# ---- uart_receive_flat ----
**uart_receive_flat: clock distribution**

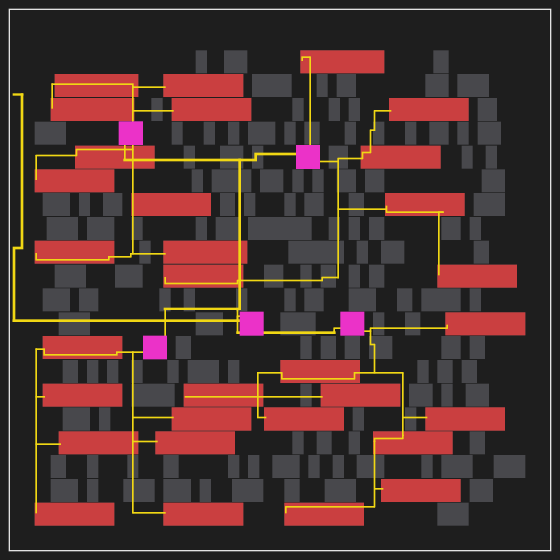

==> src/rtl/uart_pkg.sv <==
// Shared UART definitions: frame state encoding and default baud-oversampling constants.
// Also used by uart_transmit.
package uart_pkg;

   localparam int UART_OVERSAMPLE = 16;
   localparam int UART_DATA_BITS  = 8;
   localparam int UART_MID_SAMPLE = UART_OVERSAMPLE/2 - 1;

   typedef enum logic [2:0] {
      IDLE,
      START,
      DATA,
      PARITY,
      STOP
   } uart_state_e;

endpackage

==> src/rtl/uart_receive_if.sv <==
// Receiver-side UART signal bundle: serial line in, byte/strobe/status out.
// Optional parity_err member present only when UART_RX_PARITY_EN is defined.
interface uart_receive_if #(
   parameter int DATA_BITS = 8
);

   logic                 rx_in;
   logic [DATA_BITS-1:0] rx_data;
   logic                 rx_valid;
   logic                 rx_busy;
   logic                 frame_err;
`ifdef UART_RX_PARITY_EN
   logic                 parity_err;

   modport master (
      input  rx_in,
      output rx_data, rx_valid, rx_busy, frame_err, parity_err
   );

   modport slave (
      output rx_in,
      input  rx_data, rx_valid, rx_busy, frame_err, parity_err
   );
`else

   modport master (
      input  rx_in,
      output rx_data, rx_valid, rx_busy, frame_err
   );

   modport slave (
      output rx_in,
      input  rx_data, rx_valid, rx_busy, frame_err
   );
`endif

endinterface

==> src/rtl/uart_rx_sync.sv <==
// Two-flop synchroniser for the async serial line plus falling-edge detect.
// All flops reset to 1 (idle line), so a line held low never produces a fall.
module uart_rx_sync (
   input  logic clk,
   input  logic rst,
   input  logic rx_in,
   output logic line_sync,
   output logic fall_pulse
);

   logic meta_q, meta_d;
   logic sync_q, sync_d;
   logic prev_q, prev_d;

   always_comb begin
      meta_d = rx_in;
      sync_d = meta_q;
      prev_d = sync_q;
   end

   always_ff @(posedge clk or negedge rst) begin
      if (!rst) begin
         meta_q <= 1'b1;
         sync_q <= 1'b1;
         prev_q <= 1'b1;
      end else begin
         meta_q <= meta_d;
         sync_q <= sync_d;
         prev_q <= prev_d;
      end
   end

   assign line_sync  = sync_q;
   assign fall_pulse = prev_q & ~sync_q;

endmodule

==> src/rtl/uart_receive.sv <==
// UART receiver, 8N1 (8E1 when UART_RX_PARITY_EN is defined), OVERSAMPLE clocks per bit.
// Emits one-cycle rx_valid / frame_err (/ parity_err) strobes after the stop-bit sample.
//
// state  | meaning
// IDLE   | waiting for a synchronised falling edge
// START  | timing to mid start bit; a high line there is a glitch
// DATA   | sampling DATA_BITS data bits, LSB first
// PARITY | sampling the even-parity bit (UART_RX_PARITY_EN only)
// STOP   | sampling the stop bit, then strobing the result
module uart_receive
   import uart_pkg::*;
#(
   parameter int OVERSAMPLE = UART_OVERSAMPLE,
   parameter int DATA_BITS  = UART_DATA_BITS
) (
   input  logic           clk,
   input  logic           rst,
   uart_receive_if.master rx_if
);

   localparam int CNT_W = $clog2(OVERSAMPLE);
   localparam int IDX_W = (DATA_BITS > 1) ? $clog2(DATA_BITS) : 1;
   localparam logic [CNT_W-1:0] CNT_MID  = CNT_W'(OVERSAMPLE/2 - 1);
   localparam logic [CNT_W-1:0] CNT_LAST = CNT_W'(OVERSAMPLE - 1);
   localparam logic [IDX_W-1:0] IDX_LAST = IDX_W'(DATA_BITS - 1);

   uart_state_e          state_q, state_d;
   logic [CNT_W-1:0]     cnt_q, cnt_d;
   logic [IDX_W-1:0]     idx_q, idx_d;
   logic [DATA_BITS-1:0] shift_q, shift_d;
   logic [DATA_BITS-1:0] data_q, data_d;
   logic                 valid_q, valid_d;
   logic                 ferr_q, ferr_d;
`ifdef UART_RX_PARITY_EN
   logic                 perr_q, perr_d;
   logic                 par_bad_q, par_bad_d;
`endif

   logic line_sync;
   logic fall_pulse;

   uart_rx_sync u_sync (
      .clk        (clk),
      .rst        (rst),
      .rx_in      (rx_if.rx_in),
      .line_sync  (line_sync),
      .fall_pulse (fall_pulse)
   );

   always_comb begin
      state_d = state_q;
      cnt_d   = cnt_q;
      idx_d   = idx_q;
      shift_d = shift_q;
      data_d  = data_q;
      valid_d = 1'b0;
      ferr_d  = 1'b0;
`ifdef UART_RX_PARITY_EN
      perr_d    = 1'b0;
      par_bad_d = par_bad_q;
`endif
      case (state_q)
         IDLE: begin
            if (fall_pulse) begin
               state_d = START;
               cnt_d   = '0;
            end
         end
         START: begin
            if (cnt_q == CNT_MID) begin
               cnt_d = '0;
               if (!line_sync) begin
                  idx_d   = '0;
                  state_d = DATA;
               end else begin
                  state_d = IDLE;
               end
            end else begin
               cnt_d = cnt_q + CNT_W'(1);
            end
         end
         DATA: begin
            if (cnt_q == CNT_LAST) begin
               cnt_d   = '0;
               shift_d = {line_sync, shift_q[DATA_BITS-1:1]};
               if (idx_q == IDX_LAST) begin
`ifdef UART_RX_PARITY_EN
                  state_d = PARITY;
`else
                  state_d = STOP;
`endif
               end else begin
                  idx_d = idx_q + IDX_W'(1);
               end
            end else begin
               cnt_d = cnt_q + CNT_W'(1);
            end
         end
`ifdef UART_RX_PARITY_EN
         PARITY: begin
            if (cnt_q == CNT_LAST) begin
               cnt_d     = '0;
               par_bad_d = line_sync ^ (^shift_q);
               state_d   = STOP;
            end else begin
               cnt_d = cnt_q + CNT_W'(1);
            end
         end
`endif
         STOP: begin
            // Leaving mid stop bit lets a back-to-back start edge be caught.
            if (cnt_q == CNT_LAST) begin
               cnt_d   = '0;
               state_d = IDLE;
               if (!line_sync) begin
                  ferr_d = 1'b1;
`ifdef UART_RX_PARITY_EN
               end else if (par_bad_q) begin
                  perr_d = 1'b1;
`endif
               end else begin
                  valid_d = 1'b1;
                  data_d  = shift_q;
               end
            end else begin
               cnt_d = cnt_q + CNT_W'(1);
            end
         end
         default: begin
            state_d = IDLE;
            cnt_d   = '0;
         end
      endcase
   end

   always_ff @(posedge clk or negedge rst) begin
      if (!rst) begin
         state_q <= IDLE;
         cnt_q   <= '0;
         idx_q   <= '0;
         shift_q <= '0;
         data_q  <= '0;
         valid_q <= 1'b0;
         ferr_q  <= 1'b0;
`ifdef UART_RX_PARITY_EN
         perr_q    <= 1'b0;
         par_bad_q <= 1'b0;
`endif
      end else begin
         state_q <= state_d;
         cnt_q   <= cnt_d;
         idx_q   <= idx_d;
         shift_q <= shift_d;
         data_q  <= data_d;
         valid_q <= valid_d;
         ferr_q  <= ferr_d;
`ifdef UART_RX_PARITY_EN
         perr_q    <= perr_d;
         par_bad_q <= par_bad_d;
`endif
      end
   end

   assign rx_if.rx_data   = data_q;
   assign rx_if.rx_valid  = valid_q;
   assign rx_if.frame_err = ferr_q;
   assign rx_if.rx_busy   = (state_q != IDLE);
`ifdef UART_RX_PARITY_EN
   assign rx_if.parity_err = perr_q;
`endif

endmodule

==> src/flat_wrapper.sv <==
// flat-port wrapper written by rule: the top's interface ports become plain ports
module uart_receive_flat import uart_pkg::*;
#(
   parameter int OVERSAMPLE = UART_OVERSAMPLE,
   parameter int DATA_BITS  = UART_DATA_BITS
)
  (clk, rst, rx_if_rx_in, rx_if_rx_data, rx_if_rx_valid, rx_if_rx_busy, rx_if_frame_err);
  uart_receive_if #(.DATA_BITS(DATA_BITS)) rx_if_i ();
  input  logic clk;
  input  logic rst;
  input wire logic [$bits(rx_if_i.rx_in)-1:0] rx_if_rx_in;
  output wire logic [$bits(rx_if_i.rx_data)-1:0] rx_if_rx_data;
  output wire logic [$bits(rx_if_i.rx_valid)-1:0] rx_if_rx_valid;
  output wire logic [$bits(rx_if_i.rx_busy)-1:0] rx_if_rx_busy;
  output wire logic [$bits(rx_if_i.frame_err)-1:0] rx_if_frame_err;
  assign rx_if_i.rx_in = rx_if_rx_in;
  assign rx_if_rx_data = rx_if_i.rx_data;
  assign rx_if_rx_valid = rx_if_i.rx_valid;
  assign rx_if_rx_busy = rx_if_i.rx_busy;
  assign rx_if_frame_err = rx_if_i.frame_err;
  uart_receive #(.OVERSAMPLE(OVERSAMPLE), .DATA_BITS(DATA_BITS)) u_core (.clk(clk), .rst(rst), .rx_if(rx_if_i));
endmodule
==> config.mk <==
export PLATFORM = sky130hd
export DESIGN_NAME = uart_receive_flat
export DESIGN_NICKNAME = d
export VERILOG_FILES = /design/src/rtl/uart_pkg.sv /design/src/rtl/uart_receive_if.sv /design/src/rtl/uart_rx_sync.sv /design/src/rtl/uart_receive.sv /design/src/flat_wrapper.sv
export SDC_FILE = /design/constraint.sdc
export NUM_CORES = 1
export LEC_CHECK = 0
export ABC_AREA = 1
export CELL_PAD_IN_SITES_DETAIL_PLACEMENT = 1
export CELL_PAD_IN_SITES_GLOBAL_PLACEMENT = 1
export CORE_MARGIN = 2
export CORE_UTILIZATION = 43
export CTS_BUF_LIST = sky130_fd_sc_hd__clkbuf_4 sky130_fd_sc_hd__clkbuf_8 sky130_fd_sc_hd__clkbuf_16
export DETAILED_ROUTE_END_ITERATION = 8
export PLACE_DENSITY_LB_ADDON = 0.1
export SKIP_LAST_GASP = 1
export SLEW_MARGIN = 30
export SYNTH_ARGS = -nofsm -noshare
export SYNTH_HDL_FRONTEND = slang
export SYNTH_SLANG_ARGS = --single-unit
==> constraint.sdc <==
create_clock -name clk -period 1.6 [get_ports clk]
set_input_delay 0.24 -clock clk [delete_from_list [all_inputs] [get_ports clk]]
set_output_delay 0.24 -clock clk [all_outputs]
set_load 0.01 [all_outputs]
# ---- code_converter_4b ----
### config.mk
export PLATFORM = sky130hd
export DESIGN_NAME = code_converter_4b
export DESIGN_NICKNAME = d
export VERILOG_FILES = /design/src/rtl/code_converter_4b.sv
export SDC_FILE = /design/constraint.sdc
export NUM_CORES = 1
export LEC_CHECK = 0
export CAP_MARGIN = 0
export CORE_AREA = 2 2 39 41
export DETAILED_ROUTE_END_ITERATION = 6
export DIE_AREA = 0 0 41 43
export PLACE_DENSITY = 0.78
export RECOVER_POWER = 50
export SYNTH_ARGS = -nofsm -noshare
export SYNTH_HDL_FRONTEND = slang
export SYNTH_SLANG_ARGS = --single-unit
### constraint.sdc
create_clock -name clk -period 0.8 [get_ports clk]
set_input_delay 0.24 -clock clk [delete_from_list [all_inputs] [get_ports clk]]
set_output_delay 0.24 -clock clk [all_outputs]
set_load 0.02 [all_outputs]
### src/rtl/code_converter_4b.sv
// Registered 4-bit code converter: bin<->Gray and BCD<->Excess-3, selected by mode.
// Output and err update one cycle after a nibble is sampled. err flags codes that are illegal for the selected mode.
module code_converter_4b #(
  parameter logic [1:0] DEFAULT_MODE = 2'b10
) (
  input  logic       clk,
  input  logic       rst_n,
  input  logic [1:0] mode,
  input  logic       a,
  input  logic       b,
  input  logic       c,
  input  logic       d,
  output logic       q,
  output logic       w,
  output logic       e,
  output logic       r,
  output logic       err
);

  localparam logic [1:0] MODE_BIN2GRAY = 2'b00;
  localparam logic [1:0] MODE_GRAY2BIN = 2'b01;
  localparam logic [1:0] MODE_BCD2XS3  = 2'b10;
  localparam logic [1:0] MODE_XS32BCD  = 2'b11;

  logic [3:0] x;
  logic [3:0] y_next;
  logic       err_next;
  logic [3:0] y_q;
  logic       err_q;
  logic [1:0] mode_q;

  assign x = {a, b, c, d};

  // Conversion uses the live mode input, so a mode change applies on the same edge that samples it.
  always_comb begin
    y_next   = 4'b0000;
    err_next = 1'b0;
    case (mode)
      MODE_BIN2GRAY: y_next = x ^ (x >> 1);
      MODE_GRAY2BIN: begin
        y_next[3] = x[3];
        y_next[2] = y_next[3] ^ x[2];
        y_next[1] = y_next[2] ^ x[1];
        y_next[0] = y_next[1] ^ x[0];
      end
      MODE_BCD2XS3: begin
        if (x <= 4'd9) y_next = x + 4'd3;
        else           err_next = 1'b1;
      end
      MODE_XS32BCD: begin
        if ((x >= 4'd3) && (x <= 4'd12)) y_next = x - 4'd3;
        else                             err_next = 1'b1;
      end
      default: begin
        y_next   = 4'b0000;
        err_next = 1'b0;
      end
    endcase
  end

  always_ff @(posedge clk or negedge rst_n) begin
    if (!rst_n) begin
      y_q    <= 4'b0000;
      err_q  <= 1'b0;
      mode_q <= DEFAULT_MODE;
    end else begin
      y_q    <= y_next;
      err_q  <= err_next;
      mode_q <= mode;
    end
  end

  // mode_q records the mode behind the current outputs; it has no fanout of its own.
  logic unused_mode_q;
  assign unused_mode_q = ^mode_q;

  assign {q, w, e, r} = y_q;
  assign err          = err_q;

endmodule

# ---- uart_trx_param_flat ----
`src/rtl/uart_pkg.sv`:
```
// uart_pkg: shared encodings and constants for the parametrised UART transceiver.
package uart_pkg;
    typedef enum int {PAR_NONE, PAR_EVEN, PAR_ODD} parity_e;
    typedef enum logic [2:0] {ST_IDLE, ST_START, ST_DATA, ST_PARITY, ST_STOP} state_e;
    localparam int OVERSAMPLE = 16;
    localparam int MID_SAMPLE = 7;
endpackage

```
`src/rtl/uart_trx_param_if.sv`:
```
// uart_trx_param_if: parallel-side TX handshake and RX delivery signals of the UART.
interface uart_trx_param_if #(parameter int DATA_BITS = 8);
    logic [DATA_BITS-1:0] tx_data;
    logic                 tx_valid;
    logic                 tx_ready;
    logic [DATA_BITS-1:0] rx_data;
    logic                 rx_valid;
    logic                 rx_ack;
    logic                 rx_frame_err;
    logic                 rx_parity_err;
    logic                 rx_overrun;
    modport master (
        output tx_data, tx_valid, rx_ack,
        input  tx_ready, rx_data, rx_valid, rx_frame_err, rx_parity_err, rx_overrun
    );
    modport slave (
        input  tx_data, tx_valid, rx_ack,
        output tx_ready, rx_data, rx_valid, rx_frame_err, rx_parity_err, rx_overrun
    );
endinterface

```
`src/rtl/uart_baud_tick.sv`:
```
// uart_baud_tick: free-running divider giving one 16x oversample tick every CLK_DIV clocks.
module uart_baud_tick #(
    parameter int CLK_DIV = 54
) (
    input  logic clk,
    input  logic reset,
    output logic tick
);
    localparam int W = $clog2(CLK_DIV);
    localparam logic [W-1:0] LAST = W'(CLK_DIV - 1);
    logic [W-1:0] cnt_q, cnt_d;
    always_comb cnt_d = (cnt_q == LAST) ? '0 : cnt_q + 1'b1;
    always_ff @(posedge clk or negedge reset)
        if (!reset) cnt_q <= '0;
        else        cnt_q <= cnt_d;
    assign tick = cnt_q == LAST;
endmodule

```
`src/rtl/uart_trx_param.sv`:
```
// uart_trx_param: full-duplex UART with configurable width/parity/stop bits,
// valid/ready TX, error-flagged RX and internal loopback.
module uart_trx_param
    import uart_pkg::*;
#(
    parameter int CLK_DIV   = 54,
    parameter int DATA_BITS = 8,
    parameter int PARITY    = 0,
    parameter int STOP_BITS = 1
) (
    input  logic                   clk,
    input  logic                   reset,
    uart_trx_param_if.slave        bus,
    output logic                   tx_serial,
    output logic                   tx_active,
    output logic                   tx_done,
    input  logic                   rx_serial,
    input  logic                   loopback
);
    localparam int BW = $clog2(DATA_BITS);
    localparam logic [BW-1:0] BIT_LAST = BW'(DATA_BITS - 1);
    localparam logic [BW-1:0] STOP_LAST = BW'(STOP_BITS - 1);
    localparam logic [3:0] SMP_LAST = 4'(OVERSAMPLE - 1);
    localparam logic [3:0] SMP_MID = 4'(MID_SAMPLE);
    localparam bit ODD = PARITY == PAR_ODD;
    localparam bit HAS_PAR = (PARITY == PAR_EVEN) || ODD;

    logic tick;
    uart_baud_tick #(.CLK_DIV(CLK_DIV)) u_baud (.clk(clk), .reset(reset), .tick(tick));

    state_e               tx_st_q, tx_st_d;
    logic [3:0]           tx_smp_q, tx_smp_d;
    logic [BW-1:0]        tx_bit_q, tx_bit_d;
    logic [DATA_BITS-1:0] tx_sh_q, tx_sh_d;
    logic                 tx_par_q, tx_par_d;
    logic                 tx_ser_q, tx_ser_d;
    logic                 tx_rdy_q, tx_rdy_d;
    logic                 tx_act_q, tx_act_d;
    logic                 tx_done_q, tx_done_d;
    logic                 tx_end;

    // tx_act_q doubles as "start bit launched": the bit timer only runs once the line has dropped.
    assign tx_end = tick && tx_act_q && tx_smp_q == SMP_LAST;

    always_comb begin
        tx_st_d   = tx_st_q;
        tx_smp_d  = (tick && tx_act_q) ? tx_smp_q + 4'd1 : tx_smp_q;
        tx_bit_d  = tx_bit_q;
        tx_sh_d   = tx_sh_q;
        tx_par_d  = tx_par_q;
        tx_ser_d  = tx_ser_q;
        tx_rdy_d  = tx_rdy_q;
        tx_act_d  = tx_act_q;
        tx_done_d = 1'b0;
        case (tx_st_q)
            ST_IDLE: if (bus.tx_valid && tx_rdy_q) begin
                tx_st_d  = ST_START;
                tx_rdy_d = 1'b0;
                tx_sh_d  = bus.tx_data;
                tx_par_d = ^bus.tx_data ^ ODD;
                tx_bit_d = '0;
            end
            ST_START: if (tick && !tx_act_q) begin
                tx_act_d = 1'b1;
                tx_ser_d = 1'b0;
            end else if (tx_end) begin
                tx_st_d  = ST_DATA;
                tx_ser_d = tx_sh_q[0];
            end
            ST_DATA: if (tx_end) begin
                if (tx_bit_q == BIT_LAST) begin
                    tx_st_d  = HAS_PAR ? ST_PARITY : ST_STOP;
                    tx_ser_d = HAS_PAR ? tx_par_q : 1'b1;
                    tx_bit_d = '0;
                end else begin
                    tx_bit_d = tx_bit_q + 1'b1;
                    tx_sh_d  = tx_sh_q >> 1;
                    tx_ser_d = tx_sh_q[1];
                end
            end
            ST_PARITY: if (tx_end) begin
                tx_st_d  = ST_STOP;
                tx_ser_d = 1'b1;
            end
            ST_STOP: if (tx_end) begin
                if (tx_bit_q == STOP_LAST) begin
                    tx_st_d   = ST_IDLE;
                    tx_act_d  = 1'b0;
                    tx_rdy_d  = 1'b1;
                    tx_done_d = 1'b1;
                end else tx_bit_d = tx_bit_q + 1'b1;
            end
            default: tx_st_d = ST_IDLE;
        endcase
    end

    logic                 sync1_q, sync1_d, sync2_q;
    state_e               rx_st_q, rx_st_d;
    logic [3:0]           rx_smp_q, rx_smp_d;
    logic [BW-1:0]        rx_bit_q, rx_bit_d;
    logic [DATA_BITS-1:0] rx_sh_q, rx_sh_d;
    logic                 rx_par_q, rx_par_d;
    logic                 rx_pbad_q, rx_pbad_d;
    logic [DATA_BITS-1:0] rx_data_q, rx_data_d;
    logic                 rx_valid_q, rx_valid_d;
    logic                 rx_ferr_q, rx_ferr_d;
    logic                 rx_perr_q, rx_perr_d;
    logic                 rx_ovr_q, rx_ovr_d;
    logic                 rx_pend_q, rx_pend_d;
    logic                 rx_samp;

    assign sync1_d = loopback ? tx_ser_q : rx_serial;
    assign rx_samp = tick && rx_smp_q == SMP_LAST;

    always_comb begin
        rx_st_d    = rx_st_q;
        rx_smp_d   = tick ? rx_smp_q + 4'd1 : rx_smp_q;
        rx_bit_d   = rx_bit_q;
        rx_sh_d    = rx_sh_q;
        rx_par_d   = rx_par_q;
        rx_pbad_d  = rx_pbad_q;
        rx_data_d  = rx_data_q;
        rx_valid_d = 1'b0;
        rx_ferr_d  = rx_ferr_q;
        rx_perr_d  = rx_perr_q;
        rx_ovr_d   = bus.rx_ack ? 1'b0 : rx_ovr_q;
        rx_pend_d  = bus.rx_ack ? 1'b0 : rx_pend_q;
        case (rx_st_q)
            ST_IDLE: begin
                rx_smp_d = '0;
                if (tick && !sync2_q) rx_st_d = ST_START;
            end
            ST_START: if (tick && rx_smp_q == SMP_MID) begin
                rx_smp_d  = '0;
                rx_st_d   = sync2_q ? ST_IDLE : ST_DATA;
                rx_bit_d  = '0;
                rx_par_d  = 1'b0;
                rx_pbad_d = 1'b0;
            end
            ST_DATA: if (rx_samp) begin
                rx_sh_d  = {sync2_q, rx_sh_q[DATA_BITS-1:1]};
                rx_par_d = rx_par_q ^ sync2_q;
                rx_bit_d = rx_bit_q + 1'b1;
                if (rx_bit_q == BIT_LAST) rx_st_d = HAS_PAR ? ST_PARITY : ST_STOP;
            end
            ST_PARITY: if (rx_samp) begin
                rx_pbad_d = sync2_q ^ rx_par_q ^ ODD;
                rx_st_d   = ST_STOP;
            end
            // Only the first stop bit is checked; returning to IDLE here re-arms RX mid-stop.
            ST_STOP: if (rx_samp) begin
                rx_st_d    = ST_IDLE;
                rx_data_d  = rx_sh_q;
                rx_ferr_d  = !sync2_q;
                rx_perr_d  = rx_pbad_q;
                rx_valid_d = 1'b1;
                rx_pend_d  = 1'b1;
                if (rx_pend_q && !bus.rx_ack) rx_ovr_d = 1'b1;
            end
            default: rx_st_d = ST_IDLE;
        endcase
    end

    always_ff @(posedge clk or negedge reset) begin
        if (!reset) begin
            tx_st_q    <= ST_IDLE;
            tx_smp_q   <= '0;
            tx_bit_q   <= '0;
            tx_sh_q    <= '0;
            tx_par_q   <= 1'b0;
            tx_ser_q   <= 1'b1;
            tx_rdy_q   <= 1'b1;
            tx_act_q   <= 1'b0;
            tx_done_q  <= 1'b0;
            sync1_q    <= 1'b1;
            sync2_q    <= 1'b1;
            rx_st_q    <= ST_IDLE;
            rx_smp_q   <= '0;
            rx_bit_q   <= '0;
            rx_sh_q    <= '0;
            rx_par_q   <= 1'b0;
            rx_pbad_q  <= 1'b0;
            rx_data_q  <= '0;
            rx_valid_q <= 1'b0;
            rx_ferr_q  <= 1'b0;
            rx_perr_q  <= 1'b0;
            rx_ovr_q   <= 1'b0;
            rx_pend_q  <= 1'b0;
        end else begin
            tx_st_q    <= tx_st_d;
            tx_smp_q   <= tx_smp_d;
            tx_bit_q   <= tx_bit_d;
            tx_sh_q    <= tx_sh_d;
            tx_par_q   <= tx_par_d;
            tx_ser_q   <= tx_ser_d;
            tx_rdy_q   <= tx_rdy_d;
            tx_act_q   <= tx_act_d;
            tx_done_q  <= tx_done_d;
            sync1_q    <= sync1_d;
            sync2_q    <= sync1_q;
            rx_st_q    <= rx_st_d;
            rx_smp_q   <= rx_smp_d;
            rx_bit_q   <= rx_bit_d;
            rx_sh_q    <= rx_sh_d;
            rx_par_q   <= rx_par_d;
            rx_pbad_q  <= rx_pbad_d;
            rx_data_q  <= rx_data_d;
            rx_valid_q <= rx_valid_d;
            rx_ferr_q  <= rx_ferr_d;
            rx_perr_q  <= rx_perr_d;
            rx_ovr_q   <= rx_ovr_d;
            rx_pend_q  <= rx_pend_d;
        end
    end

    assign tx_serial         = tx_ser_q;
    assign tx_active         = tx_act_q;
    assign tx_done           = tx_done_q;
    assign bus.tx_ready      = tx_rdy_q;
    assign bus.rx_data       = rx_data_q;
    assign bus.rx_valid      = rx_valid_q;
    assign bus.rx_frame_err  = rx_ferr_q;
    assign bus.rx_parity_err = rx_perr_q;
    assign bus.rx_overrun    = rx_ovr_q;
endmodule

```
`src/flat_wrapper.sv`:
```
// flat-port wrapper written by rule: the top's interface ports become plain ports
module uart_trx_param_flat import uart_pkg::*;
#(
    parameter int CLK_DIV   = 54,
    parameter int DATA_BITS = 8,
    parameter int PARITY    = 0,
    parameter int STOP_BITS = 1
)
  (clk, reset, tx_serial, tx_active, tx_done, rx_serial, loopback, bus_tx_data, bus_tx_valid, bus_rx_ack, bus_tx_ready, bus_rx_data, bus_rx_valid, bus_rx_frame_err, bus_rx_parity_err, bus_rx_overrun);
  uart_trx_param_if #(.DATA_BITS(DATA_BITS)) bus_i ();
  input  logic clk;
  input  logic reset;
  output logic tx_serial;
  output logic tx_active;
  output logic tx_done;
  input  logic rx_serial;
  input  logic loopback;
  input wire logic [$bits(bus_i.tx_data)-1:0] bus_tx_data;
  input wire logic [$bits(bus_i.tx_valid)-1:0] bus_tx_valid;
  input wire logic [$bits(bus_i.rx_ack)-1:0] bus_rx_ack;
  output wire logic [$bits(bus_i.tx_ready)-1:0] bus_tx_ready;
  output wire logic [$bits(bus_i.rx_data)-1:0] bus_rx_data;
  output wire logic [$bits(bus_i.rx_valid)-1:0] bus_rx_valid;
  output wire logic [$bits(bus_i.rx_frame_err)-1:0] bus_rx_frame_err;
  output wire logic [$bits(bus_i.rx_parity_err)-1:0] bus_rx_parity_err;
  output wire logic [$bits(bus_i.rx_overrun)-1:0] bus_rx_overrun;
  assign bus_i.tx_data = bus_tx_data;
  assign bus_i.tx_valid = bus_tx_valid;
  assign bus_i.rx_ack = bus_rx_ack;
  assign bus_tx_ready = bus_i.tx_ready;
  assign bus_rx_data = bus_i.rx_data;
  assign bus_rx_valid = bus_i.rx_valid;
  assign bus_rx_frame_err = bus_i.rx_frame_err;
  assign bus_rx_parity_err = bus_i.rx_parity_err;
  assign bus_rx_overrun = bus_i.rx_overrun;
  uart_trx_param #(.CLK_DIV(CLK_DIV), .DATA_BITS(DATA_BITS), .PARITY(PARITY), .STOP_BITS(STOP_BITS)) u_core (.clk(clk), .reset(reset), .bus(bus_i), .tx_serial(tx_serial), .tx_active(tx_active), .tx_done(tx_done), .rx_serial(rx_serial), .loopback(loopback));
endmodule
```
`config.mk`:
```
export PLATFORM = sky130hd
export DESIGN_NAME = uart_trx_param_flat
export DESIGN_NICKNAME = d
export VERILOG_FILES = /design/src/rtl/uart_pkg.sv /design/src/rtl/uart_trx_param_if.sv /design/src/rtl/uart_baud_tick.sv /design/src/rtl/uart_trx_param.sv /design/src/flat_wrapper.sv
export SDC_FILE = /design/constraint.sdc
export NUM_CORES = 1
export LEC_CHECK = 0
export ABC_CLOCK_PERIOD_IN_PS = 3190
export CAP_MARGIN = 20
export CORE_MARGIN = 1
export CORE_UTILIZATION = 41
export DETAILED_ROUTE_END_ITERATION = 10
export SLEW_MARGIN = 20
export SYNTH_ARGS = -nofsm -noshare
export SYNTH_HDL_FRONTEND = slang
export SYNTH_SLANG_ARGS = --single-unit
```
`constraint.sdc`:
```
create_clock -name clk -period 3.19 [get_ports clk]
set_input_delay 0.638 -clock clk [delete_from_list [all_inputs] [get_ports clk]]
set_output_delay 0.638 -clock clk [all_outputs]
set_load 0.01 [all_outputs]
```
**uart_receive_flat: supply network**

Bar = 20 µm. Pins as bars on the die edge.
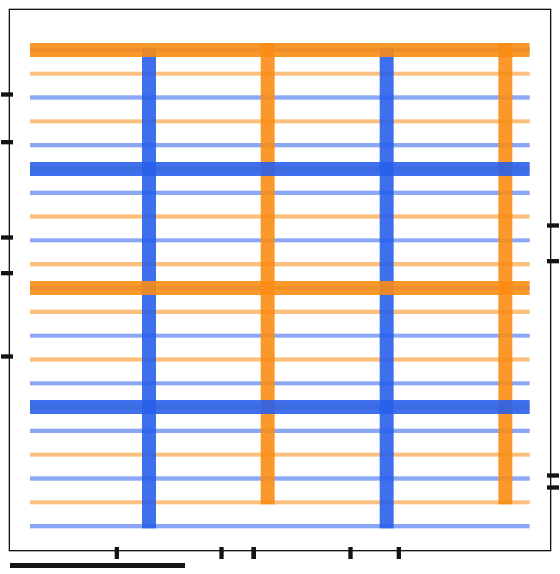
Key: VSS = blue; VDD = orange
4 straps on met4. The core has 20 rows.
chip width: 61.7 µm
Core ar.: 3100 µm²
Worst VDD drop: 597 µV
Die H: 61.7 µm

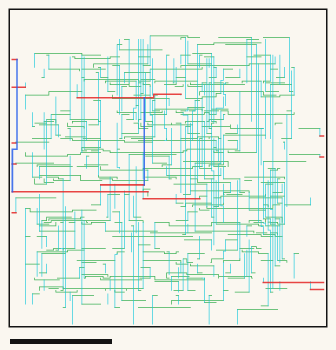
**Above:** uart_receive_flat (wiring by layer).
Bar = 20 µm.
Key: metal 2 = cyan [wire length 1500 µm]; metal 4 = blue [wire length 43.8 µm]; metal 3 = red [wire length 88.1 µm]; metal 1 = green [wire length 1410 µm]
Avg WL per Cell: 13.8 µm
routed wire length: 3.04 mm
gr usage total: 19.3%
routed via count: 1057

## Picture notes: 'clock distribution' of uart_receive_flat
Key: clock drivers = magenta [count 5]; flip-flops = red [count 31]; clock wires = yellow [length 436 µm]
Position of the flops: widely spread. There are 6 routed clock nets.
Worst-Skew Late Latency: 0.33 ns
Clk pwr share: 21.5%
P_clk: 0.000499 W

==> impl_metrics.csv, uart_receive_flat <==
group,metric,value,unit
synth,synth_top_area_share,49.0,%
route,vias_per_cell,4.78,
grt,antenna_found_initial,0,
clocking,cts_tree,"yes",
die,die-area,3800,µm²
synth,yosysUniqueCellTypes,25,
route,dr_wl_met3,88,µm
sta,hold_violations,0,
grt,grt_max_degree,32,
synth,muxShareOfSynthArea,0,%
setup_path,worstSetupStartpoint,"u_core.state_q[0]",
run_status,status,"finished clean",
sta,setup_viol,0,
setup_path,reg2reg_to,"u_core.idx_q[1]",
sta,clock.fmax,0.671,GHz
setup_path,r2r_start,"u_core.state_q[0]",
clocking,cts-root-buf,"clkbuf_4",
placed_design,io_buffers,13,
pwr,p_switching,0.000877,W
synth,yosys.area_share.aoi,11.2,%
synth,yosys_register_bits,31,
synth,syn_area,1430,µm²
## uart_receive_flat: per-stage QoR
step	hold slack (ns)	worst slack [ns]	area, µm²	cells
global placement	0.348	0.147	1610	208
floorplan	-0.0556	0.258	1430	150
detailed placement	0.351	0.0768	1610	208
CTS	0.292	0.0213	1700	218
finish	0.285	0.110	1720	221
global route	0.306	0.00302	1720	221
## uart_receive_flat: layout make-up
class,instances,area share [%]
Sequential cell,31,45.3
Multi-Input combinational cell,94,32.0
Timing Repair Buffer,21,10.7
Inverter,23,5.01
Clock buffer,7,3.41
Tap cell,44,3.20
Clock inverter,1,0.290
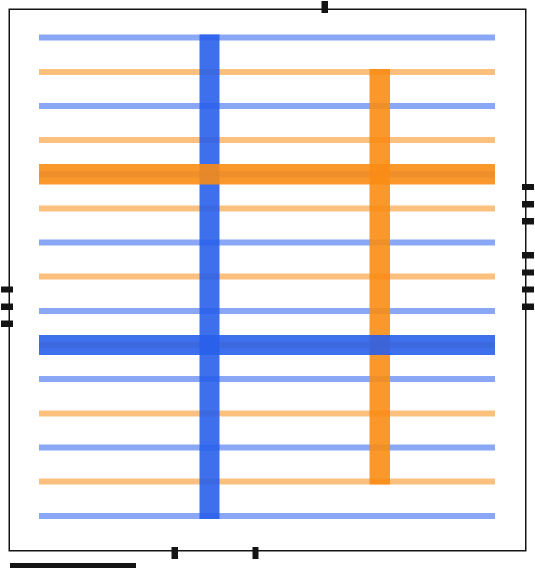
**Above:** code_converter_4b (supply network).
Bar = 10 µm. Pins as bars on the die edge.
Key: VSS = blue; VDD = orange
2 straps on met4. The core has 14 rows.
Die H: 43 µm
Core ar.: 1380 µm²
Worst VDD drop: 475 µV

==> impl_metrics.csv, code_converter_4b <==
group,metric,value,unit
sta,setup_ws,-0.457,ns
sta,period_minus_slack,1.26,ns
grt,gr-usage-met1,21.7,%
layout,n_clock_buffer,4,
placed_design,dp_hpwl,1.11,mm
run_status,status,"finished, violations left",
setup_path,cp.arrival,1.39,ns
layout,nFlopsAndLatches,5,
clocking,clkTransAtPathRegs,0.04,ns
layout,nMultiInputCombCells,46,
die,fp-utilization,38.2,%
layout,seq_share,12.7,%
setup_path,end_kind,"flop",
sta,setup_viol,10,
route,dr.pass1.iters,5,
grt,grt_use_met2,35.9,%
route,routed_wirelength,1.51,mm
sta,clock.fmax,0.796,GHz
setup_path,path_class,"primary input to flop",
layout,inverters,6,
layout,nonClkBufAreaFrac,29.4,%
die,placementRows,14,
run_status,violations,"negative setup slack",
code_converter_4b: cells by family (layout without fill, tap and decap cells):
| kind of cell | Yosys count | in the layout | share of synthesized area [%] |
|---|---|---|---|
| AND-OR/OR-AND | 11 | 11 | 15.6 |
| XOR/XNOR | 3 | 3 | 4.98 |
| adder cells (fa/ha/maj) | 11 | 11 | 26.1 |
| buffers and inverters | 7 | 44 | 5.69 |
| flip-flops | 5 | 5 | 23.7 |
| multiplexers | 2 | 2 | 3.79 |
| AND/OR/NAND/NOR | 19 | 19 | 20.1 |
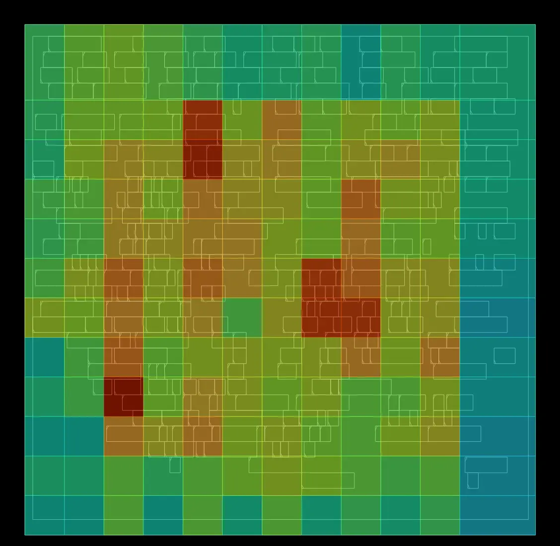
**Above:** uart_trx_param_flat (congestion heat map).
met1 GRT Util: 23.3%
M2 GR Usage: 23.0%

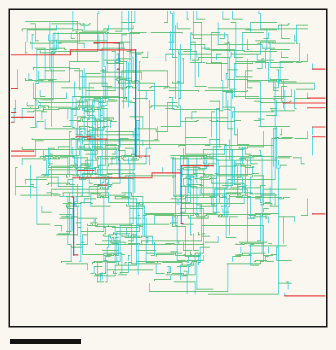
**Above:** uart_trx_param_flat (wiring by layer).
Bar = 20 µm.
Key: metal 4 = blue [wire length 101 µm]; metal 3 = red [wire length 176 µm]; metal 2 = cyan [wire length 2510 µm]; metal 1 = green [wire length 2950 µm]
Avg WL per Cell: 14.0 µm
routed wire length: 5.73 mm
routed via count: 2123

==> impl_metrics.csv, uart_trx_param_flat <==
group,metric,value,unit
setup_path,worstSetupStartpoint,"u_core.u_baud.cnt_q[1]",
sta,tightest_slew,0.703,ns
placed_design,pre_cts_ws,0.917,ns
layout,diodes,0,
die,placementRows,31,
die,tapCellCount,99,
clocking,cts_inserted_buffers,9,
layout,largest_class,"sequential cells",
synth,synth-edff-count,0,
die,fp.dieH,89.1,µm
setup_path,worstSetupStartpointType,"flop",
clocking,cts_tree,"yes",
synth,yosysWarnings,0,
sta,holdWs,0.293,ns
run_status,status,"finished clean",
grt,grt_util_all_layers,16.2,%
==> uart_trx_param_flat: logic make-up after synthesis <==
family | Yosys count | share of synthesized area (%)
AOI/OAI and AO/OA | 50 | 11.9
and+or+nand+nor | 86 | 14.8
muxes | 34 | 13.1
adders and majority gates | 9 | 3.62
buffers and inverters | 24 | 3.22
xor gates and xnor gates | 9 | 2.53
DFF | 63 | 50.8
==> uart_trx_param_flat: routing by layer <==
layer,up-vias,GRT usage (%),wire [µm]
met3,10,3.42,175
met5,-,0,0
met1,1035,23.3,2950
li1,1046,-,-
met4,0,8.23,100
met2,32,23.0,2510

==> layout pictures side by side <==
Cell classes on the final placement.
shot_01.png
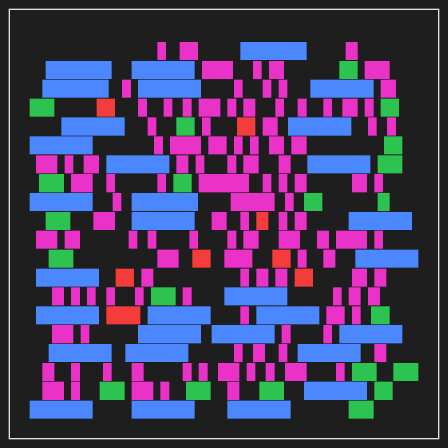
shot_02.png
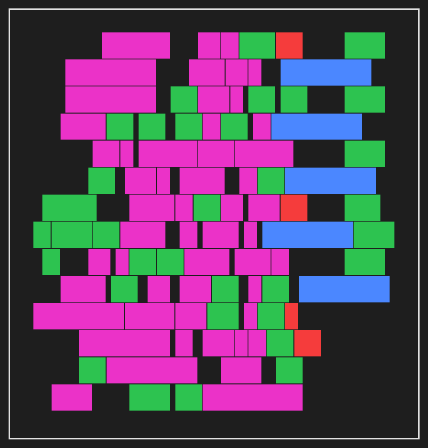
shot_03.png
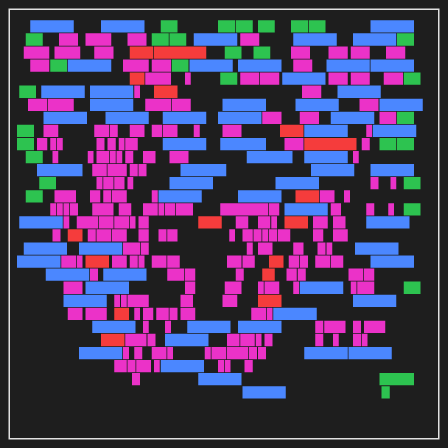
| from | picture |
|---|---|
| uart_trx_param_flat | shot_03.png |
| code_converter_4b | shot_02.png |
| uart_receive_flat | shot_01.png |
- fewest cells: shot_02.png
- highest utilization: shot_02.png


# ---- mem_port_arbiter ----
**mem_port_arbiter: supply network**

Bar = 50 µm. Pins as bars on the die edge.
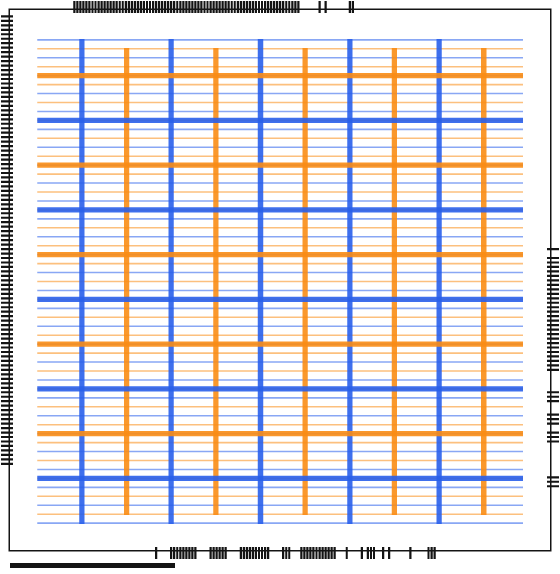

[src/rtl/mem_port_arbiter.sv]
// mem_port_arbiter
//   Shares one single-port backend memory between the instruction-fetch port
//   (if_*) and the data-memory port (dm_*). One backend transaction is in
//   flight at a time. Data requests win arbitration, but a starvation counter
//   forces a fetch grant after STARVE_MAX consecutive data grants taken while
//   a fetch was waiting. A timeout completes a transaction with bus_err when
//   the backend never answers.
//
// Ports
//   clk, reset                 clock (rising edge), async active-high reset
//   if_req/if_addr             fetch request, held stable until if_done
//   if_rdata/if_done           fetch data and one-cycle completion pulse
//   dm_req/dm_we/dm_addr/      data request, held stable until dm_done
//   dm_wdata
//   dm_rdata/dm_done           data read data and one-cycle completion pulse
//   mem_req/mem_we/mem_addr/   backend request, held until mem_gnt
//   mem_wdata/mem_gnt
//   mem_rvalid/mem_rdata       backend response (reads and writes)
//   bus_err                    pulses with *_done when the transaction timed out
//   stall                      pipeline stall while any requester waits
//   dbg_state                  current FSM state, for observation only
//
// Handshakes
//   Requester side: *_req is raised with its payload and held stable until the
//   matching *_done pulse; the requester may drop or change it on the edge
//   that ends the done cycle. Backend side: mem_req with payload is held until
//   the cycle mem_gnt is high (that cycle is the transfer); afterwards exactly
//   one mem_rvalid is expected, which ends the transaction.
module mem_port_arbiter #(
  parameter int STARVE_MAX = 4,
  parameter int TIMEOUT    = 64
) (
  input  logic        clk,
  input  logic        reset,
  input  logic        if_req,
  input  logic [31:0] if_addr,
  output logic [31:0] if_rdata,
  output logic        if_done,
  input  logic        dm_req,
  input  logic        dm_we,
  input  logic [31:0] dm_addr,
  input  logic [31:0] dm_wdata,
  output logic [31:0] dm_rdata,
  output logic        dm_done,
  output logic        mem_req,
  output logic        mem_we,
  output logic [31:0] mem_addr,
  output logic [31:0] mem_wdata,
  input  logic        mem_gnt,
  input  logic        mem_rvalid,
  input  logic [31:0] mem_rdata,
  output logic        bus_err,
  output logic        stall,
  output logic [1:0]  dbg_state
);

  localparam int SW = $clog2(STARVE_MAX + 1);
  localparam int TW = $clog2(TIMEOUT + 1);
  localparam logic [SW-1:0] STARVE_TOP = SW'(STARVE_MAX);
  localparam logic [TW-1:0] TMO_LAST   = TW'(TIMEOUT - 1);

  typedef enum logic [1:0] {
    IDLE = 2'd0,
    REQ  = 2'd1,
    WAIT = 2'd2,
    DONE = 2'd3
  } state_t;

  state_t        state, state_nxt;
  logic          owner_dm, owner_dm_nxt;   // 1: data port owns the transaction
  logic [SW-1:0] starve, starve_nxt;
  logic [TW-1:0] tmo, tmo_nxt;
  logic          err, err_nxt;
  logic [31:0]   if_rdata_nxt, dm_rdata_nxt;
  logic          pick_dm;
  logic          other_req;

  always_ff @(posedge clk or posedge reset) begin
    if (reset) begin
      state    <= IDLE;
      owner_dm <= 1'b0;
      starve   <= '0;
      tmo      <= '0;
      err      <= 1'b0;
      if_rdata <= 32'h0;
      dm_rdata <= 32'h0;
    end else begin
      state    <= state_nxt;
      owner_dm <= owner_dm_nxt;
      starve   <= starve_nxt;
      tmo      <= tmo_nxt;
      err      <= err_nxt;
      if_rdata <= if_rdata_nxt;
      dm_rdata <= dm_rdata_nxt;
    end
  end

  // Data wins unless a fetch is waiting and has already been passed over
  // STARVE_MAX times in a row.
  assign pick_dm = dm_req & ~(if_req & (starve == STARVE_TOP));

  always_comb begin
    state_nxt    = state;
    owner_dm_nxt = owner_dm;
    starve_nxt   = starve;
    tmo_nxt      = tmo;
    err_nxt      = err;
    if_rdata_nxt = if_rdata;
    dm_rdata_nxt = dm_rdata;
    case (state)
      IDLE: begin
        if (if_req | dm_req) begin
          owner_dm_nxt = pick_dm;
          err_nxt      = 1'b0;
          state_nxt    = REQ;
          if (pick_dm & if_req) begin
            starve_nxt = (starve == STARVE_TOP) ? starve : starve + SW'(1);
          end else begin
            starve_nxt = '0;
          end
        end
      end
      REQ: begin
        if (mem_gnt) begin
          tmo_nxt   = '0;
          state_nxt = WAIT;
        end
      end
      WAIT: begin
        tmo_nxt = tmo + TW'(1);
        // A response on the final timeout cycle still counts as a good one.
        if (mem_rvalid) begin
          if (!owner_dm) begin
            if_rdata_nxt = mem_rdata;
          end else if (!dm_we) begin
            dm_rdata_nxt = mem_rdata;
          end
          state_nxt = DONE;
        end else if (tmo == TMO_LAST) begin
          if (!owner_dm) begin
            if_rdata_nxt = 32'h0;
          end else if (!dm_we) begin
            dm_rdata_nxt = 32'h0;
          end
          err_nxt   = 1'b1;
          state_nxt = DONE;
        end
      end
      DONE: begin
        state_nxt = IDLE;
      end
      default: begin
        state_nxt = IDLE;
      end
    endcase
  end

  // Backend payload follows the live requester inputs while in REQ; the
  // requester guarantees they are stable, so no copy is registered.
  assign mem_req   = (state == REQ);
  assign mem_we    = mem_req & owner_dm & dm_we;
  assign mem_addr  = !mem_req ? 32'h0 : (owner_dm ? dm_addr : if_addr);
  assign mem_wdata = (mem_req & owner_dm) ? dm_wdata : 32'h0;

  assign if_done = (state == DONE) & ~owner_dm;
  assign dm_done = (state == DONE) & owner_dm;
  assign bus_err = (state == DONE) & err;

  // In DONE the owner is being released this cycle, so it only keeps the
  // pipeline stalled if the other port is also waiting.
  assign other_req = owner_dm ? if_req : dm_req;
  assign stall     = (if_req | dm_req) & ~((state == DONE) & ~other_req);

  assign dbg_state = state;

endmodule
[config.mk]
export PLATFORM = sky130hd
export DESIGN_NAME = mem_port_arbiter
export DESIGN_NICKNAME = d
export VERILOG_FILES = /design/src/rtl/mem_port_arbiter.sv
export SDC_FILE = /design/constraint.sdc
export NUM_CORES = 1
export LEC_CHECK = 0
export CAP_MARGIN = 40
export CELL_PAD_IN_SITES_DETAIL_PLACEMENT = 1
export CELL_PAD_IN_SITES_GLOBAL_PLACEMENT = 2
export CORE_MARGIN = 8
export CORE_UTILIZATION = 18
export DETAILED_ROUTE_END_ITERATION = 8
export HOLD_SLACK_MARGIN = 0.02
export PLACE_DENSITY_LB_ADDON = 0.1
export SETUP_SLACK_MARGIN = 0.4
export SLEW_MARGIN = 10
export SYNTH_ARGS = -nofsm -noshare
export SYNTH_HDL_FRONTEND = slang
export SYNTH_SLANG_ARGS = --single-unit
[constraint.sdc]
create_clock -name clk -period 2.15 [get_ports clk]
set_clock_uncertainty 0.1 [all_clocks]
set_input_delay 0.215 -clock clk [delete_from_list [all_inputs] [get_ports clk]]
set_output_delay 0.215 -clock clk [all_outputs]
set_load 0.02 [all_outputs]
# ---- video_rx_timing ----
--- config.mk ---
export PLATFORM = sky130hd
export DESIGN_NAME = video_rx_timing
export DESIGN_NICKNAME = d
export VERILOG_FILES = /design/src/rtl/video_rx_timing.sv
export SDC_FILE = /design/constraint.sdc
export NUM_CORES = 1
export LEC_CHECK = 0
export CORE_MARGIN = 10
export CORE_UTILIZATION = 45
export CTS_BUF_LIST = sky130_fd_sc_hd__clkbuf_4 sky130_fd_sc_hd__clkbuf_8 sky130_fd_sc_hd__clkbuf_16
export CTS_CLUSTER_SIZE = 12
export DETAILED_ROUTE_END_ITERATION = 8
export PLACE_DENSITY = 0.66
export RECOVER_POWER = 100
export SLEW_MARGIN = 20
export SYNTH_ARGS = -nofsm -noshare
export SYNTH_HDL_FRONTEND = slang
export SYNTH_SLANG_ARGS = --single-unit
--- constraint.sdc ---
create_clock -name i_clk -period 3.2 [get_ports i_clk]
set_clock_uncertainty 0.2 [all_clocks]
set_input_delay 0.96 -clock i_clk [delete_from_list [all_inputs] [get_ports i_clk]]
set_output_delay 0.96 -clock i_clk [all_outputs]
set_load 0.1 [all_outputs]
--- src/rtl/video_rx_timing.sv ---
// RGB565 parallel-video receiver: measures line/frame geometry, declares lock once
// it has been stable, then forwards pixels tagged with their active-area coordinates.
module video_rx_timing #(
  parameter logic        HS_POL      = 1'b0,
  parameter logic        VS_POL      = 1'b0,
  parameter int unsigned LOCK_FRAMES = 3
) (
  input  logic        i_clk,
  input  logic        i_rst_n,
  input  logic        i_lcd_hs,
  input  logic        i_lcd_vs,
  input  logic        i_lcd_de,
  input  logic [15:0] i_lcd_rgb,
  output logic        o_pixel_valid,
  output logic [15:0] o_pixel_data,
  output logic [10:0] o_pixel_xpos,
  output logic [10:0] o_pixel_ypos,
  output logic        o_frame_start,
  output logic [10:0] o_h_total,
  output logic [10:0] o_h_disp,
  output logic [10:0] o_v_total,
  output logic [10:0] o_v_disp,
  output logic        o_locked
);

  localparam logic [3:0] LP_LOCK = LOCK_FRAMES[3:0];

  typedef enum logic [1:0] {
    ST_WAIT_VS = 2'd0,
    ST_MEASURE = 2'd1,
    ST_LOCKED  = 2'd2
  } state_t;

  function automatic logic [10:0] sat_inc(input logic [10:0] v);
    return (v == 11'd2047) ? v : v + 11'd1;
  endfunction

  logic        r_hs, r_vs, r_de, r_hs_d, r_vs_d, r_de_d;
  logic [15:0] r_rgb;
  logic        w_hs_edge, w_vs_edge, w_de_rise, w_de_fall;
  logic [10:0] r_hcnt, r_line_len, r_xcnt, r_de_len, r_lcnt, r_ycnt;
  logic [10:0] w_line_len, w_de_len, w_lcnt, w_col;
  logic [43:0] r_stored, w_cand;
  logic        w_match;
  state_t      r_state, w_state_nxt;
  logic [3:0]  r_match_cnt, w_match_cnt_nxt, w_run;
  logic        r_valid, r_frame_start;
  logic [15:0] r_data;
  logic [10:0] r_xpos, r_ypos, r_h_total, r_h_disp, r_v_total, r_v_disp;

  // Input capture; syncs are stored already normalised to active-high
  always_ff @(posedge i_clk) begin
    if (!i_rst_n) begin
      r_hs   <= 1'b0;
      r_vs   <= 1'b0;
      r_de   <= 1'b0;
      r_hs_d <= 1'b0;
      r_vs_d <= 1'b0;
      r_de_d <= 1'b0;
      r_rgb  <= 16'd0;
    end else begin
      r_hs   <= i_lcd_hs ^ ~HS_POL;
      r_vs   <= i_lcd_vs ^ ~VS_POL;
      r_de   <= i_lcd_de;
      r_hs_d <= r_hs;
      r_vs_d <= r_vs;
      r_de_d <= r_de;
      r_rgb  <= i_lcd_rgb;
    end
  end

  assign w_hs_edge = r_hs & ~r_hs_d;
  assign w_vs_edge = r_vs & ~r_vs_d;
  assign w_de_rise = r_de & ~r_de_d;
  assign w_de_fall = ~r_de & r_de_d;

  // Same-cycle HS edge is folded into the candidate before VS clears the line count
  assign w_line_len = w_hs_edge ? sat_inc(r_hcnt) : r_line_len;
  assign w_de_len   = w_de_fall ? sat_inc(r_xcnt) : r_de_len;
  assign w_lcnt     = w_hs_edge ? sat_inc(r_lcnt) : r_lcnt;
  assign w_col      = w_de_rise ? 11'd0 : sat_inc(r_xcnt);
  assign w_cand     = {w_line_len, w_de_len, w_lcnt, r_ycnt};
  assign w_match    = (w_cand == r_stored);

  // Geometry counters and the stored previous-frame candidate
  always_ff @(posedge i_clk) begin
    if (!i_rst_n) begin
      r_hcnt     <= 11'd0;
      r_line_len <= 11'd0;
      r_xcnt     <= 11'd0;
      r_de_len   <= 11'd0;
      r_lcnt     <= 11'd0;
      r_ycnt     <= 11'd0;
      r_stored   <= 44'd0;
    end else begin
      r_hcnt     <= w_hs_edge ? 11'd0 : sat_inc(r_hcnt);
      r_line_len <= w_line_len;
      r_de_len   <= w_de_len;
      r_lcnt     <= w_vs_edge ? 11'd0 : w_lcnt;
      if (r_de) begin
        r_xcnt <= w_col;
      end
      if (w_vs_edge) begin
        r_ycnt <= 11'd0;
      end else if (w_de_fall) begin
        r_ycnt <= sat_inc(r_ycnt);
      end
      if (w_vs_edge) begin
        r_stored <= w_cand;
      end
    end
  end

  // Lock FSM state register
  always_ff @(posedge i_clk) begin
    if (!i_rst_n) begin
      r_state     <= ST_WAIT_VS;
      r_match_cnt <= 4'd0;
    end else begin
      r_state     <= w_state_nxt;
      r_match_cnt <= w_match_cnt_nxt;
    end
  end

  // Lock FSM: w_run is the length of the current run of identical measurements
  always_comb begin
    w_state_nxt     = r_state;
    w_match_cnt_nxt = r_match_cnt;
    w_run           = 4'd1;
    if (!w_match) begin
      w_run = 4'd1;
    end else if (r_match_cnt == 4'd15) begin
      w_run = r_match_cnt;
    end else begin
      w_run = r_match_cnt + 4'd1;
    end
    case (r_state)
      ST_WAIT_VS: begin
        if (w_vs_edge) begin
          w_state_nxt     = ST_MEASURE;
          w_match_cnt_nxt = 4'd0;
        end else begin
          w_state_nxt = ST_WAIT_VS;
        end
      end
      ST_MEASURE: begin
        if (w_vs_edge) begin
          w_match_cnt_nxt = w_run;
          w_state_nxt     = (w_run >= LP_LOCK) ? ST_LOCKED : ST_MEASURE;
        end else begin
          w_state_nxt = ST_MEASURE;
        end
      end
      ST_LOCKED: begin
        if (w_vs_edge && !w_match) begin
          w_state_nxt     = ST_MEASURE;
          w_match_cnt_nxt = 4'd0;
        end else begin
          w_state_nxt = ST_LOCKED;
        end
      end
      default: begin
        w_state_nxt     = ST_WAIT_VS;
        w_match_cnt_nxt = 4'd0;
      end
    endcase
  end

  // Output register stage; pixels gate on the post-update state so they align with locked
  always_ff @(posedge i_clk) begin
    if (!i_rst_n) begin
      r_valid       <= 1'b0;
      r_data        <= 16'd0;
      r_xpos        <= 11'd0;
      r_ypos        <= 11'd0;
      r_frame_start <= 1'b0;
      r_h_total     <= 11'd0;
      r_h_disp      <= 11'd0;
      r_v_total     <= 11'd0;
      r_v_disp      <= 11'd0;
    end else begin
      r_valid       <= r_de && (w_state_nxt == ST_LOCKED);
      r_data        <= r_rgb;
      r_xpos        <= w_col;
      r_ypos        <= r_ycnt;
      r_frame_start <= w_vs_edge;
      if (w_vs_edge) begin
        r_h_total <= w_cand[43:33];
        r_h_disp  <= w_cand[32:22];
        r_v_total <= w_cand[21:11];
        r_v_disp  <= w_cand[10:0];
      end
    end
  end

  assign o_pixel_valid = r_valid;
  assign o_pixel_data  = r_data;
  assign o_pixel_xpos  = r_xpos;
  assign o_pixel_ypos  = r_ypos;
  assign o_frame_start = r_frame_start;
  assign o_h_total     = r_h_total;
  assign o_h_disp      = r_h_disp;
  assign o_v_total     = r_v_total;
  assign o_v_disp      = r_v_disp;
  assign o_locked      = (r_state == ST_LOCKED);

endmodule

# ---- fp_mult_issue_flat ----
$ cat config.mk
export PLATFORM = sky130hd
export DESIGN_NAME = fp_mult_issue_flat
export DESIGN_NICKNAME = d
export VERILOG_FILES = /design/src/rtl/fp_issue_pkg.sv /design/src/rtl/fp_mult_issue_if.sv /design/src/rtl/fp_issue_fifo.sv /design/src/rtl/fp_mult_issue.sv /design/src/flat_wrapper.sv
export SDC_FILE = /design/constraint.sdc
export NUM_CORES = 1
export LEC_CHECK = 0
export ABC_AREA = 1
export CAP_MARGIN = 20
export CELL_PAD_IN_SITES_DETAIL_PLACEMENT = 0
export CELL_PAD_IN_SITES_GLOBAL_PLACEMENT = 1
export CORE_AREA = 2 2 310 312
export DETAILED_ROUTE_END_ITERATION = 7
export DIE_AREA = 0 0 312 314
export PLACE_DENSITY = 0.74
export SETUP_SLACK_MARGIN = 0.1
export SLEW_MARGIN = 10
export SYNTH_ARGS = -nofsm -noshare
export SYNTH_HDL_FRONTEND = slang
export SYNTH_SLANG_ARGS = --single-unit
$ cat constraint.sdc
create_clock -name clk -period 9.07 [get_ports clk]
set_input_delay 2.721 -clock clk [delete_from_list [all_inputs] [get_ports clk]]
set_output_delay 2.721 -clock clk [all_outputs]
set_load 0.02 [all_outputs]
$ cat src/rtl/fp_issue_pkg.sv
// Shared constants, error-flag bit positions and channel-id sizing for the
// floating-point multiplier issue/return controller.
package fp_issue_pkg;

    localparam int DEF_WIDTH    = 64;
    localparam int DEF_CHANNELS = 4;
    localparam int DEF_DEPTH    = 4;
    localparam int DEF_TIMEOUT  = 64;

    localparam int ERR_TIMEOUT_BIT  = 0;
    localparam int ERR_SPURIOUS_BIT = 1;
    localparam int ERR_BITS         = 2;

    typedef enum logic {
        ST_IDLE = 1'b0,
        ST_BUSY = 1'b1
    } state_t;

    // Channel tags are never narrower than one bit, even for two clients.
    function automatic int chan_w(input int n);
        return (n > 2) ? $clog2(n) : 1;
    endfunction

endpackage

$ cat src/rtl/fp_mult_issue_if.sv
// Client request, multiplier core and result-return signals of the issue controller.
// slave = controller view, master = clients/core/consumer view.
interface fp_mult_issue_if
    import fp_issue_pkg::*;
#(
    parameter int WIDTH    = DEF_WIDTH,
    parameter int CHANNELS = DEF_CHANNELS
) ();
    localparam int CW = chan_w(CHANNELS);

    logic [CHANNELS-1:0]       req_valid;
    logic [CHANNELS-1:0]       req_ready;
    logic [CHANNELS*WIDTH-1:0] req_a;
    logic [CHANNELS*WIDTH-1:0] req_b;
    logic [CHANNELS-1:0]       req_square;

    logic [WIDTH-1:0]          core_a;
    logic [WIDTH-1:0]          core_b;
    logic                      core_nd;
    logic                      core_rfd;
    logic [WIDTH-1:0]          core_result;
    logic                      core_rdy;

    logic                      res_valid;
    logic                      res_ready;
    logic [WIDTH-1:0]          res_data;
    logic [CW-1:0]             res_chan;

    logic                      err_timeout;
    logic                      err_spurious;

    modport slave (
        input  req_valid, req_a, req_b, req_square,
        input  core_rfd, core_result, core_rdy,
        input  res_ready,
        output req_ready,
        output core_a, core_b, core_nd,
        output res_valid, res_data, res_chan,
        output err_timeout, err_spurious
    );

    modport master (
        output req_valid, req_a, req_b, req_square,
        output core_rfd, core_result, core_rdy,
        output res_ready,
        input  req_ready,
        input  core_a, core_b, core_nd,
        input  res_valid, res_data, res_chan,
        input  err_timeout, err_spurious
    );

endinterface

$ cat src/rtl/fp_issue_fifo.sv
// Generic first-word-fall-through FIFO with full/empty/count.
// Latency: a push is visible at pop_dat the cycle after it is written.
// Backpressure: push while full is dropped unless a pop happens in the same cycle.
module fp_issue_fifo #(
    parameter int W     = 8,
    parameter int DEPTH = 4
) (
    input  logic                       clk,
    input  logic                       rst_n,
    input  logic                       push,
    input  logic [W-1:0]               push_dat,
    input  logic                       pop,
    output logic [W-1:0]               pop_dat,
    output logic                       full,
    output logic                       empty,
    output logic [$clog2(DEPTH+1)-1:0] count
);
    localparam int AW = (DEPTH > 1) ? $clog2(DEPTH) : 1;
    localparam int CNTW = $clog2(DEPTH + 1);

    logic [W-1:0]  mem [DEPTH];
    logic [AW-1:0] wr_ptr;
    logic [AW-1:0] rd_ptr;
    logic          do_push;
    logic          do_pop;

    assign do_pop  = pop && !empty;
    assign do_push = push && (!full || do_pop);

    always_ff @(posedge clk) begin
        if (!rst_n) begin
            for (int i = 0; i < DEPTH; i++) begin
                mem[i] <= '0;
            end
            wr_ptr <= '0;
            rd_ptr <= '0;
            count  <= '0;
        end else begin
            if (do_push) begin
                mem[wr_ptr] <= push_dat;
                wr_ptr      <= wr_ptr + 1'b1;
            end
            if (do_pop) begin
                rd_ptr <= rd_ptr + 1'b1;
            end
            case ({do_push, do_pop})
                2'b10:   count <= count + 1'b1;
                2'b01:   count <= count - 1'b1;
                default: count <= count;
            endcase
        end
    end

    assign full    = (count == CNTW'(DEPTH));
    assign empty   = (count == '0);
    // Memory is cleared on reset so the head reads as zero while empty after reset.
    assign pop_dat = mem[rd_ptr];

endmodule

$ cat src/rtl/fp_mult_issue.sv
// Round-robin issue of client multiply requests onto one in-order pipelined core, tagged result return.
// Latency: grant -> core_nd next cycle; core_rdy -> res_valid next cycle (buffer empty).
// Backpressure: req_ready only while core_rfd and a credit (buffer + in-flight < DEPTH) remains.
module fp_mult_issue
    import fp_issue_pkg::*;
#(
    parameter int WIDTH    = DEF_WIDTH,
    parameter int CHANNELS = DEF_CHANNELS,
    parameter int DEPTH    = DEF_DEPTH,
    parameter int TIMEOUT  = DEF_TIMEOUT
) (
    input  logic           clk,
    input  logic           rst_n,
    fp_mult_issue_if.slave bus
);
    localparam int CW   = chan_w(CHANNELS);
    localparam int CNTW = $clog2(DEPTH + 1);
    localparam int WDW  = $clog2(TIMEOUT + 1);

    localparam logic [CNTW:0]  DEPTH_C  = (CNTW+1)'(DEPTH);
    localparam logic [CW:0]    CHAN_C   = (CW+1)'(CHANNELS);
    localparam logic [WDW-1:0] WD_MAX   = WDW'(TIMEOUT);

    typedef struct packed {
        logic [CW-1:0]    chan;
        logic [WIDTH-1:0] data;
    } res_t;

    // Arbitration
    logic [CW-1:0]      rr_ptr;
    logic [CW-1:0]      gnt_idx;
    logic               gnt_found;
    logic [CW:0]        cand;
    logic               issue_ok;
    logic               fire;
    logic [WIDTH-1:0]   a_sel;
    logic [WIDTH-1:0]   b_sel;

    // Bookkeeping
    logic [CNTW-1:0]    tag_cnt;
    logic [CNTW-1:0]    res_cnt;
    logic [CNTW:0]      occupancy;
    logic               tag_full;
    logic               tag_empty;
    logic               res_full;
    logic               res_empty;
    logic [CW-1:0]      tag_dat;
    logic               ret;
    logic               res_push;
    logic               res_pop;
    res_t               res_in;
    res_t               res_out;
    state_t             st;

    // Watchdog and errors
    logic [WDW-1:0]     wd_cnt;
    logic               wd_run;
    logic [ERR_BITS-1:0] err_q;

    // Every in-flight operation and every buffered result holds one credit.
    assign occupancy = {1'b0, tag_cnt} + {1'b0, res_cnt};
    assign issue_ok  = bus.core_rfd && (occupancy < DEPTH_C);

    always_comb begin
        gnt_found = 1'b0;
        gnt_idx   = rr_ptr;
        cand      = '0;
        for (int k = 0; k < CHANNELS; k++) begin
            cand = {1'b0, rr_ptr} + (CW+1)'(k);
            if (cand >= CHAN_C) begin
                cand = cand - CHAN_C;
            end
            if (!gnt_found && bus.req_valid[cand[CW-1:0]]) begin
                gnt_found = 1'b1;
                gnt_idx   = cand[CW-1:0];
            end
        end
    end

    always_comb begin
        bus.req_ready = '0;
        if (gnt_found && issue_ok) begin
            bus.req_ready[gnt_idx] = 1'b1;
        end
    end

    assign fire  = gnt_found && issue_ok;
    assign a_sel = bus.req_a[int'(gnt_idx)*WIDTH +: WIDTH];
    assign b_sel = bus.req_b[int'(gnt_idx)*WIDTH +: WIDTH];

    always_ff @(posedge clk) begin
        if (!rst_n) begin
            rr_ptr      <= '0;
            bus.core_nd <= 1'b0;
            bus.core_a  <= '0;
            bus.core_b  <= '0;
        end else begin
            bus.core_nd <= fire;
            if (fire) begin
                rr_ptr     <= (gnt_idx == CW'(CHANNELS - 1)) ? '0 : gnt_idx + 1'b1;
                bus.core_a <= a_sel;
                bus.core_b <= bus.req_square[gnt_idx] ? a_sel : b_sel;
            end
        end
    end

    // The core returns in issue order, so the oldest tag owns each core_rdy.
    fp_issue_fifo #(
        .W     (CW),
        .DEPTH (DEPTH)
    ) u_tag_fifo (
        .clk      (clk),
        .rst_n    (rst_n),
        .push     (fire && !tag_full),
        .push_dat (gnt_idx),
        .pop      (ret),
        .pop_dat  (tag_dat),
        .full     (tag_full),
        .empty    (tag_empty),
        .count    (tag_cnt)
    );

    assign ret         = bus.core_rdy && !tag_empty;
    assign res_pop     = !res_empty && bus.res_ready;
    assign res_push    = ret && (!res_full || res_pop);
    assign res_in.chan = tag_dat;
    assign res_in.data = bus.core_result;

    fp_issue_fifo #(
        .W     ($bits(res_t)),
        .DEPTH (DEPTH)
    ) u_res_fifo (
        .clk      (clk),
        .rst_n    (rst_n),
        .push     (res_push),
        .push_dat (res_in),
        .pop      (res_pop),
        .pop_dat  (res_out),
        .full     (res_full),
        .empty    (res_empty),
        .count    (res_cnt)
    );

    assign bus.res_valid = !res_empty;
    assign bus.res_data  = res_out.data;
    assign bus.res_chan  = res_out.chan;

    assign st = (tag_empty && res_empty) ? ST_IDLE : ST_BUSY;

    // Only operations still inside the core can starve; a full result buffer cannot.
    assign wd_run = (st == ST_BUSY) && !tag_empty && !bus.core_rdy;

    always_ff @(posedge clk) begin
        if (!rst_n) begin
            wd_cnt <= '0;
            err_q  <= '0;
        end else begin
            if (bus.core_rdy && tag_empty) begin
                err_q[ERR_SPURIOUS_BIT] <= 1'b1;
            end
            if (!wd_run) begin
                wd_cnt <= '0;
            end else if (wd_cnt != WD_MAX) begin
                wd_cnt <= wd_cnt + 1'b1;
                if (wd_cnt == WD_MAX - 1'b1) begin
                    err_q[ERR_TIMEOUT_BIT] <= 1'b1;
                end
            end
        end
    end

    assign bus.err_timeout  = err_q[ERR_TIMEOUT_BIT];
    assign bus.err_spurious = err_q[ERR_SPURIOUS_BIT];

endmodule

$ cat src/flat_wrapper.sv
// flat-port wrapper written by rule: the top's interface ports become plain ports
module fp_mult_issue_flat import fp_issue_pkg::*;
#(
    parameter int WIDTH    = DEF_WIDTH,
    parameter int CHANNELS = DEF_CHANNELS,
    parameter int DEPTH    = DEF_DEPTH,
    parameter int TIMEOUT  = DEF_TIMEOUT
)
  (clk, rst_n, bus_req_valid, bus_req_a, bus_req_b, bus_req_square, bus_core_rfd, bus_core_result, bus_core_rdy, bus_res_ready, bus_req_ready, bus_core_a, bus_core_b, bus_core_nd, bus_res_valid, bus_res_data, bus_res_chan, bus_err_timeout, bus_err_spurious);
  fp_mult_issue_if #(.WIDTH(WIDTH), .CHANNELS(CHANNELS)) bus_i ();
  input  logic clk;
  input  logic rst_n;
  input wire logic [$bits(bus_i.req_valid)-1:0] bus_req_valid;
  input wire logic [$bits(bus_i.req_a)-1:0] bus_req_a;
  input wire logic [$bits(bus_i.req_b)-1:0] bus_req_b;
  input wire logic [$bits(bus_i.req_square)-1:0] bus_req_square;
  input wire logic [$bits(bus_i.core_rfd)-1:0] bus_core_rfd;
  input wire logic [$bits(bus_i.core_result)-1:0] bus_core_result;
  input wire logic [$bits(bus_i.core_rdy)-1:0] bus_core_rdy;
  input wire logic [$bits(bus_i.res_ready)-1:0] bus_res_ready;
  output wire logic [$bits(bus_i.req_ready)-1:0] bus_req_ready;
  output wire logic [$bits(bus_i.core_a)-1:0] bus_core_a;
  output wire logic [$bits(bus_i.core_b)-1:0] bus_core_b;
  output wire logic [$bits(bus_i.core_nd)-1:0] bus_core_nd;
  output wire logic [$bits(bus_i.res_valid)-1:0] bus_res_valid;
  output wire logic [$bits(bus_i.res_data)-1:0] bus_res_data;
  output wire logic [$bits(bus_i.res_chan)-1:0] bus_res_chan;
  output wire logic [$bits(bus_i.err_timeout)-1:0] bus_err_timeout;
  output wire logic [$bits(bus_i.err_spurious)-1:0] bus_err_spurious;
  assign bus_i.req_valid = bus_req_valid;
  assign bus_i.req_a = bus_req_a;
  assign bus_i.req_b = bus_req_b;
  assign bus_i.req_square = bus_req_square;
  assign bus_i.core_rfd = bus_core_rfd;
  assign bus_i.core_result = bus_core_result;
  assign bus_i.core_rdy = bus_core_rdy;
  assign bus_i.res_ready = bus_res_ready;
  assign bus_req_ready = bus_i.req_ready;
  assign bus_core_a = bus_i.core_a;
  assign bus_core_b = bus_i.core_b;
  assign bus_core_nd = bus_i.core_nd;
  assign bus_res_valid = bus_i.res_valid;
  assign bus_res_data = bus_i.res_data;
  assign bus_res_chan = bus_i.res_chan;
  assign bus_err_timeout = bus_i.err_timeout;
  assign bus_err_spurious = bus_i.err_spurious;
  fp_mult_issue #(.WIDTH(WIDTH), .CHANNELS(CHANNELS), .DEPTH(DEPTH), .TIMEOUT(TIMEOUT)) u_core (.clk(clk), .rst_n(rst_n), .bus(bus_i));
endmodule
# ---- kpn_fifo_channel ----
## config.mk

```make
export PLATFORM = sky130hd
export DESIGN_NAME = kpn_fifo_channel
export DESIGN_NICKNAME = d
export VERILOG_FILES = /design/src/rtl/kpn_pkg.sv /design/src/rtl/kpn_fifo_mem.sv /design/src/rtl/kpn_fifo_channel.sv
export SDC_FILE = /design/constraint.sdc
export NUM_CORES = 1
export LEC_CHECK = 0
export ABC_CLOCK_PERIOD_IN_PS = 3400
export CORE_ASPECT_RATIO = 1.1
export CORE_MARGIN = 3
export CORE_UTILIZATION = 50
export DETAILED_ROUTE_END_ITERATION = 16
export PLACE_DENSITY = 0.78
export SYNTH_ARGS = -nofsm -noshare
export SYNTH_HDL_FRONTEND = slang
export SYNTH_SLANG_ARGS = --single-unit
```

## constraint.sdc

```tcl
create_clock -name clk -period 3.4 [get_ports clk]
set_input_delay 0.68 -clock clk [delete_from_list [all_inputs] [get_ports clk]]
set_output_delay 0.68 -clock clk [all_outputs]
set_load 0.01 [all_outputs]
```

## src/rtl/kpn_pkg.sv

```systemverilog
// Shared definitions for the KPN channel FIFO: default sizes, token type and depth helper.
package kpn_pkg;

  localparam int KPN_TOKEN_BITS    = 16;
  localparam int KPN_FIFO_ELEMENTS = 5;

  typedef logic [KPN_TOKEN_BITS-1:0] kpn_token_t;

  // Number of token slots addressed by an elements-bit pointer.
  function automatic int kpn_depth(input int elements);
    return 1 << elements;
  endfunction

endpackage

```

## src/rtl/kpn_fifo_mem.sv

```systemverilog
// Token storage for the KPN channel FIFO: one write port and one registered read port.
// The read register is the channel's visible output, so it is cleared by reset and holds
// its value whenever no read is issued.
module kpn_fifo_mem
  import kpn_pkg::*;
#(
  parameter int BITS_NUMBER   = KPN_TOKEN_BITS,
  parameter int FIFO_ELEMENTS = KPN_FIFO_ELEMENTS
) (
  input  logic                     clk_i,
  input  logic                     reset_i,
  input  logic                     we_i,
  input  logic [FIFO_ELEMENTS-1:0] waddr_i,
  input  logic [BITS_NUMBER-1:0]   wdata_i,
  input  logic                     re_i,
  input  logic [FIFO_ELEMENTS-1:0] raddr_i,
  output logic [BITS_NUMBER-1:0]   rdata_o
);

  localparam int DEPTH = kpn_depth(FIFO_ELEMENTS);

  logic [BITS_NUMBER-1:0] mem_q [DEPTH];
  logic [BITS_NUMBER-1:0] rdata_q;

  // Storage array; contents are never reset.
  always_ff @(posedge clk_i) begin
    if (we_i) begin
      mem_q[waddr_i] <= wdata_i;
    end
  end

  // Registered read port; a read and write to the same slot returns the old token.
  always_ff @(posedge clk_i) begin
    if (reset_i) begin
      rdata_q <= '0;
    end else if (re_i) begin
      rdata_q <= mem_q[raddr_i];
    end
  end

  assign rdata_o = rdata_q;

endmodule

```

## src/rtl/kpn_fifo_channel.sv

```systemverilog
// KPN channel FIFO: single-clock token buffer between a producer and a consumer process.
// Pointers, occupancy, flags and accept logic live here; storage is in kpn_fifo_mem.
// All outputs are registered; flags are derived from the next occupancy.
// Optional build macro KPN_FIFO_ERR_EN adds sticky overflow/underflow outputs.
module kpn_fifo_channel
  import kpn_pkg::*;
#(
  parameter int BITS_NUMBER       = KPN_TOKEN_BITS,
  parameter int FIFO_ELEMENTS     = KPN_FIFO_ELEMENTS,
  parameter int ALMOST_FULL_LEVEL = kpn_depth(FIFO_ELEMENTS) - 2
) (
  input  logic                     clk,
  input  logic                     reset,
  input  logic                     wr,
  input  logic [BITS_NUMBER-1:0]   entry_1,
  input  logic                     rd,
  output logic [BITS_NUMBER-1:0]   output_1,
  output logic                     output_valid,
  output logic                     full,
  output logic                     empty,
  output logic                     almost_full,
  output logic [FIFO_ELEMENTS:0]   count
`ifdef KPN_FIFO_ERR_EN
  ,
  output logic                     overflow,
  output logic                     underflow
`endif
);

  localparam int                 DEPTH     = kpn_depth(FIFO_ELEMENTS);
  localparam logic [FIFO_ELEMENTS:0] DEPTH_C = (FIFO_ELEMENTS+1)'(DEPTH);
  localparam logic [FIFO_ELEMENTS:0] AF_C    = (FIFO_ELEMENTS+1)'(ALMOST_FULL_LEVEL);

  logic [FIFO_ELEMENTS-1:0] w_ptr_q, w_ptr_d;
  logic [FIFO_ELEMENTS-1:0] r_ptr_q, r_ptr_d;
  logic [FIFO_ELEMENTS:0]   count_q, count_d;
  logic                     full_q, empty_q, almost_full_q;
  logic                     valid_q;
  logic                     rd_acc, wr_acc;

  // A read needs a token present; a write needs space or a read freeing a slot this cycle.
  assign rd_acc = rd & ~empty_q;
  assign wr_acc = wr & (~full_q | rd_acc);

  // Next pointers and occupancy; pointers wrap naturally at the depth.
  always_comb begin
    w_ptr_d = w_ptr_q;
    r_ptr_d = r_ptr_q;
    if (wr_acc) w_ptr_d = w_ptr_q + 1'b1;
    if (rd_acc) r_ptr_d = r_ptr_q + 1'b1;
    count_d = count_q + {{FIFO_ELEMENTS{1'b0}}, wr_acc} - {{FIFO_ELEMENTS{1'b0}}, rd_acc};
  end

  // Control state: pointers, occupancy, registered flags and the read-valid strobe.
  always_ff @(posedge clk) begin
    if (reset) begin
      w_ptr_q       <= '0;
      r_ptr_q       <= '0;
      count_q       <= '0;
      full_q        <= 1'b0;
      empty_q       <= 1'b1;
      almost_full_q <= 1'b0;
      valid_q       <= 1'b0;
    end else begin
      w_ptr_q       <= w_ptr_d;
      r_ptr_q       <= r_ptr_d;
      count_q       <= count_d;
      full_q        <= (count_d == DEPTH_C);
      empty_q       <= (count_d == '0);
      almost_full_q <= (count_d >= AF_C);
      valid_q       <= rd_acc;
    end
  end

  kpn_fifo_mem #(
    .BITS_NUMBER   (BITS_NUMBER),
    .FIFO_ELEMENTS (FIFO_ELEMENTS)
  ) u_mem (
    .clk_i   (clk),
    .reset_i (reset),
    .we_i    (wr_acc),
    .waddr_i (w_ptr_q),
    .wdata_i (entry_1),
    .re_i    (rd_acc),
    .raddr_i (r_ptr_q),
    .rdata_o (output_1)
  );

`ifdef KPN_FIFO_ERR_EN
  logic overflow_q, underflow_q;

  // Sticky error flags for dropped writes and reads issued while empty.
  always_ff @(posedge clk) begin
    if (reset) begin
      overflow_q  <= 1'b0;
      underflow_q <= 1'b0;
    end else begin
      if (wr & ~wr_acc) overflow_q  <= 1'b1;
      if (rd & empty_q) underflow_q <= 1'b1;
    end
  end

  assign overflow  = overflow_q;
  assign underflow = underflow_q;
`endif

  assign output_valid = valid_q;
  assign full         = full_q;
  assign empty        = empty_q;
  assign almost_full  = almost_full_q;
  assign count        = count_q;

endmodule

```

**video_rx_timing: congestion heat map**

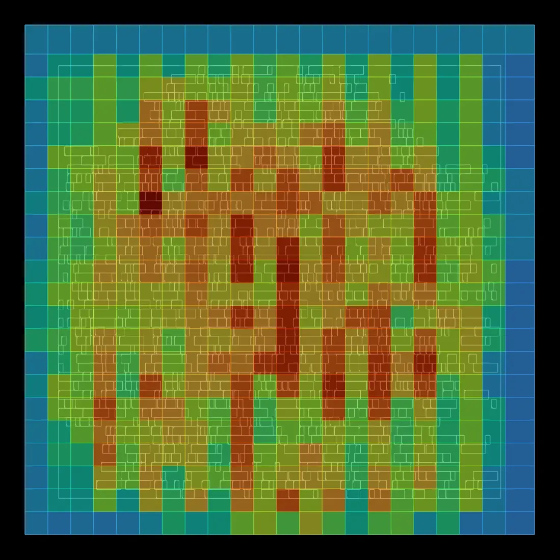
M2 GR Usage: 29.5%
Avg WL per Cell: 17.5 µm
fin util: 56.8%
global routing usage on met3: 3.57%

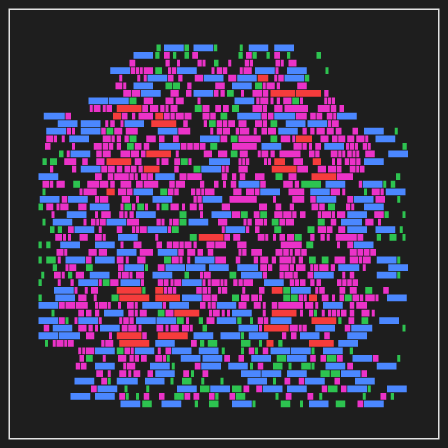
**Above:** video_rx_timing (cell classes on the final placement).
Key: clock drivers and dummy loads = red [cells 32, share of their area 6.7%]; sequential cells = blue [cells 178, share of their area 37%]; remaining buffers and delay cells = green [cells 171, share of their area 11%]; combinational and other logic = magenta [cells 682, share of their area 45%]
# rows: 48
sequential share of cell area: 36.2%

==> impl_metrics.csv, video_rx_timing <==
group,metric,value,unit
run_status,status,"finished, violations left",
run_status,violations,"max-capacitance violations, max-slew violations",
route,dr_wl_met3,1.14,mm
die,ios,106,
setup_path,end_kind,"flop",
clocking,cts_sinks,178,
route,top_layer,"met4",
synth,ff_type,"dfxtp_1",
synth,synth.net_count,949,
layout,nFlopsAndLatches,178,
grt,grt_pass1_wl,35.9,mm
sta,final_max_slew_viol_count,38,
synth,most_common_cell,"dfxtp_1",
job,cap_violations,1,
synth,ys_area,8040,µm²
sta,period_minus_slack,3.08,ns
## video_rx_timing: timing repair
item	in CTS	in global routing
endpoints found under the setup margin	0	7
buffers inserted	0	3
resized	0	49
hold buffers	0	0
## video_rx_timing: worst max-delay path, stage by stage (launching register included)
cell,delay [ns]
dfxtp_1,0.38
buf_4,0.16
and3_1,0.24
a21oi_1,0.11
o31a_1,0.35
xnor2_1,0.16
or4_4,0.56
nor4_4,0.28
and3_4,0.28
a41oi_1,0.12
o21a_1,0.12
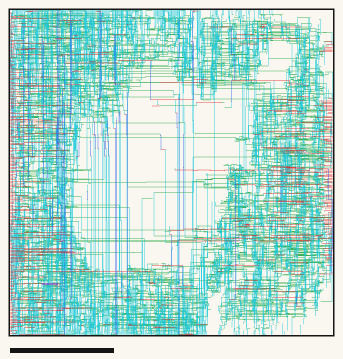
**Above:** fp_mult_issue_flat (wiring by layer).
Bar = 100 µm.
Key: metal 4 = blue [wire length 3820 µm]; metal 5 = purple [wire length 13.8 µm]; metal 2 = cyan [wire length 56.4 mm]; metal 1 = green [wire length 43.1 mm]; metal 3 = red [wire length 7330 µm]
routed via count: 25100
Avg WL per Cell: 20.2 µm

==> impl_metrics.csv, fp_mult_issue_flat <==
group,metric,value,unit
sta,period_minus_slack,8.03,ns
synth,synth-edff-count,272,
setup_path,reg2reg_to,"u_core.bus.core_b[56]",
sta,final_max_slew_viol_count,0,
setup_path,crit_buf_inv,4,
run_status,status,"finished clean",
grt,gr-usage-met1,25.0,%
synth,synth_cells,3523,
pwr,combPwrFrac,63.7,%
setup_path,cp_max_fo,26,
setup_path,slowest_delay,0.64,ns
die,placementRows,113,
job,warnings,39,
synth,yosysWarnings,0,
synth,ys_area,24300,µm²
fp_mult_issue_flat: area by class of cell:
class | count | area share, %
Antenna cell | 21 | 0.151
Clock buffer | 59 | 3.72
Sequential cell | 430 | 32.6
Multi-Input combinational cell | 2542 | 31.0
Timing Repair Buffer | 823 | 23.6
Clock inverter | 31 | 0.928
Inverter | 310 | 3.38
Tap cell | 1265 | 4.55
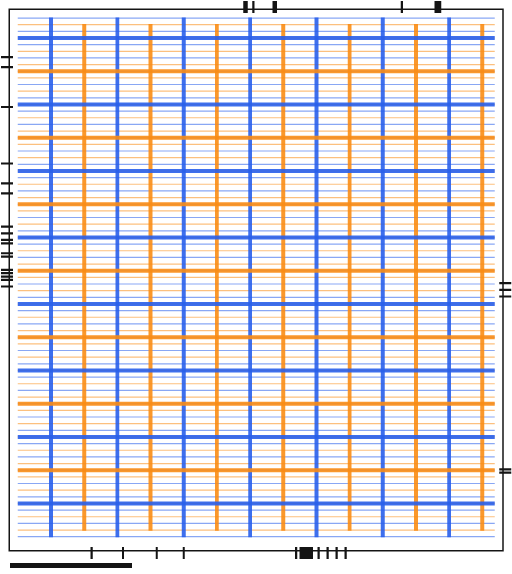
**Above:** kpn_fifo_channel (supply network).
Bar = 50 µm. Pins as bars on the die edge.
Key: VDD = orange; VSS = blue
46 signal pins sit on the boundary. 15 straps on met5. The core has 78 rows.
Die H: 221 µm
chip width: 201 µm
Worst VDD drop: 474 µV
Core ar.: 41400 µm²

==> impl_metrics.csv, kpn_fifo_channel <==
group,metric,value,unit
grt,grt_pass1_vias,11000,
setup_path,slowest_delay,0.46,ns
synth,synth.avg_cell_area,20.1,µm²
layout,diodes,0,
route,drtIter0Drc,1143,
layout,fin_cells,1763,
sta,clock.fmax,0.350,GHz
grt,antenna_found_initial,0,
die,placementRows,78,
sta,tightest_slew,0.998,ns
synth,yosys.area_share.aoi,4.29,%
clocking,cts-root-buf,"clkbuf_16",
layout,largest-register,"u_mem.mem_q",
sta,setup_ws,0.546,ns
run_status,status,"finished clean",
route,wl_met1,17.1,mm
placed_design,dp_cells,1674,
die,die-area,44500,µm²
setup_path,cp_top_family,"adder cells",
synth,synth.net_count,1076,
synth,ys_sh_adder,0.751,%
[kpn_fifo_channel: path summary, 6_finish.rpt]
kind	slack [ns]	startpoint	to	cells after the start
worst max-delay path	0.55	rd	full	12
worst min-delay path	0.51	u_mem.rdata_o[8]	u_mem.rdata_o[8]	1
worst max register to register	0.72	empty	full	11
worst min register to register	0.51	u_mem.rdata_o[8]	u_mem.rdata_o[8]	1
[kpn_fifo_channel: layout make-up]
class,instances,area [µm²]
clock buffer,63,1340
clock inverter,26,158
fill,2984,17400
inverter,11,41.3
multi-input combinational,426,4540
sequential,548,16100
tap,560,701
timing repair buffer,129,1130
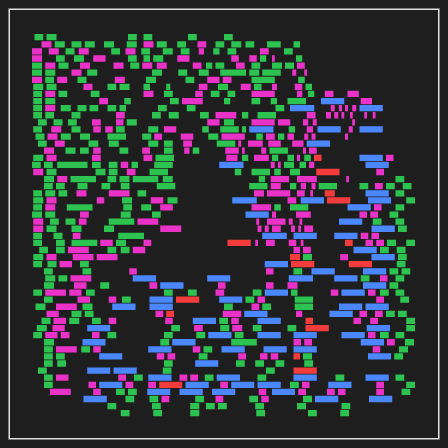
**Above:** mem_port_arbiter (cell classes on the final placement).
Key: sequential cells = blue [cells 78, share of their area 23%]; combinational and other logic = magenta [cells 245, share of their area 30%]; clock drivers and dummy loads = red [cells 16, share of their area 3.4%]; remaining buffers and delay cells = green [cells 331, share of their area 43%]
sequential share of cell area: 22.3%
# rows: 54
post-route cell area: 8790 µm²
Core ar.: 21700 µm²

## Picture notes: 'supply network' of mem_port_arbiter
Key: VSS = blue; VDD = orange
55 met1 rails follow the rows. 10 straps on met4. The core has 54 rows. 271 signal pins sit on the boundary. 10 straps on met5.
chip width: 164 µm
Die H: 164 µm

==> impl_metrics.csv, mem_port_arbiter <==
group,metric,value,unit
synth,ys_sh_xor,0,%
sta,clock.fmax,0.507,GHz
synth,syn_area,3950,µm²
clocking,htree_levels,3,
sta,setup_ws,0.178,ns
layout,nNetsFinal,807,
clocking,cts_inserted_buffers,9,
synth,yosysTopAreaCell,"dfrtp_1",
sta,holdWs,0.204,ns
synth,yosysWarnings,0,
synth,yosysUniqueCellTypes,37,
route,top_layer,"met5",
synth,ys_seq_share,49.4,%
run_status,status,"finished clean",
sta,max-slew-margin-rel,72.4,%
layout,layout_top_cells,"198 x clkdlybuf4s50_1, 72 x dfrtp_1, 68 x buf_6",
mem_port_arbiter: state kept, by name, indices dropped and copies added (netlist names):
register	cells
if_rdata	32
err	1
dbg_state	2
owner_dm	1
tmo	7
dm_rdata	32
starve	3
mem_port_arbiter: what timing repair did:
item,4_1_cts,5_1_grt
resized,509,39
endpoints found under the setup margin,142,147
gates cloned,12,1
pin swaps,32,4
buffers inserted,25,7

==> screenshots <==
Clock distribution.
picture 1
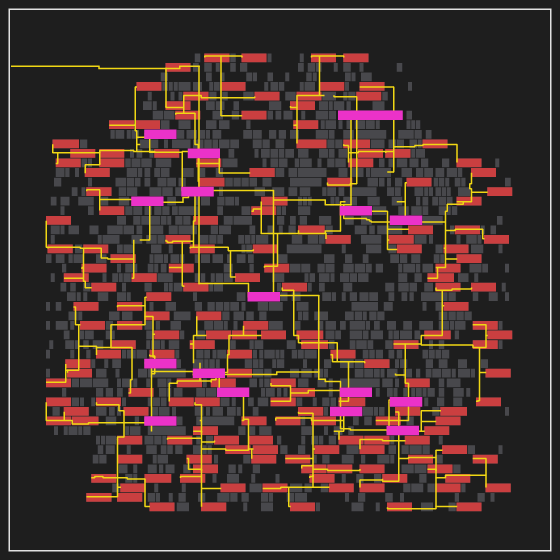
picture 2
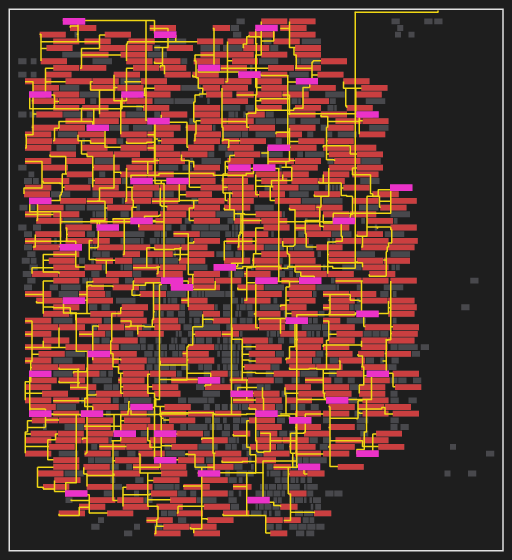
picture 3
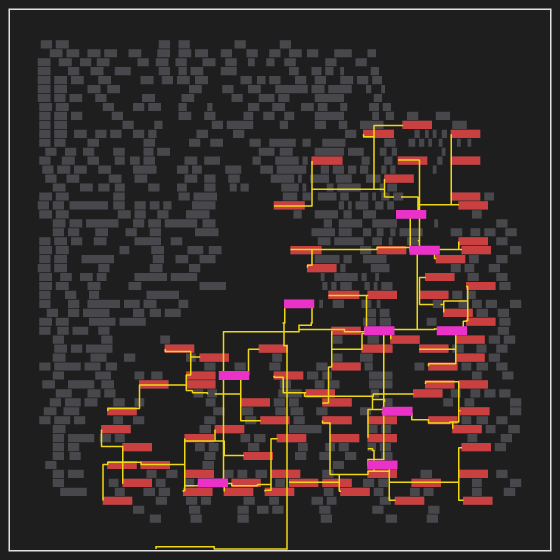
picture 4
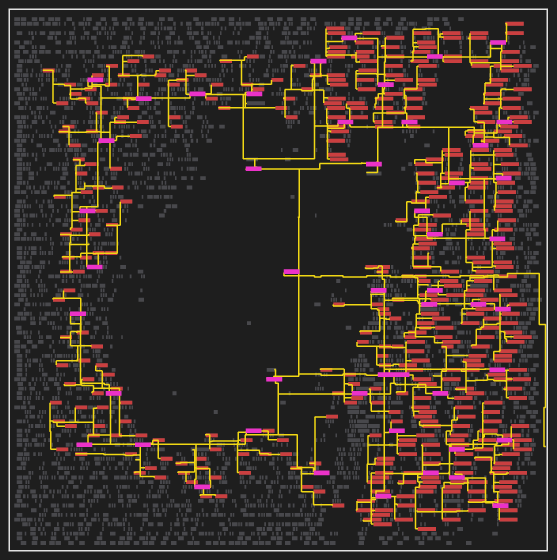
video_rx_timing -> picture 1
kpn_fifo_channel -> picture 2
mem_port_arbiter -> picture 3
fp_mult_issue_flat -> picture 4
- fewest sequential cells: picture 3
- most sequential cells: picture 2


# ---- mux_lectura_registros_flat ----
**mux_lectura_registros_flat: supply network**

Bar = 20 µm. Pins as bars on the die edge.
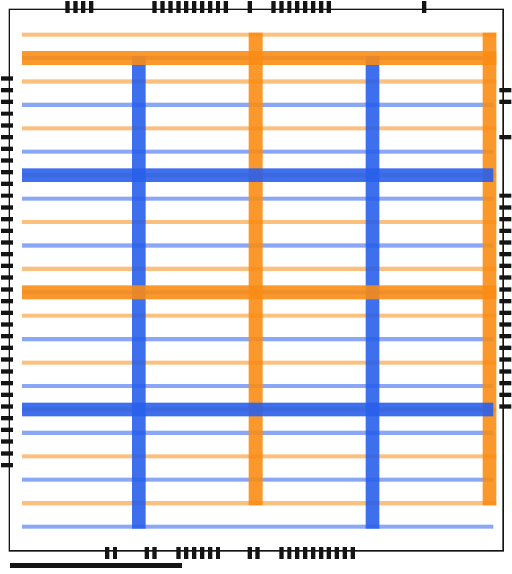

===== src/rtl/registros_pkg.sv =====
// Shared port map and status bit positions for the PicoBlaze register read/write decoders.
package registros_pkg;

  localparam logic [7:0] PORT_SEG_HORA   = 8'h03;
  localparam logic [7:0] PORT_MIN_HORA   = 8'h04;
  localparam logic [7:0] PORT_HORA_HORA  = 8'h05;
  localparam logic [7:0] PORT_DIA_FECHA  = 8'h06;
  localparam logic [7:0] PORT_MES_FECHA  = 8'h07;
  localparam logic [7:0] PORT_JAHR_FECHA = 8'h08;
  localparam logic [7:0] PORT_SEG_TIMER  = 8'h0A;
  localparam logic [7:0] PORT_MIN_TIMER  = 8'h0B;
  localparam logic [7:0] PORT_HORA_TIMER = 8'h0C;
  localparam logic [7:0] PORT_BANDERAS   = 8'h0D;
  localparam logic [7:0] PORT_STATUS_DEF = 8'h0E;

  localparam int RTC_BYTES     = 6;
  localparam int TMR_BYTES     = 3;
  localparam int BIT_TIMER_FIN = 0;
  localparam int BIT_ALARMA    = 1;

  function automatic logic [7:0] status_byte(input logic [1:0] sticky);
    return {6'b000000, sticky};
  endfunction

endpackage


===== src/rtl/mux_lectura_registros_if.sv =====
// PicoBlaze input-port bus: address and strobe from the CPU, read data and interrupt back to it.
interface mux_lectura_registros_if;
  logic [7:0] port_id;
  logic       read_strobe;
  logic [7:0] in_port;
  logic       irq;

  modport master (output port_id, output read_strobe, input in_port, input irq);
  modport slave  (input port_id, input read_strobe, output in_port, output irq);
endinterface


===== src/rtl/snapshot_grupo.sv =====
// N-byte load-enable register bank with asynchronous active-low reset.
module snapshot_grupo #(
  parameter int N = 6
) (
  input  logic            clk,
  input  logic            rst_n,
  input  logic            load,
  input  logic [N-1:0][7:0] d,
  output logic [N-1:0][7:0] q
);

  logic [N-1:0][7:0] dato_q;
  logic [N-1:0][7:0] dato_d;

  always_comb begin
    dato_d = dato_q;
    if (load) dato_d = d;
  end

  always_ff @(posedge clk or negedge rst_n) begin
    if (!rst_n) dato_q <= '0;
    else        dato_q <= dato_d;
  end

  assign q = dato_q;

endmodule


===== src/rtl/mux_lectura_registros.sv =====
// PicoBlaze read mux with coherent RTC/timer snapshots and sticky event status driving irq.
// Snapshots are built only when LECTURA_SNAPSHOT_EN is defined; otherwise every port reads live.
module mux_lectura_registros
  import registros_pkg::*;
#(
  parameter logic [7:0] STATUS_PORT = PORT_STATUS_DEF
) (
  input  logic                         clk,
  input  logic                         rst_n,
  mux_lectura_registros_if.slave       bus,
  input  logic [7:0]                   seg_hora,
  input  logic [7:0]                   min_hora,
  input  logic [7:0]                   hora_hora,
  input  logic [7:0]                   dia_fecha,
  input  logic [7:0]                   mes_fecha,
  input  logic [7:0]                   jahr_fecha,
  input  logic [7:0]                   seg_timer,
  input  logic [7:0]                   min_timer,
  input  logic [7:0]                   hora_timer,
  input  logic [7:0]                   banderas_config,
  input  logic                         timer_fin,
  input  logic                         alarma
);

  logic [RTC_BYTES-1:0][7:0] rtc_live, rtc_view;
  logic [TMR_BYTES-1:0][7:0] tmr_live, tmr_view;
  logic [7:0] in_port_q, in_port_d;
  logic [1:0] sticky_q, sticky_d;
  logic       irq_q, irq_d;
  logic       clr_status;

  assign rtc_live = {jahr_fecha, mes_fecha, dia_fecha, hora_hora, min_hora, seg_hora};
  assign tmr_live = {hora_timer, min_timer, seg_timer};

`ifdef LECTURA_SNAPSHOT_EN
  logic arm_rtc, arm_tmr;
  logic [RTC_BYTES-1:0][7:0] rtc_snap;
  logic [TMR_BYTES-1:0][7:0] tmr_snap;

  // An arm cycle is the first INPUT cycle on the lowest byte of a group.
  assign arm_rtc = (bus.port_id == PORT_SEG_HORA)  && !bus.read_strobe;
  assign arm_tmr = (bus.port_id == PORT_SEG_TIMER) && !bus.read_strobe;

  snapshot_grupo #(.N(RTC_BYTES)) u_snap_rtc (
    .clk(clk), .rst_n(rst_n), .load(arm_rtc), .d(rtc_live), .q(rtc_snap)
  );

  snapshot_grupo #(.N(TMR_BYTES)) u_snap_tmr (
    .clk(clk), .rst_n(rst_n), .load(arm_tmr), .d(tmr_live), .q(tmr_snap)
  );

  // While arming, the live byte is returned so it matches the value being captured.
  assign rtc_view = arm_rtc ? rtc_live : rtc_snap;
  assign tmr_view = arm_tmr ? tmr_live : tmr_snap;
`else
  assign rtc_view = rtc_live;
  assign tmr_view = tmr_live;
`endif

  assign clr_status = bus.read_strobe && (bus.port_id == STATUS_PORT);

  always_comb begin
    in_port_d = 8'h00;
    if (bus.port_id == STATUS_PORT) begin
      in_port_d = status_byte(sticky_q);
    end else begin
      case (bus.port_id)
        PORT_SEG_HORA:   in_port_d = rtc_view[0];
        PORT_MIN_HORA:   in_port_d = rtc_view[1];
        PORT_HORA_HORA:  in_port_d = rtc_view[2];
        PORT_DIA_FECHA:  in_port_d = rtc_view[3];
        PORT_MES_FECHA:  in_port_d = rtc_view[4];
        PORT_JAHR_FECHA: in_port_d = rtc_view[5];
        PORT_SEG_TIMER:  in_port_d = tmr_view[0];
        PORT_MIN_TIMER:  in_port_d = tmr_view[1];
        PORT_HORA_TIMER: in_port_d = tmr_view[2];
        PORT_BANDERAS:   in_port_d = banderas_config;
        default:         in_port_d = 8'h00;
      endcase
    end
  end

  // A new pulse outranks a clear on the same edge.
  always_comb begin
    sticky_d = sticky_q;
    if (clr_status) sticky_d = 2'b00;
    if (timer_fin)  sticky_d[BIT_TIMER_FIN] = 1'b1;
    if (alarma)     sticky_d[BIT_ALARMA]    = 1'b1;
    irq_d = |sticky_d;
  end

  always_ff @(posedge clk or negedge rst_n) begin
    if (!rst_n) begin
      in_port_q <= 8'h00;
      sticky_q  <= 2'b00;
      irq_q     <= 1'b0;
    end else begin
      in_port_q <= in_port_d;
      sticky_q  <= sticky_d;
      irq_q     <= irq_d;
    end
  end

  assign bus.in_port = in_port_q;
  assign bus.irq     = irq_q;

endmodule


===== src/flat_wrapper.sv =====
// flat-port wrapper written by rule: the top's interface ports become plain ports
module mux_lectura_registros_flat import registros_pkg::*;
#(
  parameter logic [7:0] STATUS_PORT = PORT_STATUS_DEF
)
  (clk, rst_n, seg_hora, min_hora, hora_hora, dia_fecha, mes_fecha, jahr_fecha, seg_timer, min_timer, hora_timer, banderas_config, timer_fin, alarma, bus_port_id, bus_read_strobe, bus_in_port, bus_irq);
  mux_lectura_registros_if bus_i ();
  input  logic clk;
  input  logic rst_n;
  input  logic [7:0] seg_hora;
  input  logic [7:0] min_hora;
  input  logic [7:0] hora_hora;
  input  logic [7:0] dia_fecha;
  input  logic [7:0] mes_fecha;
  input  logic [7:0] jahr_fecha;
  input  logic [7:0] seg_timer;
  input  logic [7:0] min_timer;
  input  logic [7:0] hora_timer;
  input  logic [7:0] banderas_config;
  input  logic timer_fin;
  input  logic alarma;
  input wire logic [$bits(bus_i.port_id)-1:0] bus_port_id;
  input wire logic [$bits(bus_i.read_strobe)-1:0] bus_read_strobe;
  output wire logic [$bits(bus_i.in_port)-1:0] bus_in_port;
  output wire logic [$bits(bus_i.irq)-1:0] bus_irq;
  assign bus_i.port_id = bus_port_id;
  assign bus_i.read_strobe = bus_read_strobe;
  assign bus_in_port = bus_i.in_port;
  assign bus_irq = bus_i.irq;
  mux_lectura_registros #(.STATUS_PORT(STATUS_PORT)) u_core (.clk(clk), .rst_n(rst_n), .bus(bus_i), .seg_hora(seg_hora), .min_hora(min_hora), .hora_hora(hora_hora), .dia_fecha(dia_fecha), .mes_fecha(mes_fecha), .jahr_fecha(jahr_fecha), .seg_timer(seg_timer), .min_timer(min_timer), .hora_timer(hora_timer), .banderas_config(banderas_config), .timer_fin(timer_fin), .alarma(alarma));
endmodule

===== config.mk =====
export PLATFORM = sky130hd
export DESIGN_NAME = mux_lectura_registros_flat
export DESIGN_NICKNAME = d
export VERILOG_FILES = /design/src/rtl/registros_pkg.sv /design/src/rtl/mux_lectura_registros_if.sv /design/src/rtl/snapshot_grupo.sv /design/src/rtl/mux_lectura_registros.sv /design/src/flat_wrapper.sv
export SDC_FILE = /design/constraint.sdc
export NUM_CORES = 1
export LEC_CHECK = 0
export CAP_MARGIN = 20
export CORE_ASPECT_RATIO = 1.1
export CORE_MARGIN = 1
export CORE_UTILIZATION = 34
export DETAILED_ROUTE_END_ITERATION = 7
export GPL_ROUTABILITY_DRIVEN = 0
export HOLD_SLACK_MARGIN = 0.02
export PLACE_DENSITY_LB_ADDON = 0.05
export SLEW_MARGIN = 30
export SYNTH_ARGS = -nofsm -noshare
export SYNTH_HDL_FRONTEND = slang
export SYNTH_SLANG_ARGS = --single-unit

===== constraint.sdc =====
create_clock -name clk -period 2.2 [get_ports clk]
set_clock_uncertainty 0.1 [all_clocks]
set_input_delay 0.44 -clock clk [delete_from_list [all_inputs] [get_ports clk]]
set_output_delay 0.44 -clock clk [all_outputs]
set_load 0.05 [all_outputs]

# ---- fifo_frame_builder ----
## config.mk

```make
export PLATFORM = sky130hd
export DESIGN_NAME = fifo_frame_builder
export DESIGN_NICKNAME = d
export VERILOG_FILES = /design/src/rtl/fifo_frame_pkg.sv /design/src/rtl/frame_skid_buf.sv /design/src/rtl/fifo_frame_builder.sv
export SDC_FILE = /design/constraint.sdc
export NUM_CORES = 1
export LEC_CHECK = 0
export ABC_AREA = 0
export CORE_MARGIN = 10
export CORE_UTILIZATION = 45
export CTS_BUF_LIST = sky130_fd_sc_hd__clkbuf_4 sky130_fd_sc_hd__clkbuf_8
export DETAILED_ROUTE_END_ITERATION = 10
export PLACE_DENSITY_LB_ADDON = 0.2
export SLEW_MARGIN = 30
export SYNTH_ARGS = -nofsm -noshare
export SYNTH_HDL_FRONTEND = slang
export SYNTH_HIERARCHICAL = 1
export SYNTH_SLANG_ARGS = --single-unit
```

## constraint.sdc

```tcl
create_clock -name clk_in -period 8.05 [get_ports clk_in]
set_input_delay 1.61 -clock clk_in [delete_from_list [all_inputs] [get_ports clk_in]]
set_output_delay 1.61 -clock clk_in [all_outputs]
set_load 0.01 [all_outputs]
```

## src/rtl/fifo_frame_pkg.sv

```systemverilog
// Shared types and constants for the capture-FIFO frame builder.
package fifo_frame_pkg;
  localparam int WORD_W = 36;
  localparam int CNT_W  = 16;

  localparam logic [3:0] HDR_TAG = 4'hA;
  localparam logic [3:0] TRL_TAG = 4'hE;

  typedef enum logic [1:0] {
    ST_IDLE,
    ST_HDR,
    ST_PAYLOAD,
    ST_TRL
  } state_t;
endpackage

```

## src/rtl/frame_skid_buf.sv

```systemverilog
// Two-entry valid/ready buffer: an output register plus one holding slot.
// The writer must reserve room using the occupancy output; in_valid is never refused.
module frame_skid_buf
  import fifo_frame_pkg::*;
(
  input  logic              clk,
  input  logic              rst,
  input  logic [WORD_W-1:0] in_data,
  input  logic              in_valid,
  output logic [WORD_W-1:0] out_data,
  output logic              out_valid,
  input  logic              out_ready,
  output logic [1:0]        occupancy
);
  logic [WORD_W-1:0] out_data_reg, out_data_next, hold_data_reg, hold_data_next;
  logic              out_valid_reg, out_valid_next, hold_valid_reg, hold_valid_next;

  always_comb begin
    out_data_next   = out_data_reg;
    out_valid_next  = out_valid_reg;
    hold_data_next  = hold_data_reg;
    hold_valid_next = hold_valid_reg;
    if (!out_valid_reg || out_ready) begin
      // Output slot frees up: the older held word goes first to keep order.
      if (hold_valid_reg) begin
        out_data_next   = hold_data_reg;
        out_valid_next  = 1'b1;
        hold_data_next  = in_data;
        hold_valid_next = in_valid;
      end else begin
        out_data_next  = in_data;
        out_valid_next = in_valid;
      end
    end else if (in_valid) begin
      hold_data_next  = in_data;
      hold_valid_next = 1'b1;
    end
  end

  always_ff @(posedge clk or posedge rst) begin
    if (rst) begin
      out_data_reg   <= '0;
      out_valid_reg  <= 1'b0;
      hold_data_reg  <= '0;
      hold_valid_reg <= 1'b0;
    end else begin
      out_data_reg   <= out_data_next;
      out_valid_reg  <= out_valid_next;
      hold_data_reg  <= hold_data_next;
      hold_valid_reg <= hold_valid_next;
    end
  end

  assign out_data  = out_data_reg;
  assign out_valid = out_valid_reg;
  assign occupancy = {1'b0, out_valid_reg} + {1'b0, hold_valid_reg};
endmodule

```

## src/rtl/fifo_frame_builder.sv

```systemverilog
// Drains a non-FWFT capture FIFO and wraps its words into header/payload/trailer
// frames on a 36-bit valid/ready stream.
module fifo_frame_builder
  import fifo_frame_pkg::*;
#(
  parameter int          FRAME_WORDS = 10,
  parameter int          TIMEOUT     = 64,
  parameter logic [15:0] HDR_MAGIC   = 16'h5A5A
) (
  input  logic              clk_in,
  input  logic              rst,
  input  logic              enable,
  input  logic              fifo_empty,
  input  logic [WORD_W-1:0] fifo_q,
  output logic              fifo_rd_en,
  output logic [WORD_W-1:0] dout,
  output logic              dout_valid,
  input  logic              dout_ready,
  output logic [CNT_W-1:0]  frame_cnt,
  output logic              busy,
  output logic              timeout_flag
);
  localparam logic [CNT_W-1:0] FRAME_LAST = CNT_W'(FRAME_WORDS);
  localparam logic [CNT_W-1:0] IDLE_LIMIT = CNT_W'(TIMEOUT - 1);

  state_t           state_reg, state_next;
  logic [CNT_W-1:0] req_cnt_reg, req_cnt_next, rcv_cnt_reg, rcv_cnt_next;
  logic [CNT_W-1:0] csum_reg, csum_next, idle_cnt_reg, idle_cnt_next;
  logic [CNT_W-1:0] frame_cnt_reg, frame_cnt_next;
  logic             inflight_reg, timeout_flag_reg, timeout_flag_next;

  logic [WORD_W-1:0] buf_data;
  logic              buf_valid, buf_ready;
  logic [1:0]        buf_occ;
  logic [2:0]        pending;
  logic              has_room;

  // The FIFO word arrives one cycle after the strobe, so inflight_reg is its valid.
  frame_skid_buf u_skid (
    .clk       (clk_in),
    .rst       (rst),
    .in_data   (fifo_q),
    .in_valid  (inflight_reg),
    .out_data  (buf_data),
    .out_valid (buf_valid),
    .out_ready (buf_ready),
    .occupancy (buf_occ)
  );

  assign buf_ready = dout_ready && (state_reg == ST_PAYLOAD);
  // A read may issue if buffered plus in-flight words, minus the one leaving now, is at most 1.
  assign pending  = {1'b0, buf_occ} + {2'b00, inflight_reg};
  assign has_room = pending <= ({2'b00, buf_valid & buf_ready} + 3'd1);

  always_comb begin
    state_next        = state_reg;
    req_cnt_next      = req_cnt_reg;
    rcv_cnt_next      = rcv_cnt_reg;
    csum_next         = csum_reg;
    idle_cnt_next     = idle_cnt_reg;
    frame_cnt_next    = frame_cnt_reg;
    timeout_flag_next = 1'b0;
    fifo_rd_en        = 1'b0;
    dout              = '0;
    dout_valid        = 1'b0;
    if (inflight_reg) begin
      rcv_cnt_next = rcv_cnt_reg + CNT_W'(1);
      csum_next    = csum_reg ^ fifo_q[CNT_W-1:0];
    end
    case (state_reg)
      ST_IDLE: if (enable && !fifo_empty) state_next = ST_HDR;
      ST_HDR: begin
        dout          = {HDR_TAG, HDR_MAGIC, frame_cnt_reg};
        dout_valid    = 1'b1;
        idle_cnt_next = '0;
        if (dout_ready) state_next = ST_PAYLOAD;
      end
      ST_PAYLOAD: begin
        dout       = buf_data;
        dout_valid = buf_valid;
        fifo_rd_en = !fifo_empty && (req_cnt_reg < FRAME_LAST) && has_room;
        if (fifo_rd_en) req_cnt_next = req_cnt_reg + CNT_W'(1);
        if (rcv_cnt_reg == FRAME_LAST && buf_occ == 2'd0 && !inflight_reg)
          state_next = ST_TRL;
        else if (inflight_reg || fifo_rd_en)
          idle_cnt_next = '0;
        else if (idle_cnt_reg != IDLE_LIMIT)
          idle_cnt_next = idle_cnt_reg + CNT_W'(1);
        else if (buf_occ == 2'd0) begin
          // Expired: close only once stalled payload words have drained.
          timeout_flag_next = 1'b1;
          state_next        = ST_TRL;
        end
      end
      ST_TRL: begin
        dout       = {TRL_TAG, rcv_cnt_reg, csum_reg};
        dout_valid = 1'b1;
        if (dout_ready) begin
          frame_cnt_next = frame_cnt_reg + CNT_W'(1);
          req_cnt_next   = '0;
          rcv_cnt_next   = '0;
          csum_next      = '0;
          state_next     = ST_IDLE;
        end
      end
      default: state_next = ST_IDLE;
    endcase
  end

  always_ff @(posedge clk_in or posedge rst) begin
    if (rst) begin
      state_reg        <= ST_IDLE;
      req_cnt_reg      <= '0;
      rcv_cnt_reg      <= '0;
      csum_reg         <= '0;
      idle_cnt_reg     <= '0;
      frame_cnt_reg    <= '0;
      inflight_reg     <= 1'b0;
      timeout_flag_reg <= 1'b0;
    end else begin
      state_reg        <= state_next;
      req_cnt_reg      <= req_cnt_next;
      rcv_cnt_reg      <= rcv_cnt_next;
      csum_reg         <= csum_next;
      idle_cnt_reg     <= idle_cnt_next;
      frame_cnt_reg    <= frame_cnt_next;
      inflight_reg     <= fifo_rd_en;
      timeout_flag_reg <= timeout_flag_next;
    end
  end

  assign frame_cnt    = frame_cnt_reg;
  assign busy         = (state_reg != ST_IDLE);
  assign timeout_flag = timeout_flag_reg;
endmodule

```

# ---- digit_serial_add_ctrl ----
**src/rtl/digit_serial_add_ctrl.sv**
```systemverilog
// -----------------------------------------------------------------------------
// digit_serial_add_ctrl
//
// Adds two OP_W-bit operands one DIGIT_W-bit digit per clock, LSB digit first,
// by sequencing an external combinational adder slice. The carry between
// digits is held in a register. The slice connects through the add_* ports.
//
// Ports
//   clk, rst_n         clock (rising edge), asynchronous active-low reset
//   in_valid/in_ready  operand handshake (in_a, in_b, in_cin)
//   out_valid/out_ready result handshake (out_sum, out_cout)
//   busy               high whenever an operation is in flight (state != IDLE)
//   add_a, add_b       current digit of the latched operands, to the slice
//   add_cin            registered inter-digit carry, to the slice
//   add_s, add_cout    slice result, combinational in the same cycle
//
// Handshake semantics: a transfer happens on a rising edge where valid and
// ready are both high. in_ready is high only in IDLE and out_valid only in
// DONE, so neither ready depends combinationally on the matching valid, and
// the result stays stable in DONE until it is taken.
//
// The FSM state register is named `state` so checkers can bind to it.
// -----------------------------------------------------------------------------
module digit_serial_add_ctrl #(
    parameter  int DIGIT_W    = 2,
    parameter  int NUM_DIGITS = 8,
    localparam int OP_W       = DIGIT_W * NUM_DIGITS
) (
    input  logic               clk,
    input  logic               rst_n,
    input  logic               in_valid,
    output logic               in_ready,
    input  logic [OP_W-1:0]    in_a,
    input  logic [OP_W-1:0]    in_b,
    input  logic               in_cin,
    output logic               out_valid,
    input  logic               out_ready,
    output logic [OP_W-1:0]    out_sum,
    output logic               out_cout,
    output logic               busy,
    output logic [DIGIT_W-1:0] add_a,
    output logic [DIGIT_W-1:0] add_b,
    output logic               add_cin,
    input  logic [DIGIT_W-1:0] add_s,
    input  logic               add_cout
);

    localparam int IDX_W = (NUM_DIGITS > 1) ? $clog2(NUM_DIGITS) : 1;
    localparam logic [IDX_W-1:0] LAST_IDX = IDX_W'(NUM_DIGITS - 1);

    typedef enum logic [1:0] {
        IDLE = 2'd0,
        RUN  = 2'd1,
        DONE = 2'd2
    } state_t;

    state_t            state;
    logic [OP_W-1:0]   a_q;
    logic [OP_W-1:0]   b_q;
    logic              carry;
    logic [IDX_W-1:0]  idx;

    always_ff @(posedge clk or negedge rst_n) begin
        if (!rst_n) begin
            state    <= IDLE;
            a_q      <= '0;
            b_q      <= '0;
            carry    <= 1'b0;
            idx      <= '0;
            out_sum  <= '0;
            out_cout <= 1'b0;
        end else begin
            case (state)
                IDLE: begin
                    if (in_valid) begin
                        a_q      <= in_a;
                        b_q      <= in_b;
                        carry    <= in_cin;
                        idx      <= '0;
                        out_sum  <= '0;
                        out_cout <= 1'b0;
                        state    <= RUN;
                    end
                end
                RUN: begin
                    out_sum[idx*DIGIT_W +: DIGIT_W] <= add_s;
                    carry <= add_cout;
                    // idx stops at the last digit; it is re-zeroed on the
                    // next accept, so it never wraps.
                    if (idx == LAST_IDX) begin
                        out_cout <= add_cout;
                        state    <= DONE;
                    end else begin
                        idx <= idx + 1'b1;
                    end
                end
                DONE: begin
                    if (out_ready) begin
                        state <= IDLE;
                    end
                end
                default: begin
                    state <= IDLE;
                end
            endcase
        end
    end

    // Status outputs are pure decodes of the state register, so they change
    // only on a clock edge (or asynchronously with reset).
    assign in_ready  = (state == IDLE);
    assign out_valid = (state == DONE);
    assign busy      = (state != IDLE);

    // The adder slice sees zeros outside RUN so it is quiet between operations.
    assign add_a   = (state == RUN) ? a_q[idx*DIGIT_W +: DIGIT_W] : '0;
    assign add_b   = (state == RUN) ? b_q[idx*DIGIT_W +: DIGIT_W] : '0;
    assign add_cin = (state == RUN) ? carry : 1'b0;

endmodule
```
**config.mk**
```make
export PLATFORM = sky130hd
export DESIGN_NAME = digit_serial_add_ctrl
export DESIGN_NICKNAME = d
export VERILOG_FILES = /design/src/rtl/digit_serial_add_ctrl.sv
export SDC_FILE = /design/constraint.sdc
export NUM_CORES = 1
export LEC_CHECK = 0
export CORE_UTILIZATION = 45
export DETAILED_ROUTE_END_ITERATION = 10
export PLACE_DENSITY = 0.73
export REMOVE_ABC_BUFFERS = 1
export SLEW_MARGIN = 40
export SYNTH_ARGS = -nofsm -noshare
export SYNTH_HDL_FRONTEND = slang
export SYNTH_SLANG_ARGS = --single-unit
```
**constraint.sdc**
```tcl
create_clock -name clk -period 2.1 [get_ports clk]
set_clock_uncertainty 0.05 [all_clocks]
set_input_delay 0.42 -clock clk [delete_from_list [all_inputs] [get_ports clk]]
set_output_delay 0.42 -clock clk [all_outputs]
set_load 0.02 [all_outputs]
```
**fifo_frame_builder: wiring by layer**

Bar = 50 µm.
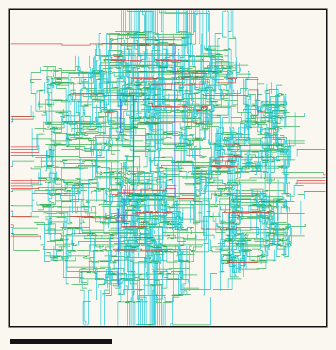
Key: metal 2 = cyan [wire length 10500 µm]; metal 1 = green [wire length 9290 µm]; metal 4 = blue [wire length 233 µm]; metal 3 = red [wire length 969 µm]
Avg WL per Cell: 19.1 µm
gr usage total: 17.6%
routed via count: 6234
routed wire length: 21.0 mm

==> impl_metrics.csv, fifo_frame_builder <==
group,metric,value,unit
setup_path,reg2reg_to,"req_cnt_reg[6]",
setup_path,crit_cells,9,
setup_path,critPathCapture,"fifo_rd_en",
synth,ys_sh_simple,16.2,%
die,fp-utilization,45.4,%
run_status,status,"finished clean",
worst_hold_path,hold-path-endpoint,"u_skid/out_data[33]",
clocking,cts_inserted_buffers,17,
sta,finClkSkew,0.0124,ns
sta,final_max_slew_viol_count,0,
synth,synth.top_cells.by_count,"158 x dfrtp_1, 88 x nand2_1, 75 x nor2_1, 45 x o21ai_0, 42 x mux2i_1",
sta,finalSetupTns,0,ns
setup_path,r2r_start,"state_reg[1]",
layout,regArea,3960,µm²
synth,yosys.area_share.aoi,12.4,%
route,antenna_left,0,
route,vias_per_cell,5.68,
clocking,htree_levels,4,
setup_path,cp_slowest_cell,"clkdlybuf4s50_1",
fifo_frame_builder: routing by layer:
layer | up-vias | share of wire [%] | global-route usage (%)
met5 | - | 0 | 0
met3 | 16 | 4.6 | 4.24
met4 | 0 | 1.1 | 4.27
li1 | 2962 | - | -
met1 | 3112 | 44 | 22.5
met2 | 144 | 50 | 29.2
fifo_frame_builder: final cells by class:
class                   count  share of cell area, %
well taps                 229                   2.99
clock inverters            12                   1.11
inverters                  16                  0.640
repair buffers            106                   10.9
flip-flops and latches    158                   41.3
multi-input cells         557                   40.3
clock buffers              20                   2.81
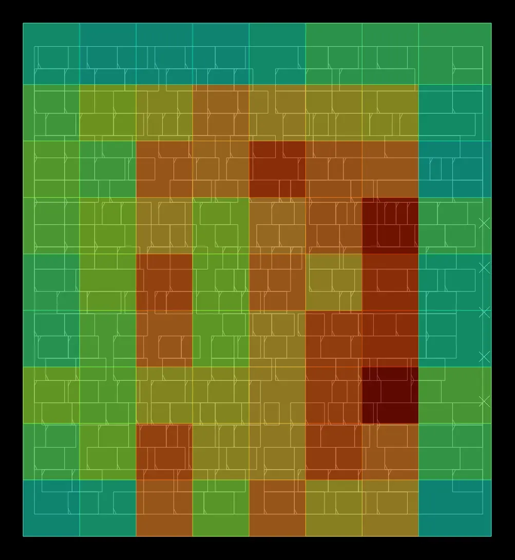
**Above:** mux_lectura_registros_flat (congestion heat map).
fin util: 75.6%
gr usage total: 24.5%

About 'supply network' of mux_lectura_registros_flat:
Key: VDD = orange; VSS = blue
The core has 21 rows. 102 signal pins sit on the boundary. 4 straps on met4. 4 straps on met5. 22 met1 rails follow the rows.
Die H: 62.7 µm
Core ar.: 3130 µm²
chip width: 57.2 µm
Worst VDD drop: 122 µV

==> impl_metrics.csv, mux_lectura_registros_flat <==
group,metric,value,unit
synth,ys_sh_xor,0,%
sta,clock.fmax,0.483,GHz
setup_path,cp.arrival,2.12,ns
sta,finalCritPeriodShare,94.0,%
sta,finalSetupTns,0,ns
job,cap_violations,0,
synth,most_common_cell,"dfrtp_1",
pwr,power_density,288,nW/µm²
layout,layout_top_cells,"101 x clkdlybuf4s50_1, 27 x buf_4, 11 x dfrtp_1",
pwr,p_leak,0.959,nW
route,drc,5,
route,drtIter0Drc,61,
route,vias,1512,
layout,inverters,3,
placed_design,dp_cells,278,
run_status,violations,"design-rule violations",
run_status,status,"finished, violations left",
grt,grt_use_met3,1.66,%
setup_path,slowest_delay,0.55,ns
placed_design,pre_cts_ws,-0.141,ns
route,routed_wirelength,4.26,mm
grt,top_usage_layer,"met2",
synth,ys_sh_adder,0,%
layout,nNetsFinal,342,
mux_lectura_registros_flat: worst min-delay path by stage:
stage / slack [ns] / cells after the start / end / startpoint
floorplan: 0.04 / 0 / u_core.bus.in_port[0] / rst_n
global placement: 0.38 / 1 / u_core.sticky_q[0] / u_core.sticky_q[0]
detailed placement: 0.43 / 1 / u_core.sticky_q[0] / u_core.sticky_q[0]
CTS: 0.41 / 1 / u_core.bus.in_port[3] / rst_n
global route: 0.43 / 1 / u_core.bus.in_port[3] / rst_n
finish: 0.40 / 1 / u_core.bus.in_port[3] / rst_n
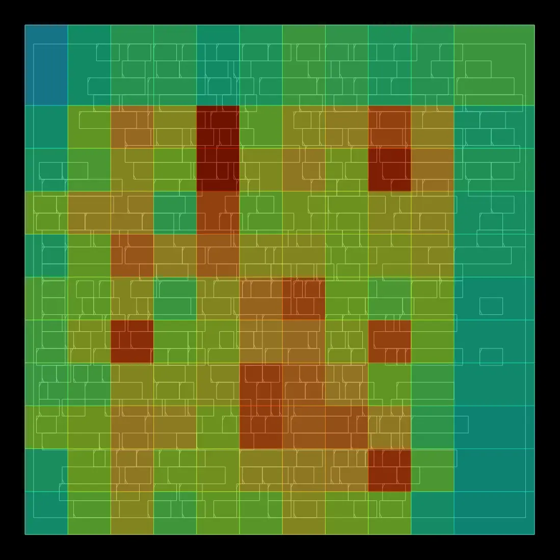
**Above:** digit_serial_add_ctrl (congestion heat map).
gr usage total: 19.8%
M2 GR Usage: 30.1%

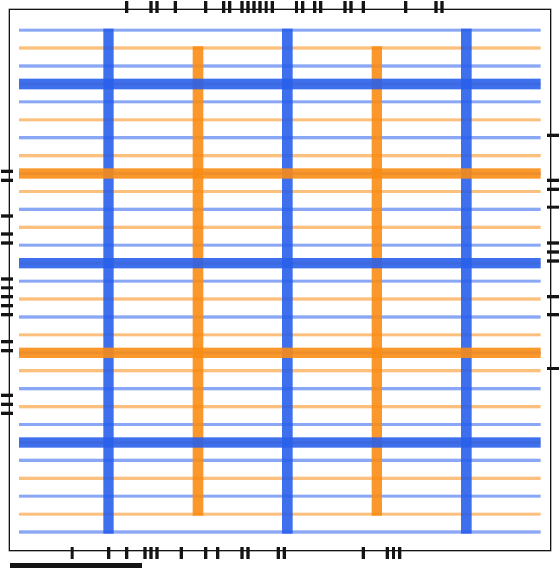
**Above:** digit_serial_add_ctrl (supply network).
Bar = 20 µm. Pins as bars on the die edge.
Key: VSS = blue; VDD = orange
29 met1 rails follow the rows. The core has 28 rows. 5 straps on met5.
Core ar.: 6030 µm²
Worst VDD drop: 714 µV
chip width: 81.9 µm
Die H: 81.9 µm

==> impl_metrics.csv, digit_serial_add_ctrl <==
group,metric,value,unit
synth,ff_type,"dfrtp_1",
synth,ys_sh_xor,0,%
layout,fill_cells,482,
layout,final_area,3870,µm²
run_status,status,"finished clean",
layout,clkCellAreaFrac,2.56,%
pwr,maxPowerGroup,"combinational logic",
job,cap_violations,0,
route,wl_per_cell,16.2,µm
synth,yosys_register_bits,55,
layout,inverters,7,
synth,ys_sh_adder,2.18,%
clocking,cts-root-buf,"clkbuf_8",
clocking,cts_tree,"yes",
die,fp-utilization,47.7,%
digit_serial_add_ctrl: final timing paths:
path / endpoint / slack [ns] / depth (start not counted)
setup / recovery: add_a[1] / 0.05 / 5
hold reg to reg: a_q[13] / 0.47 / 1
min in group clk: a_q[13] / 0.47 / 1
max in group asynchronous: idx[2] / 1.71 / 2
setup reg to reg: out_sum[1] / 0.11 / 7
hold / removal: out_sum[11] / 0.05 / 2

## Gallery

Cell classes on the final placement.
Plate I
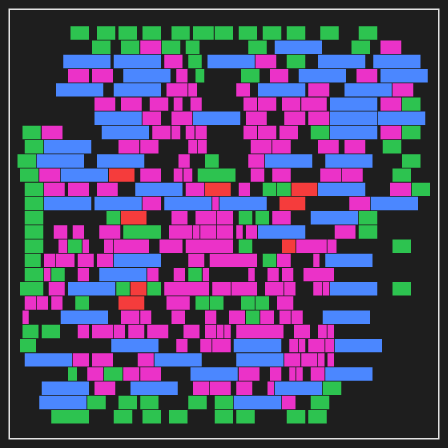
Plate II
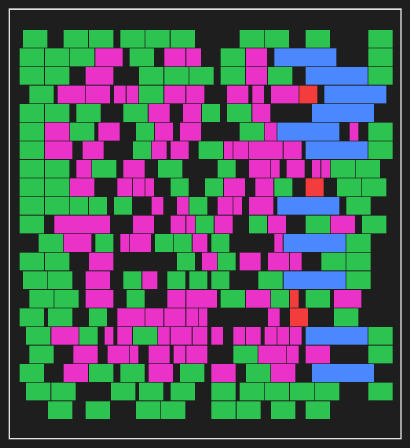
Plate III
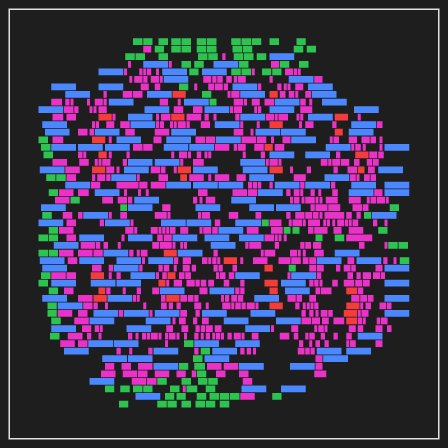
Plate III -> fifo_frame_builder
Plate I -> digit_serial_add_ctrl
Plate II -> mux_lectura_registros_flat



## Gallery

Congestion heat map.
(a)
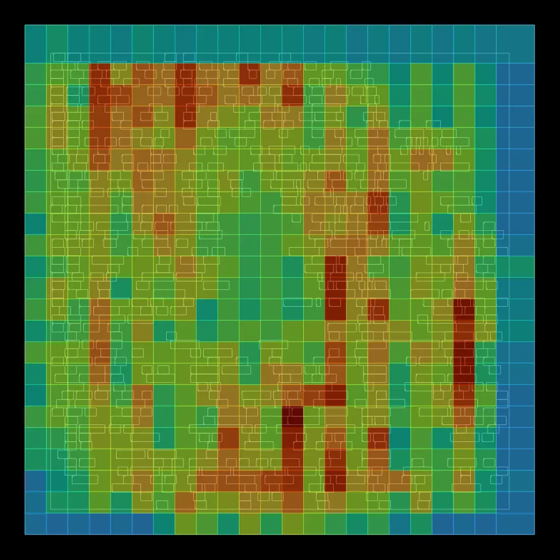
(b)
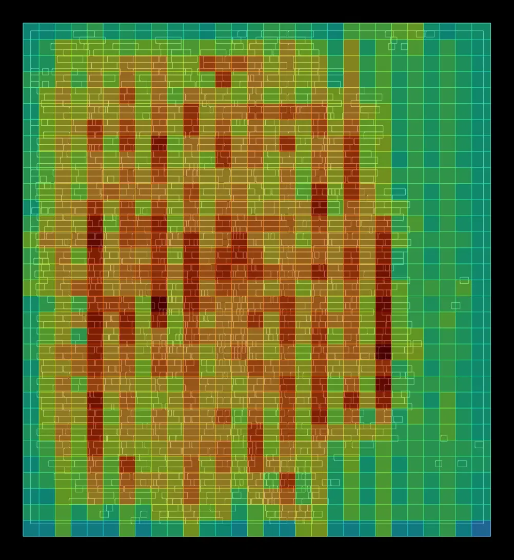
(c)
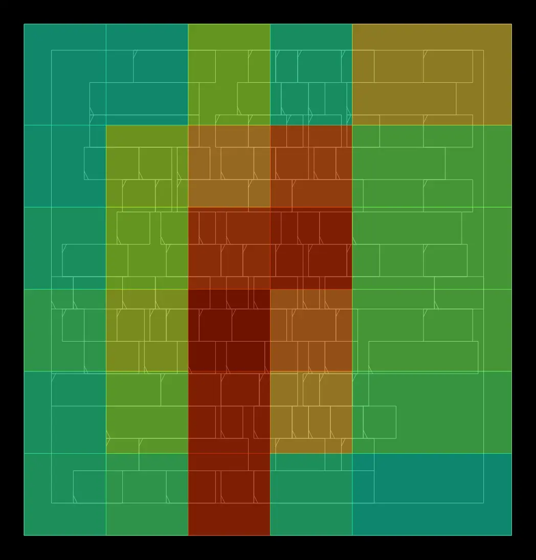
(d)
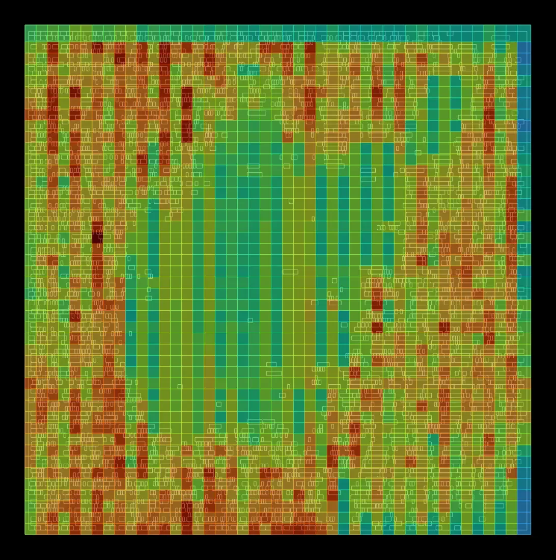
(e)
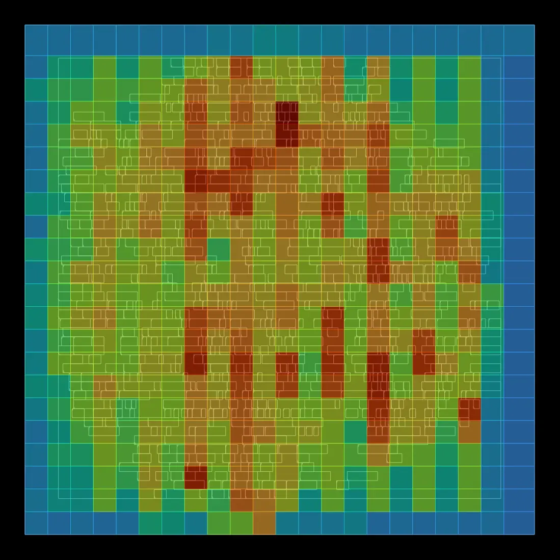
- mem_port_arbiter = (a)
- fifo_frame_builder = (e)
- fp_mult_issue_flat = (d)
- code_converter_4b = (c)
- kpn_fifo_channel = (b)
- least wire per cell: (c)


==> notes/layouts.md <==
Pictures saved along the way, in no particular order.

Supply network.
panel A
Bar = 50 µm. Pins as bars on the die edge.
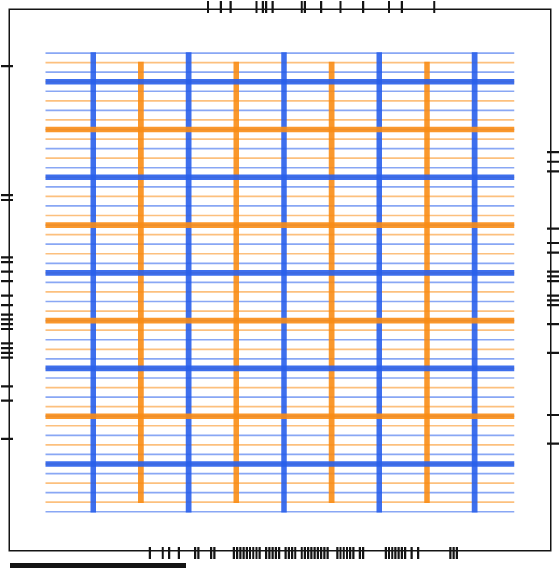
panel B
Bar = 100 µm. Pins as bars on the die edge.
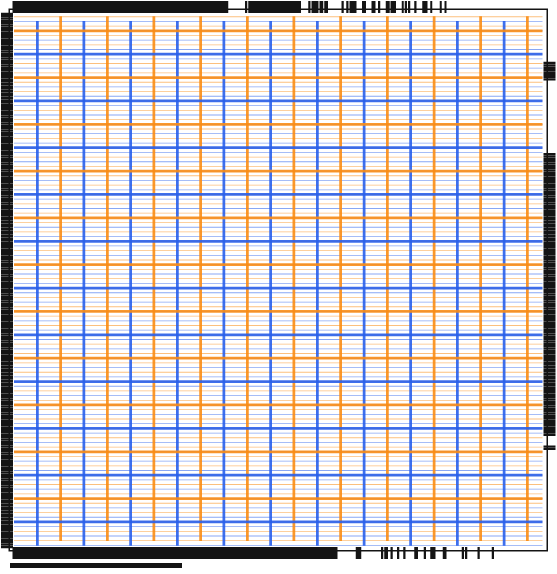
panel C
Bar = 50 µm. Pins as bars on the die edge.
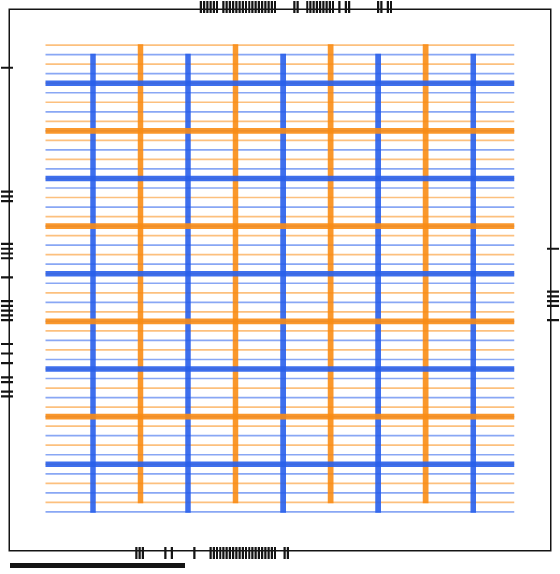
panel D
Bar = 20 µm. Pins as bars on the die edge.
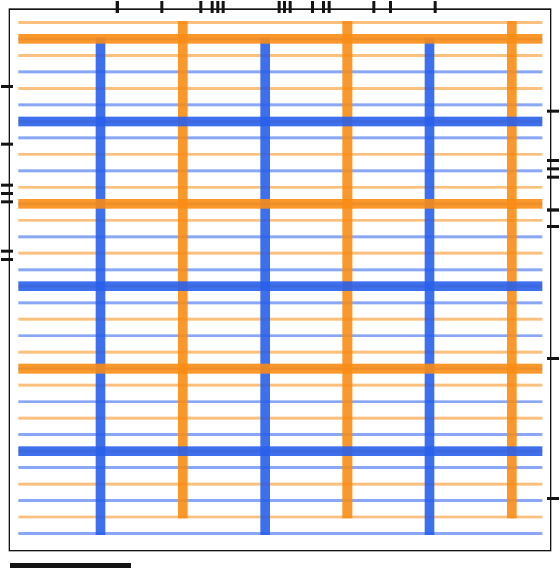
| from | picture |
|---|---|
| fifo_frame_builder | panel C |
| uart_trx_param_flat | panel D |
| fp_mult_issue_flat | panel B |
| video_rx_timing | panel A |

Key to panel C:
Key: VSS = blue; VDD = orange
9 straps on met4. The core has 49 rows. 9 straps on met5. 50 met1 rails follow the rows.

Power and IR drop assume default switching activity.
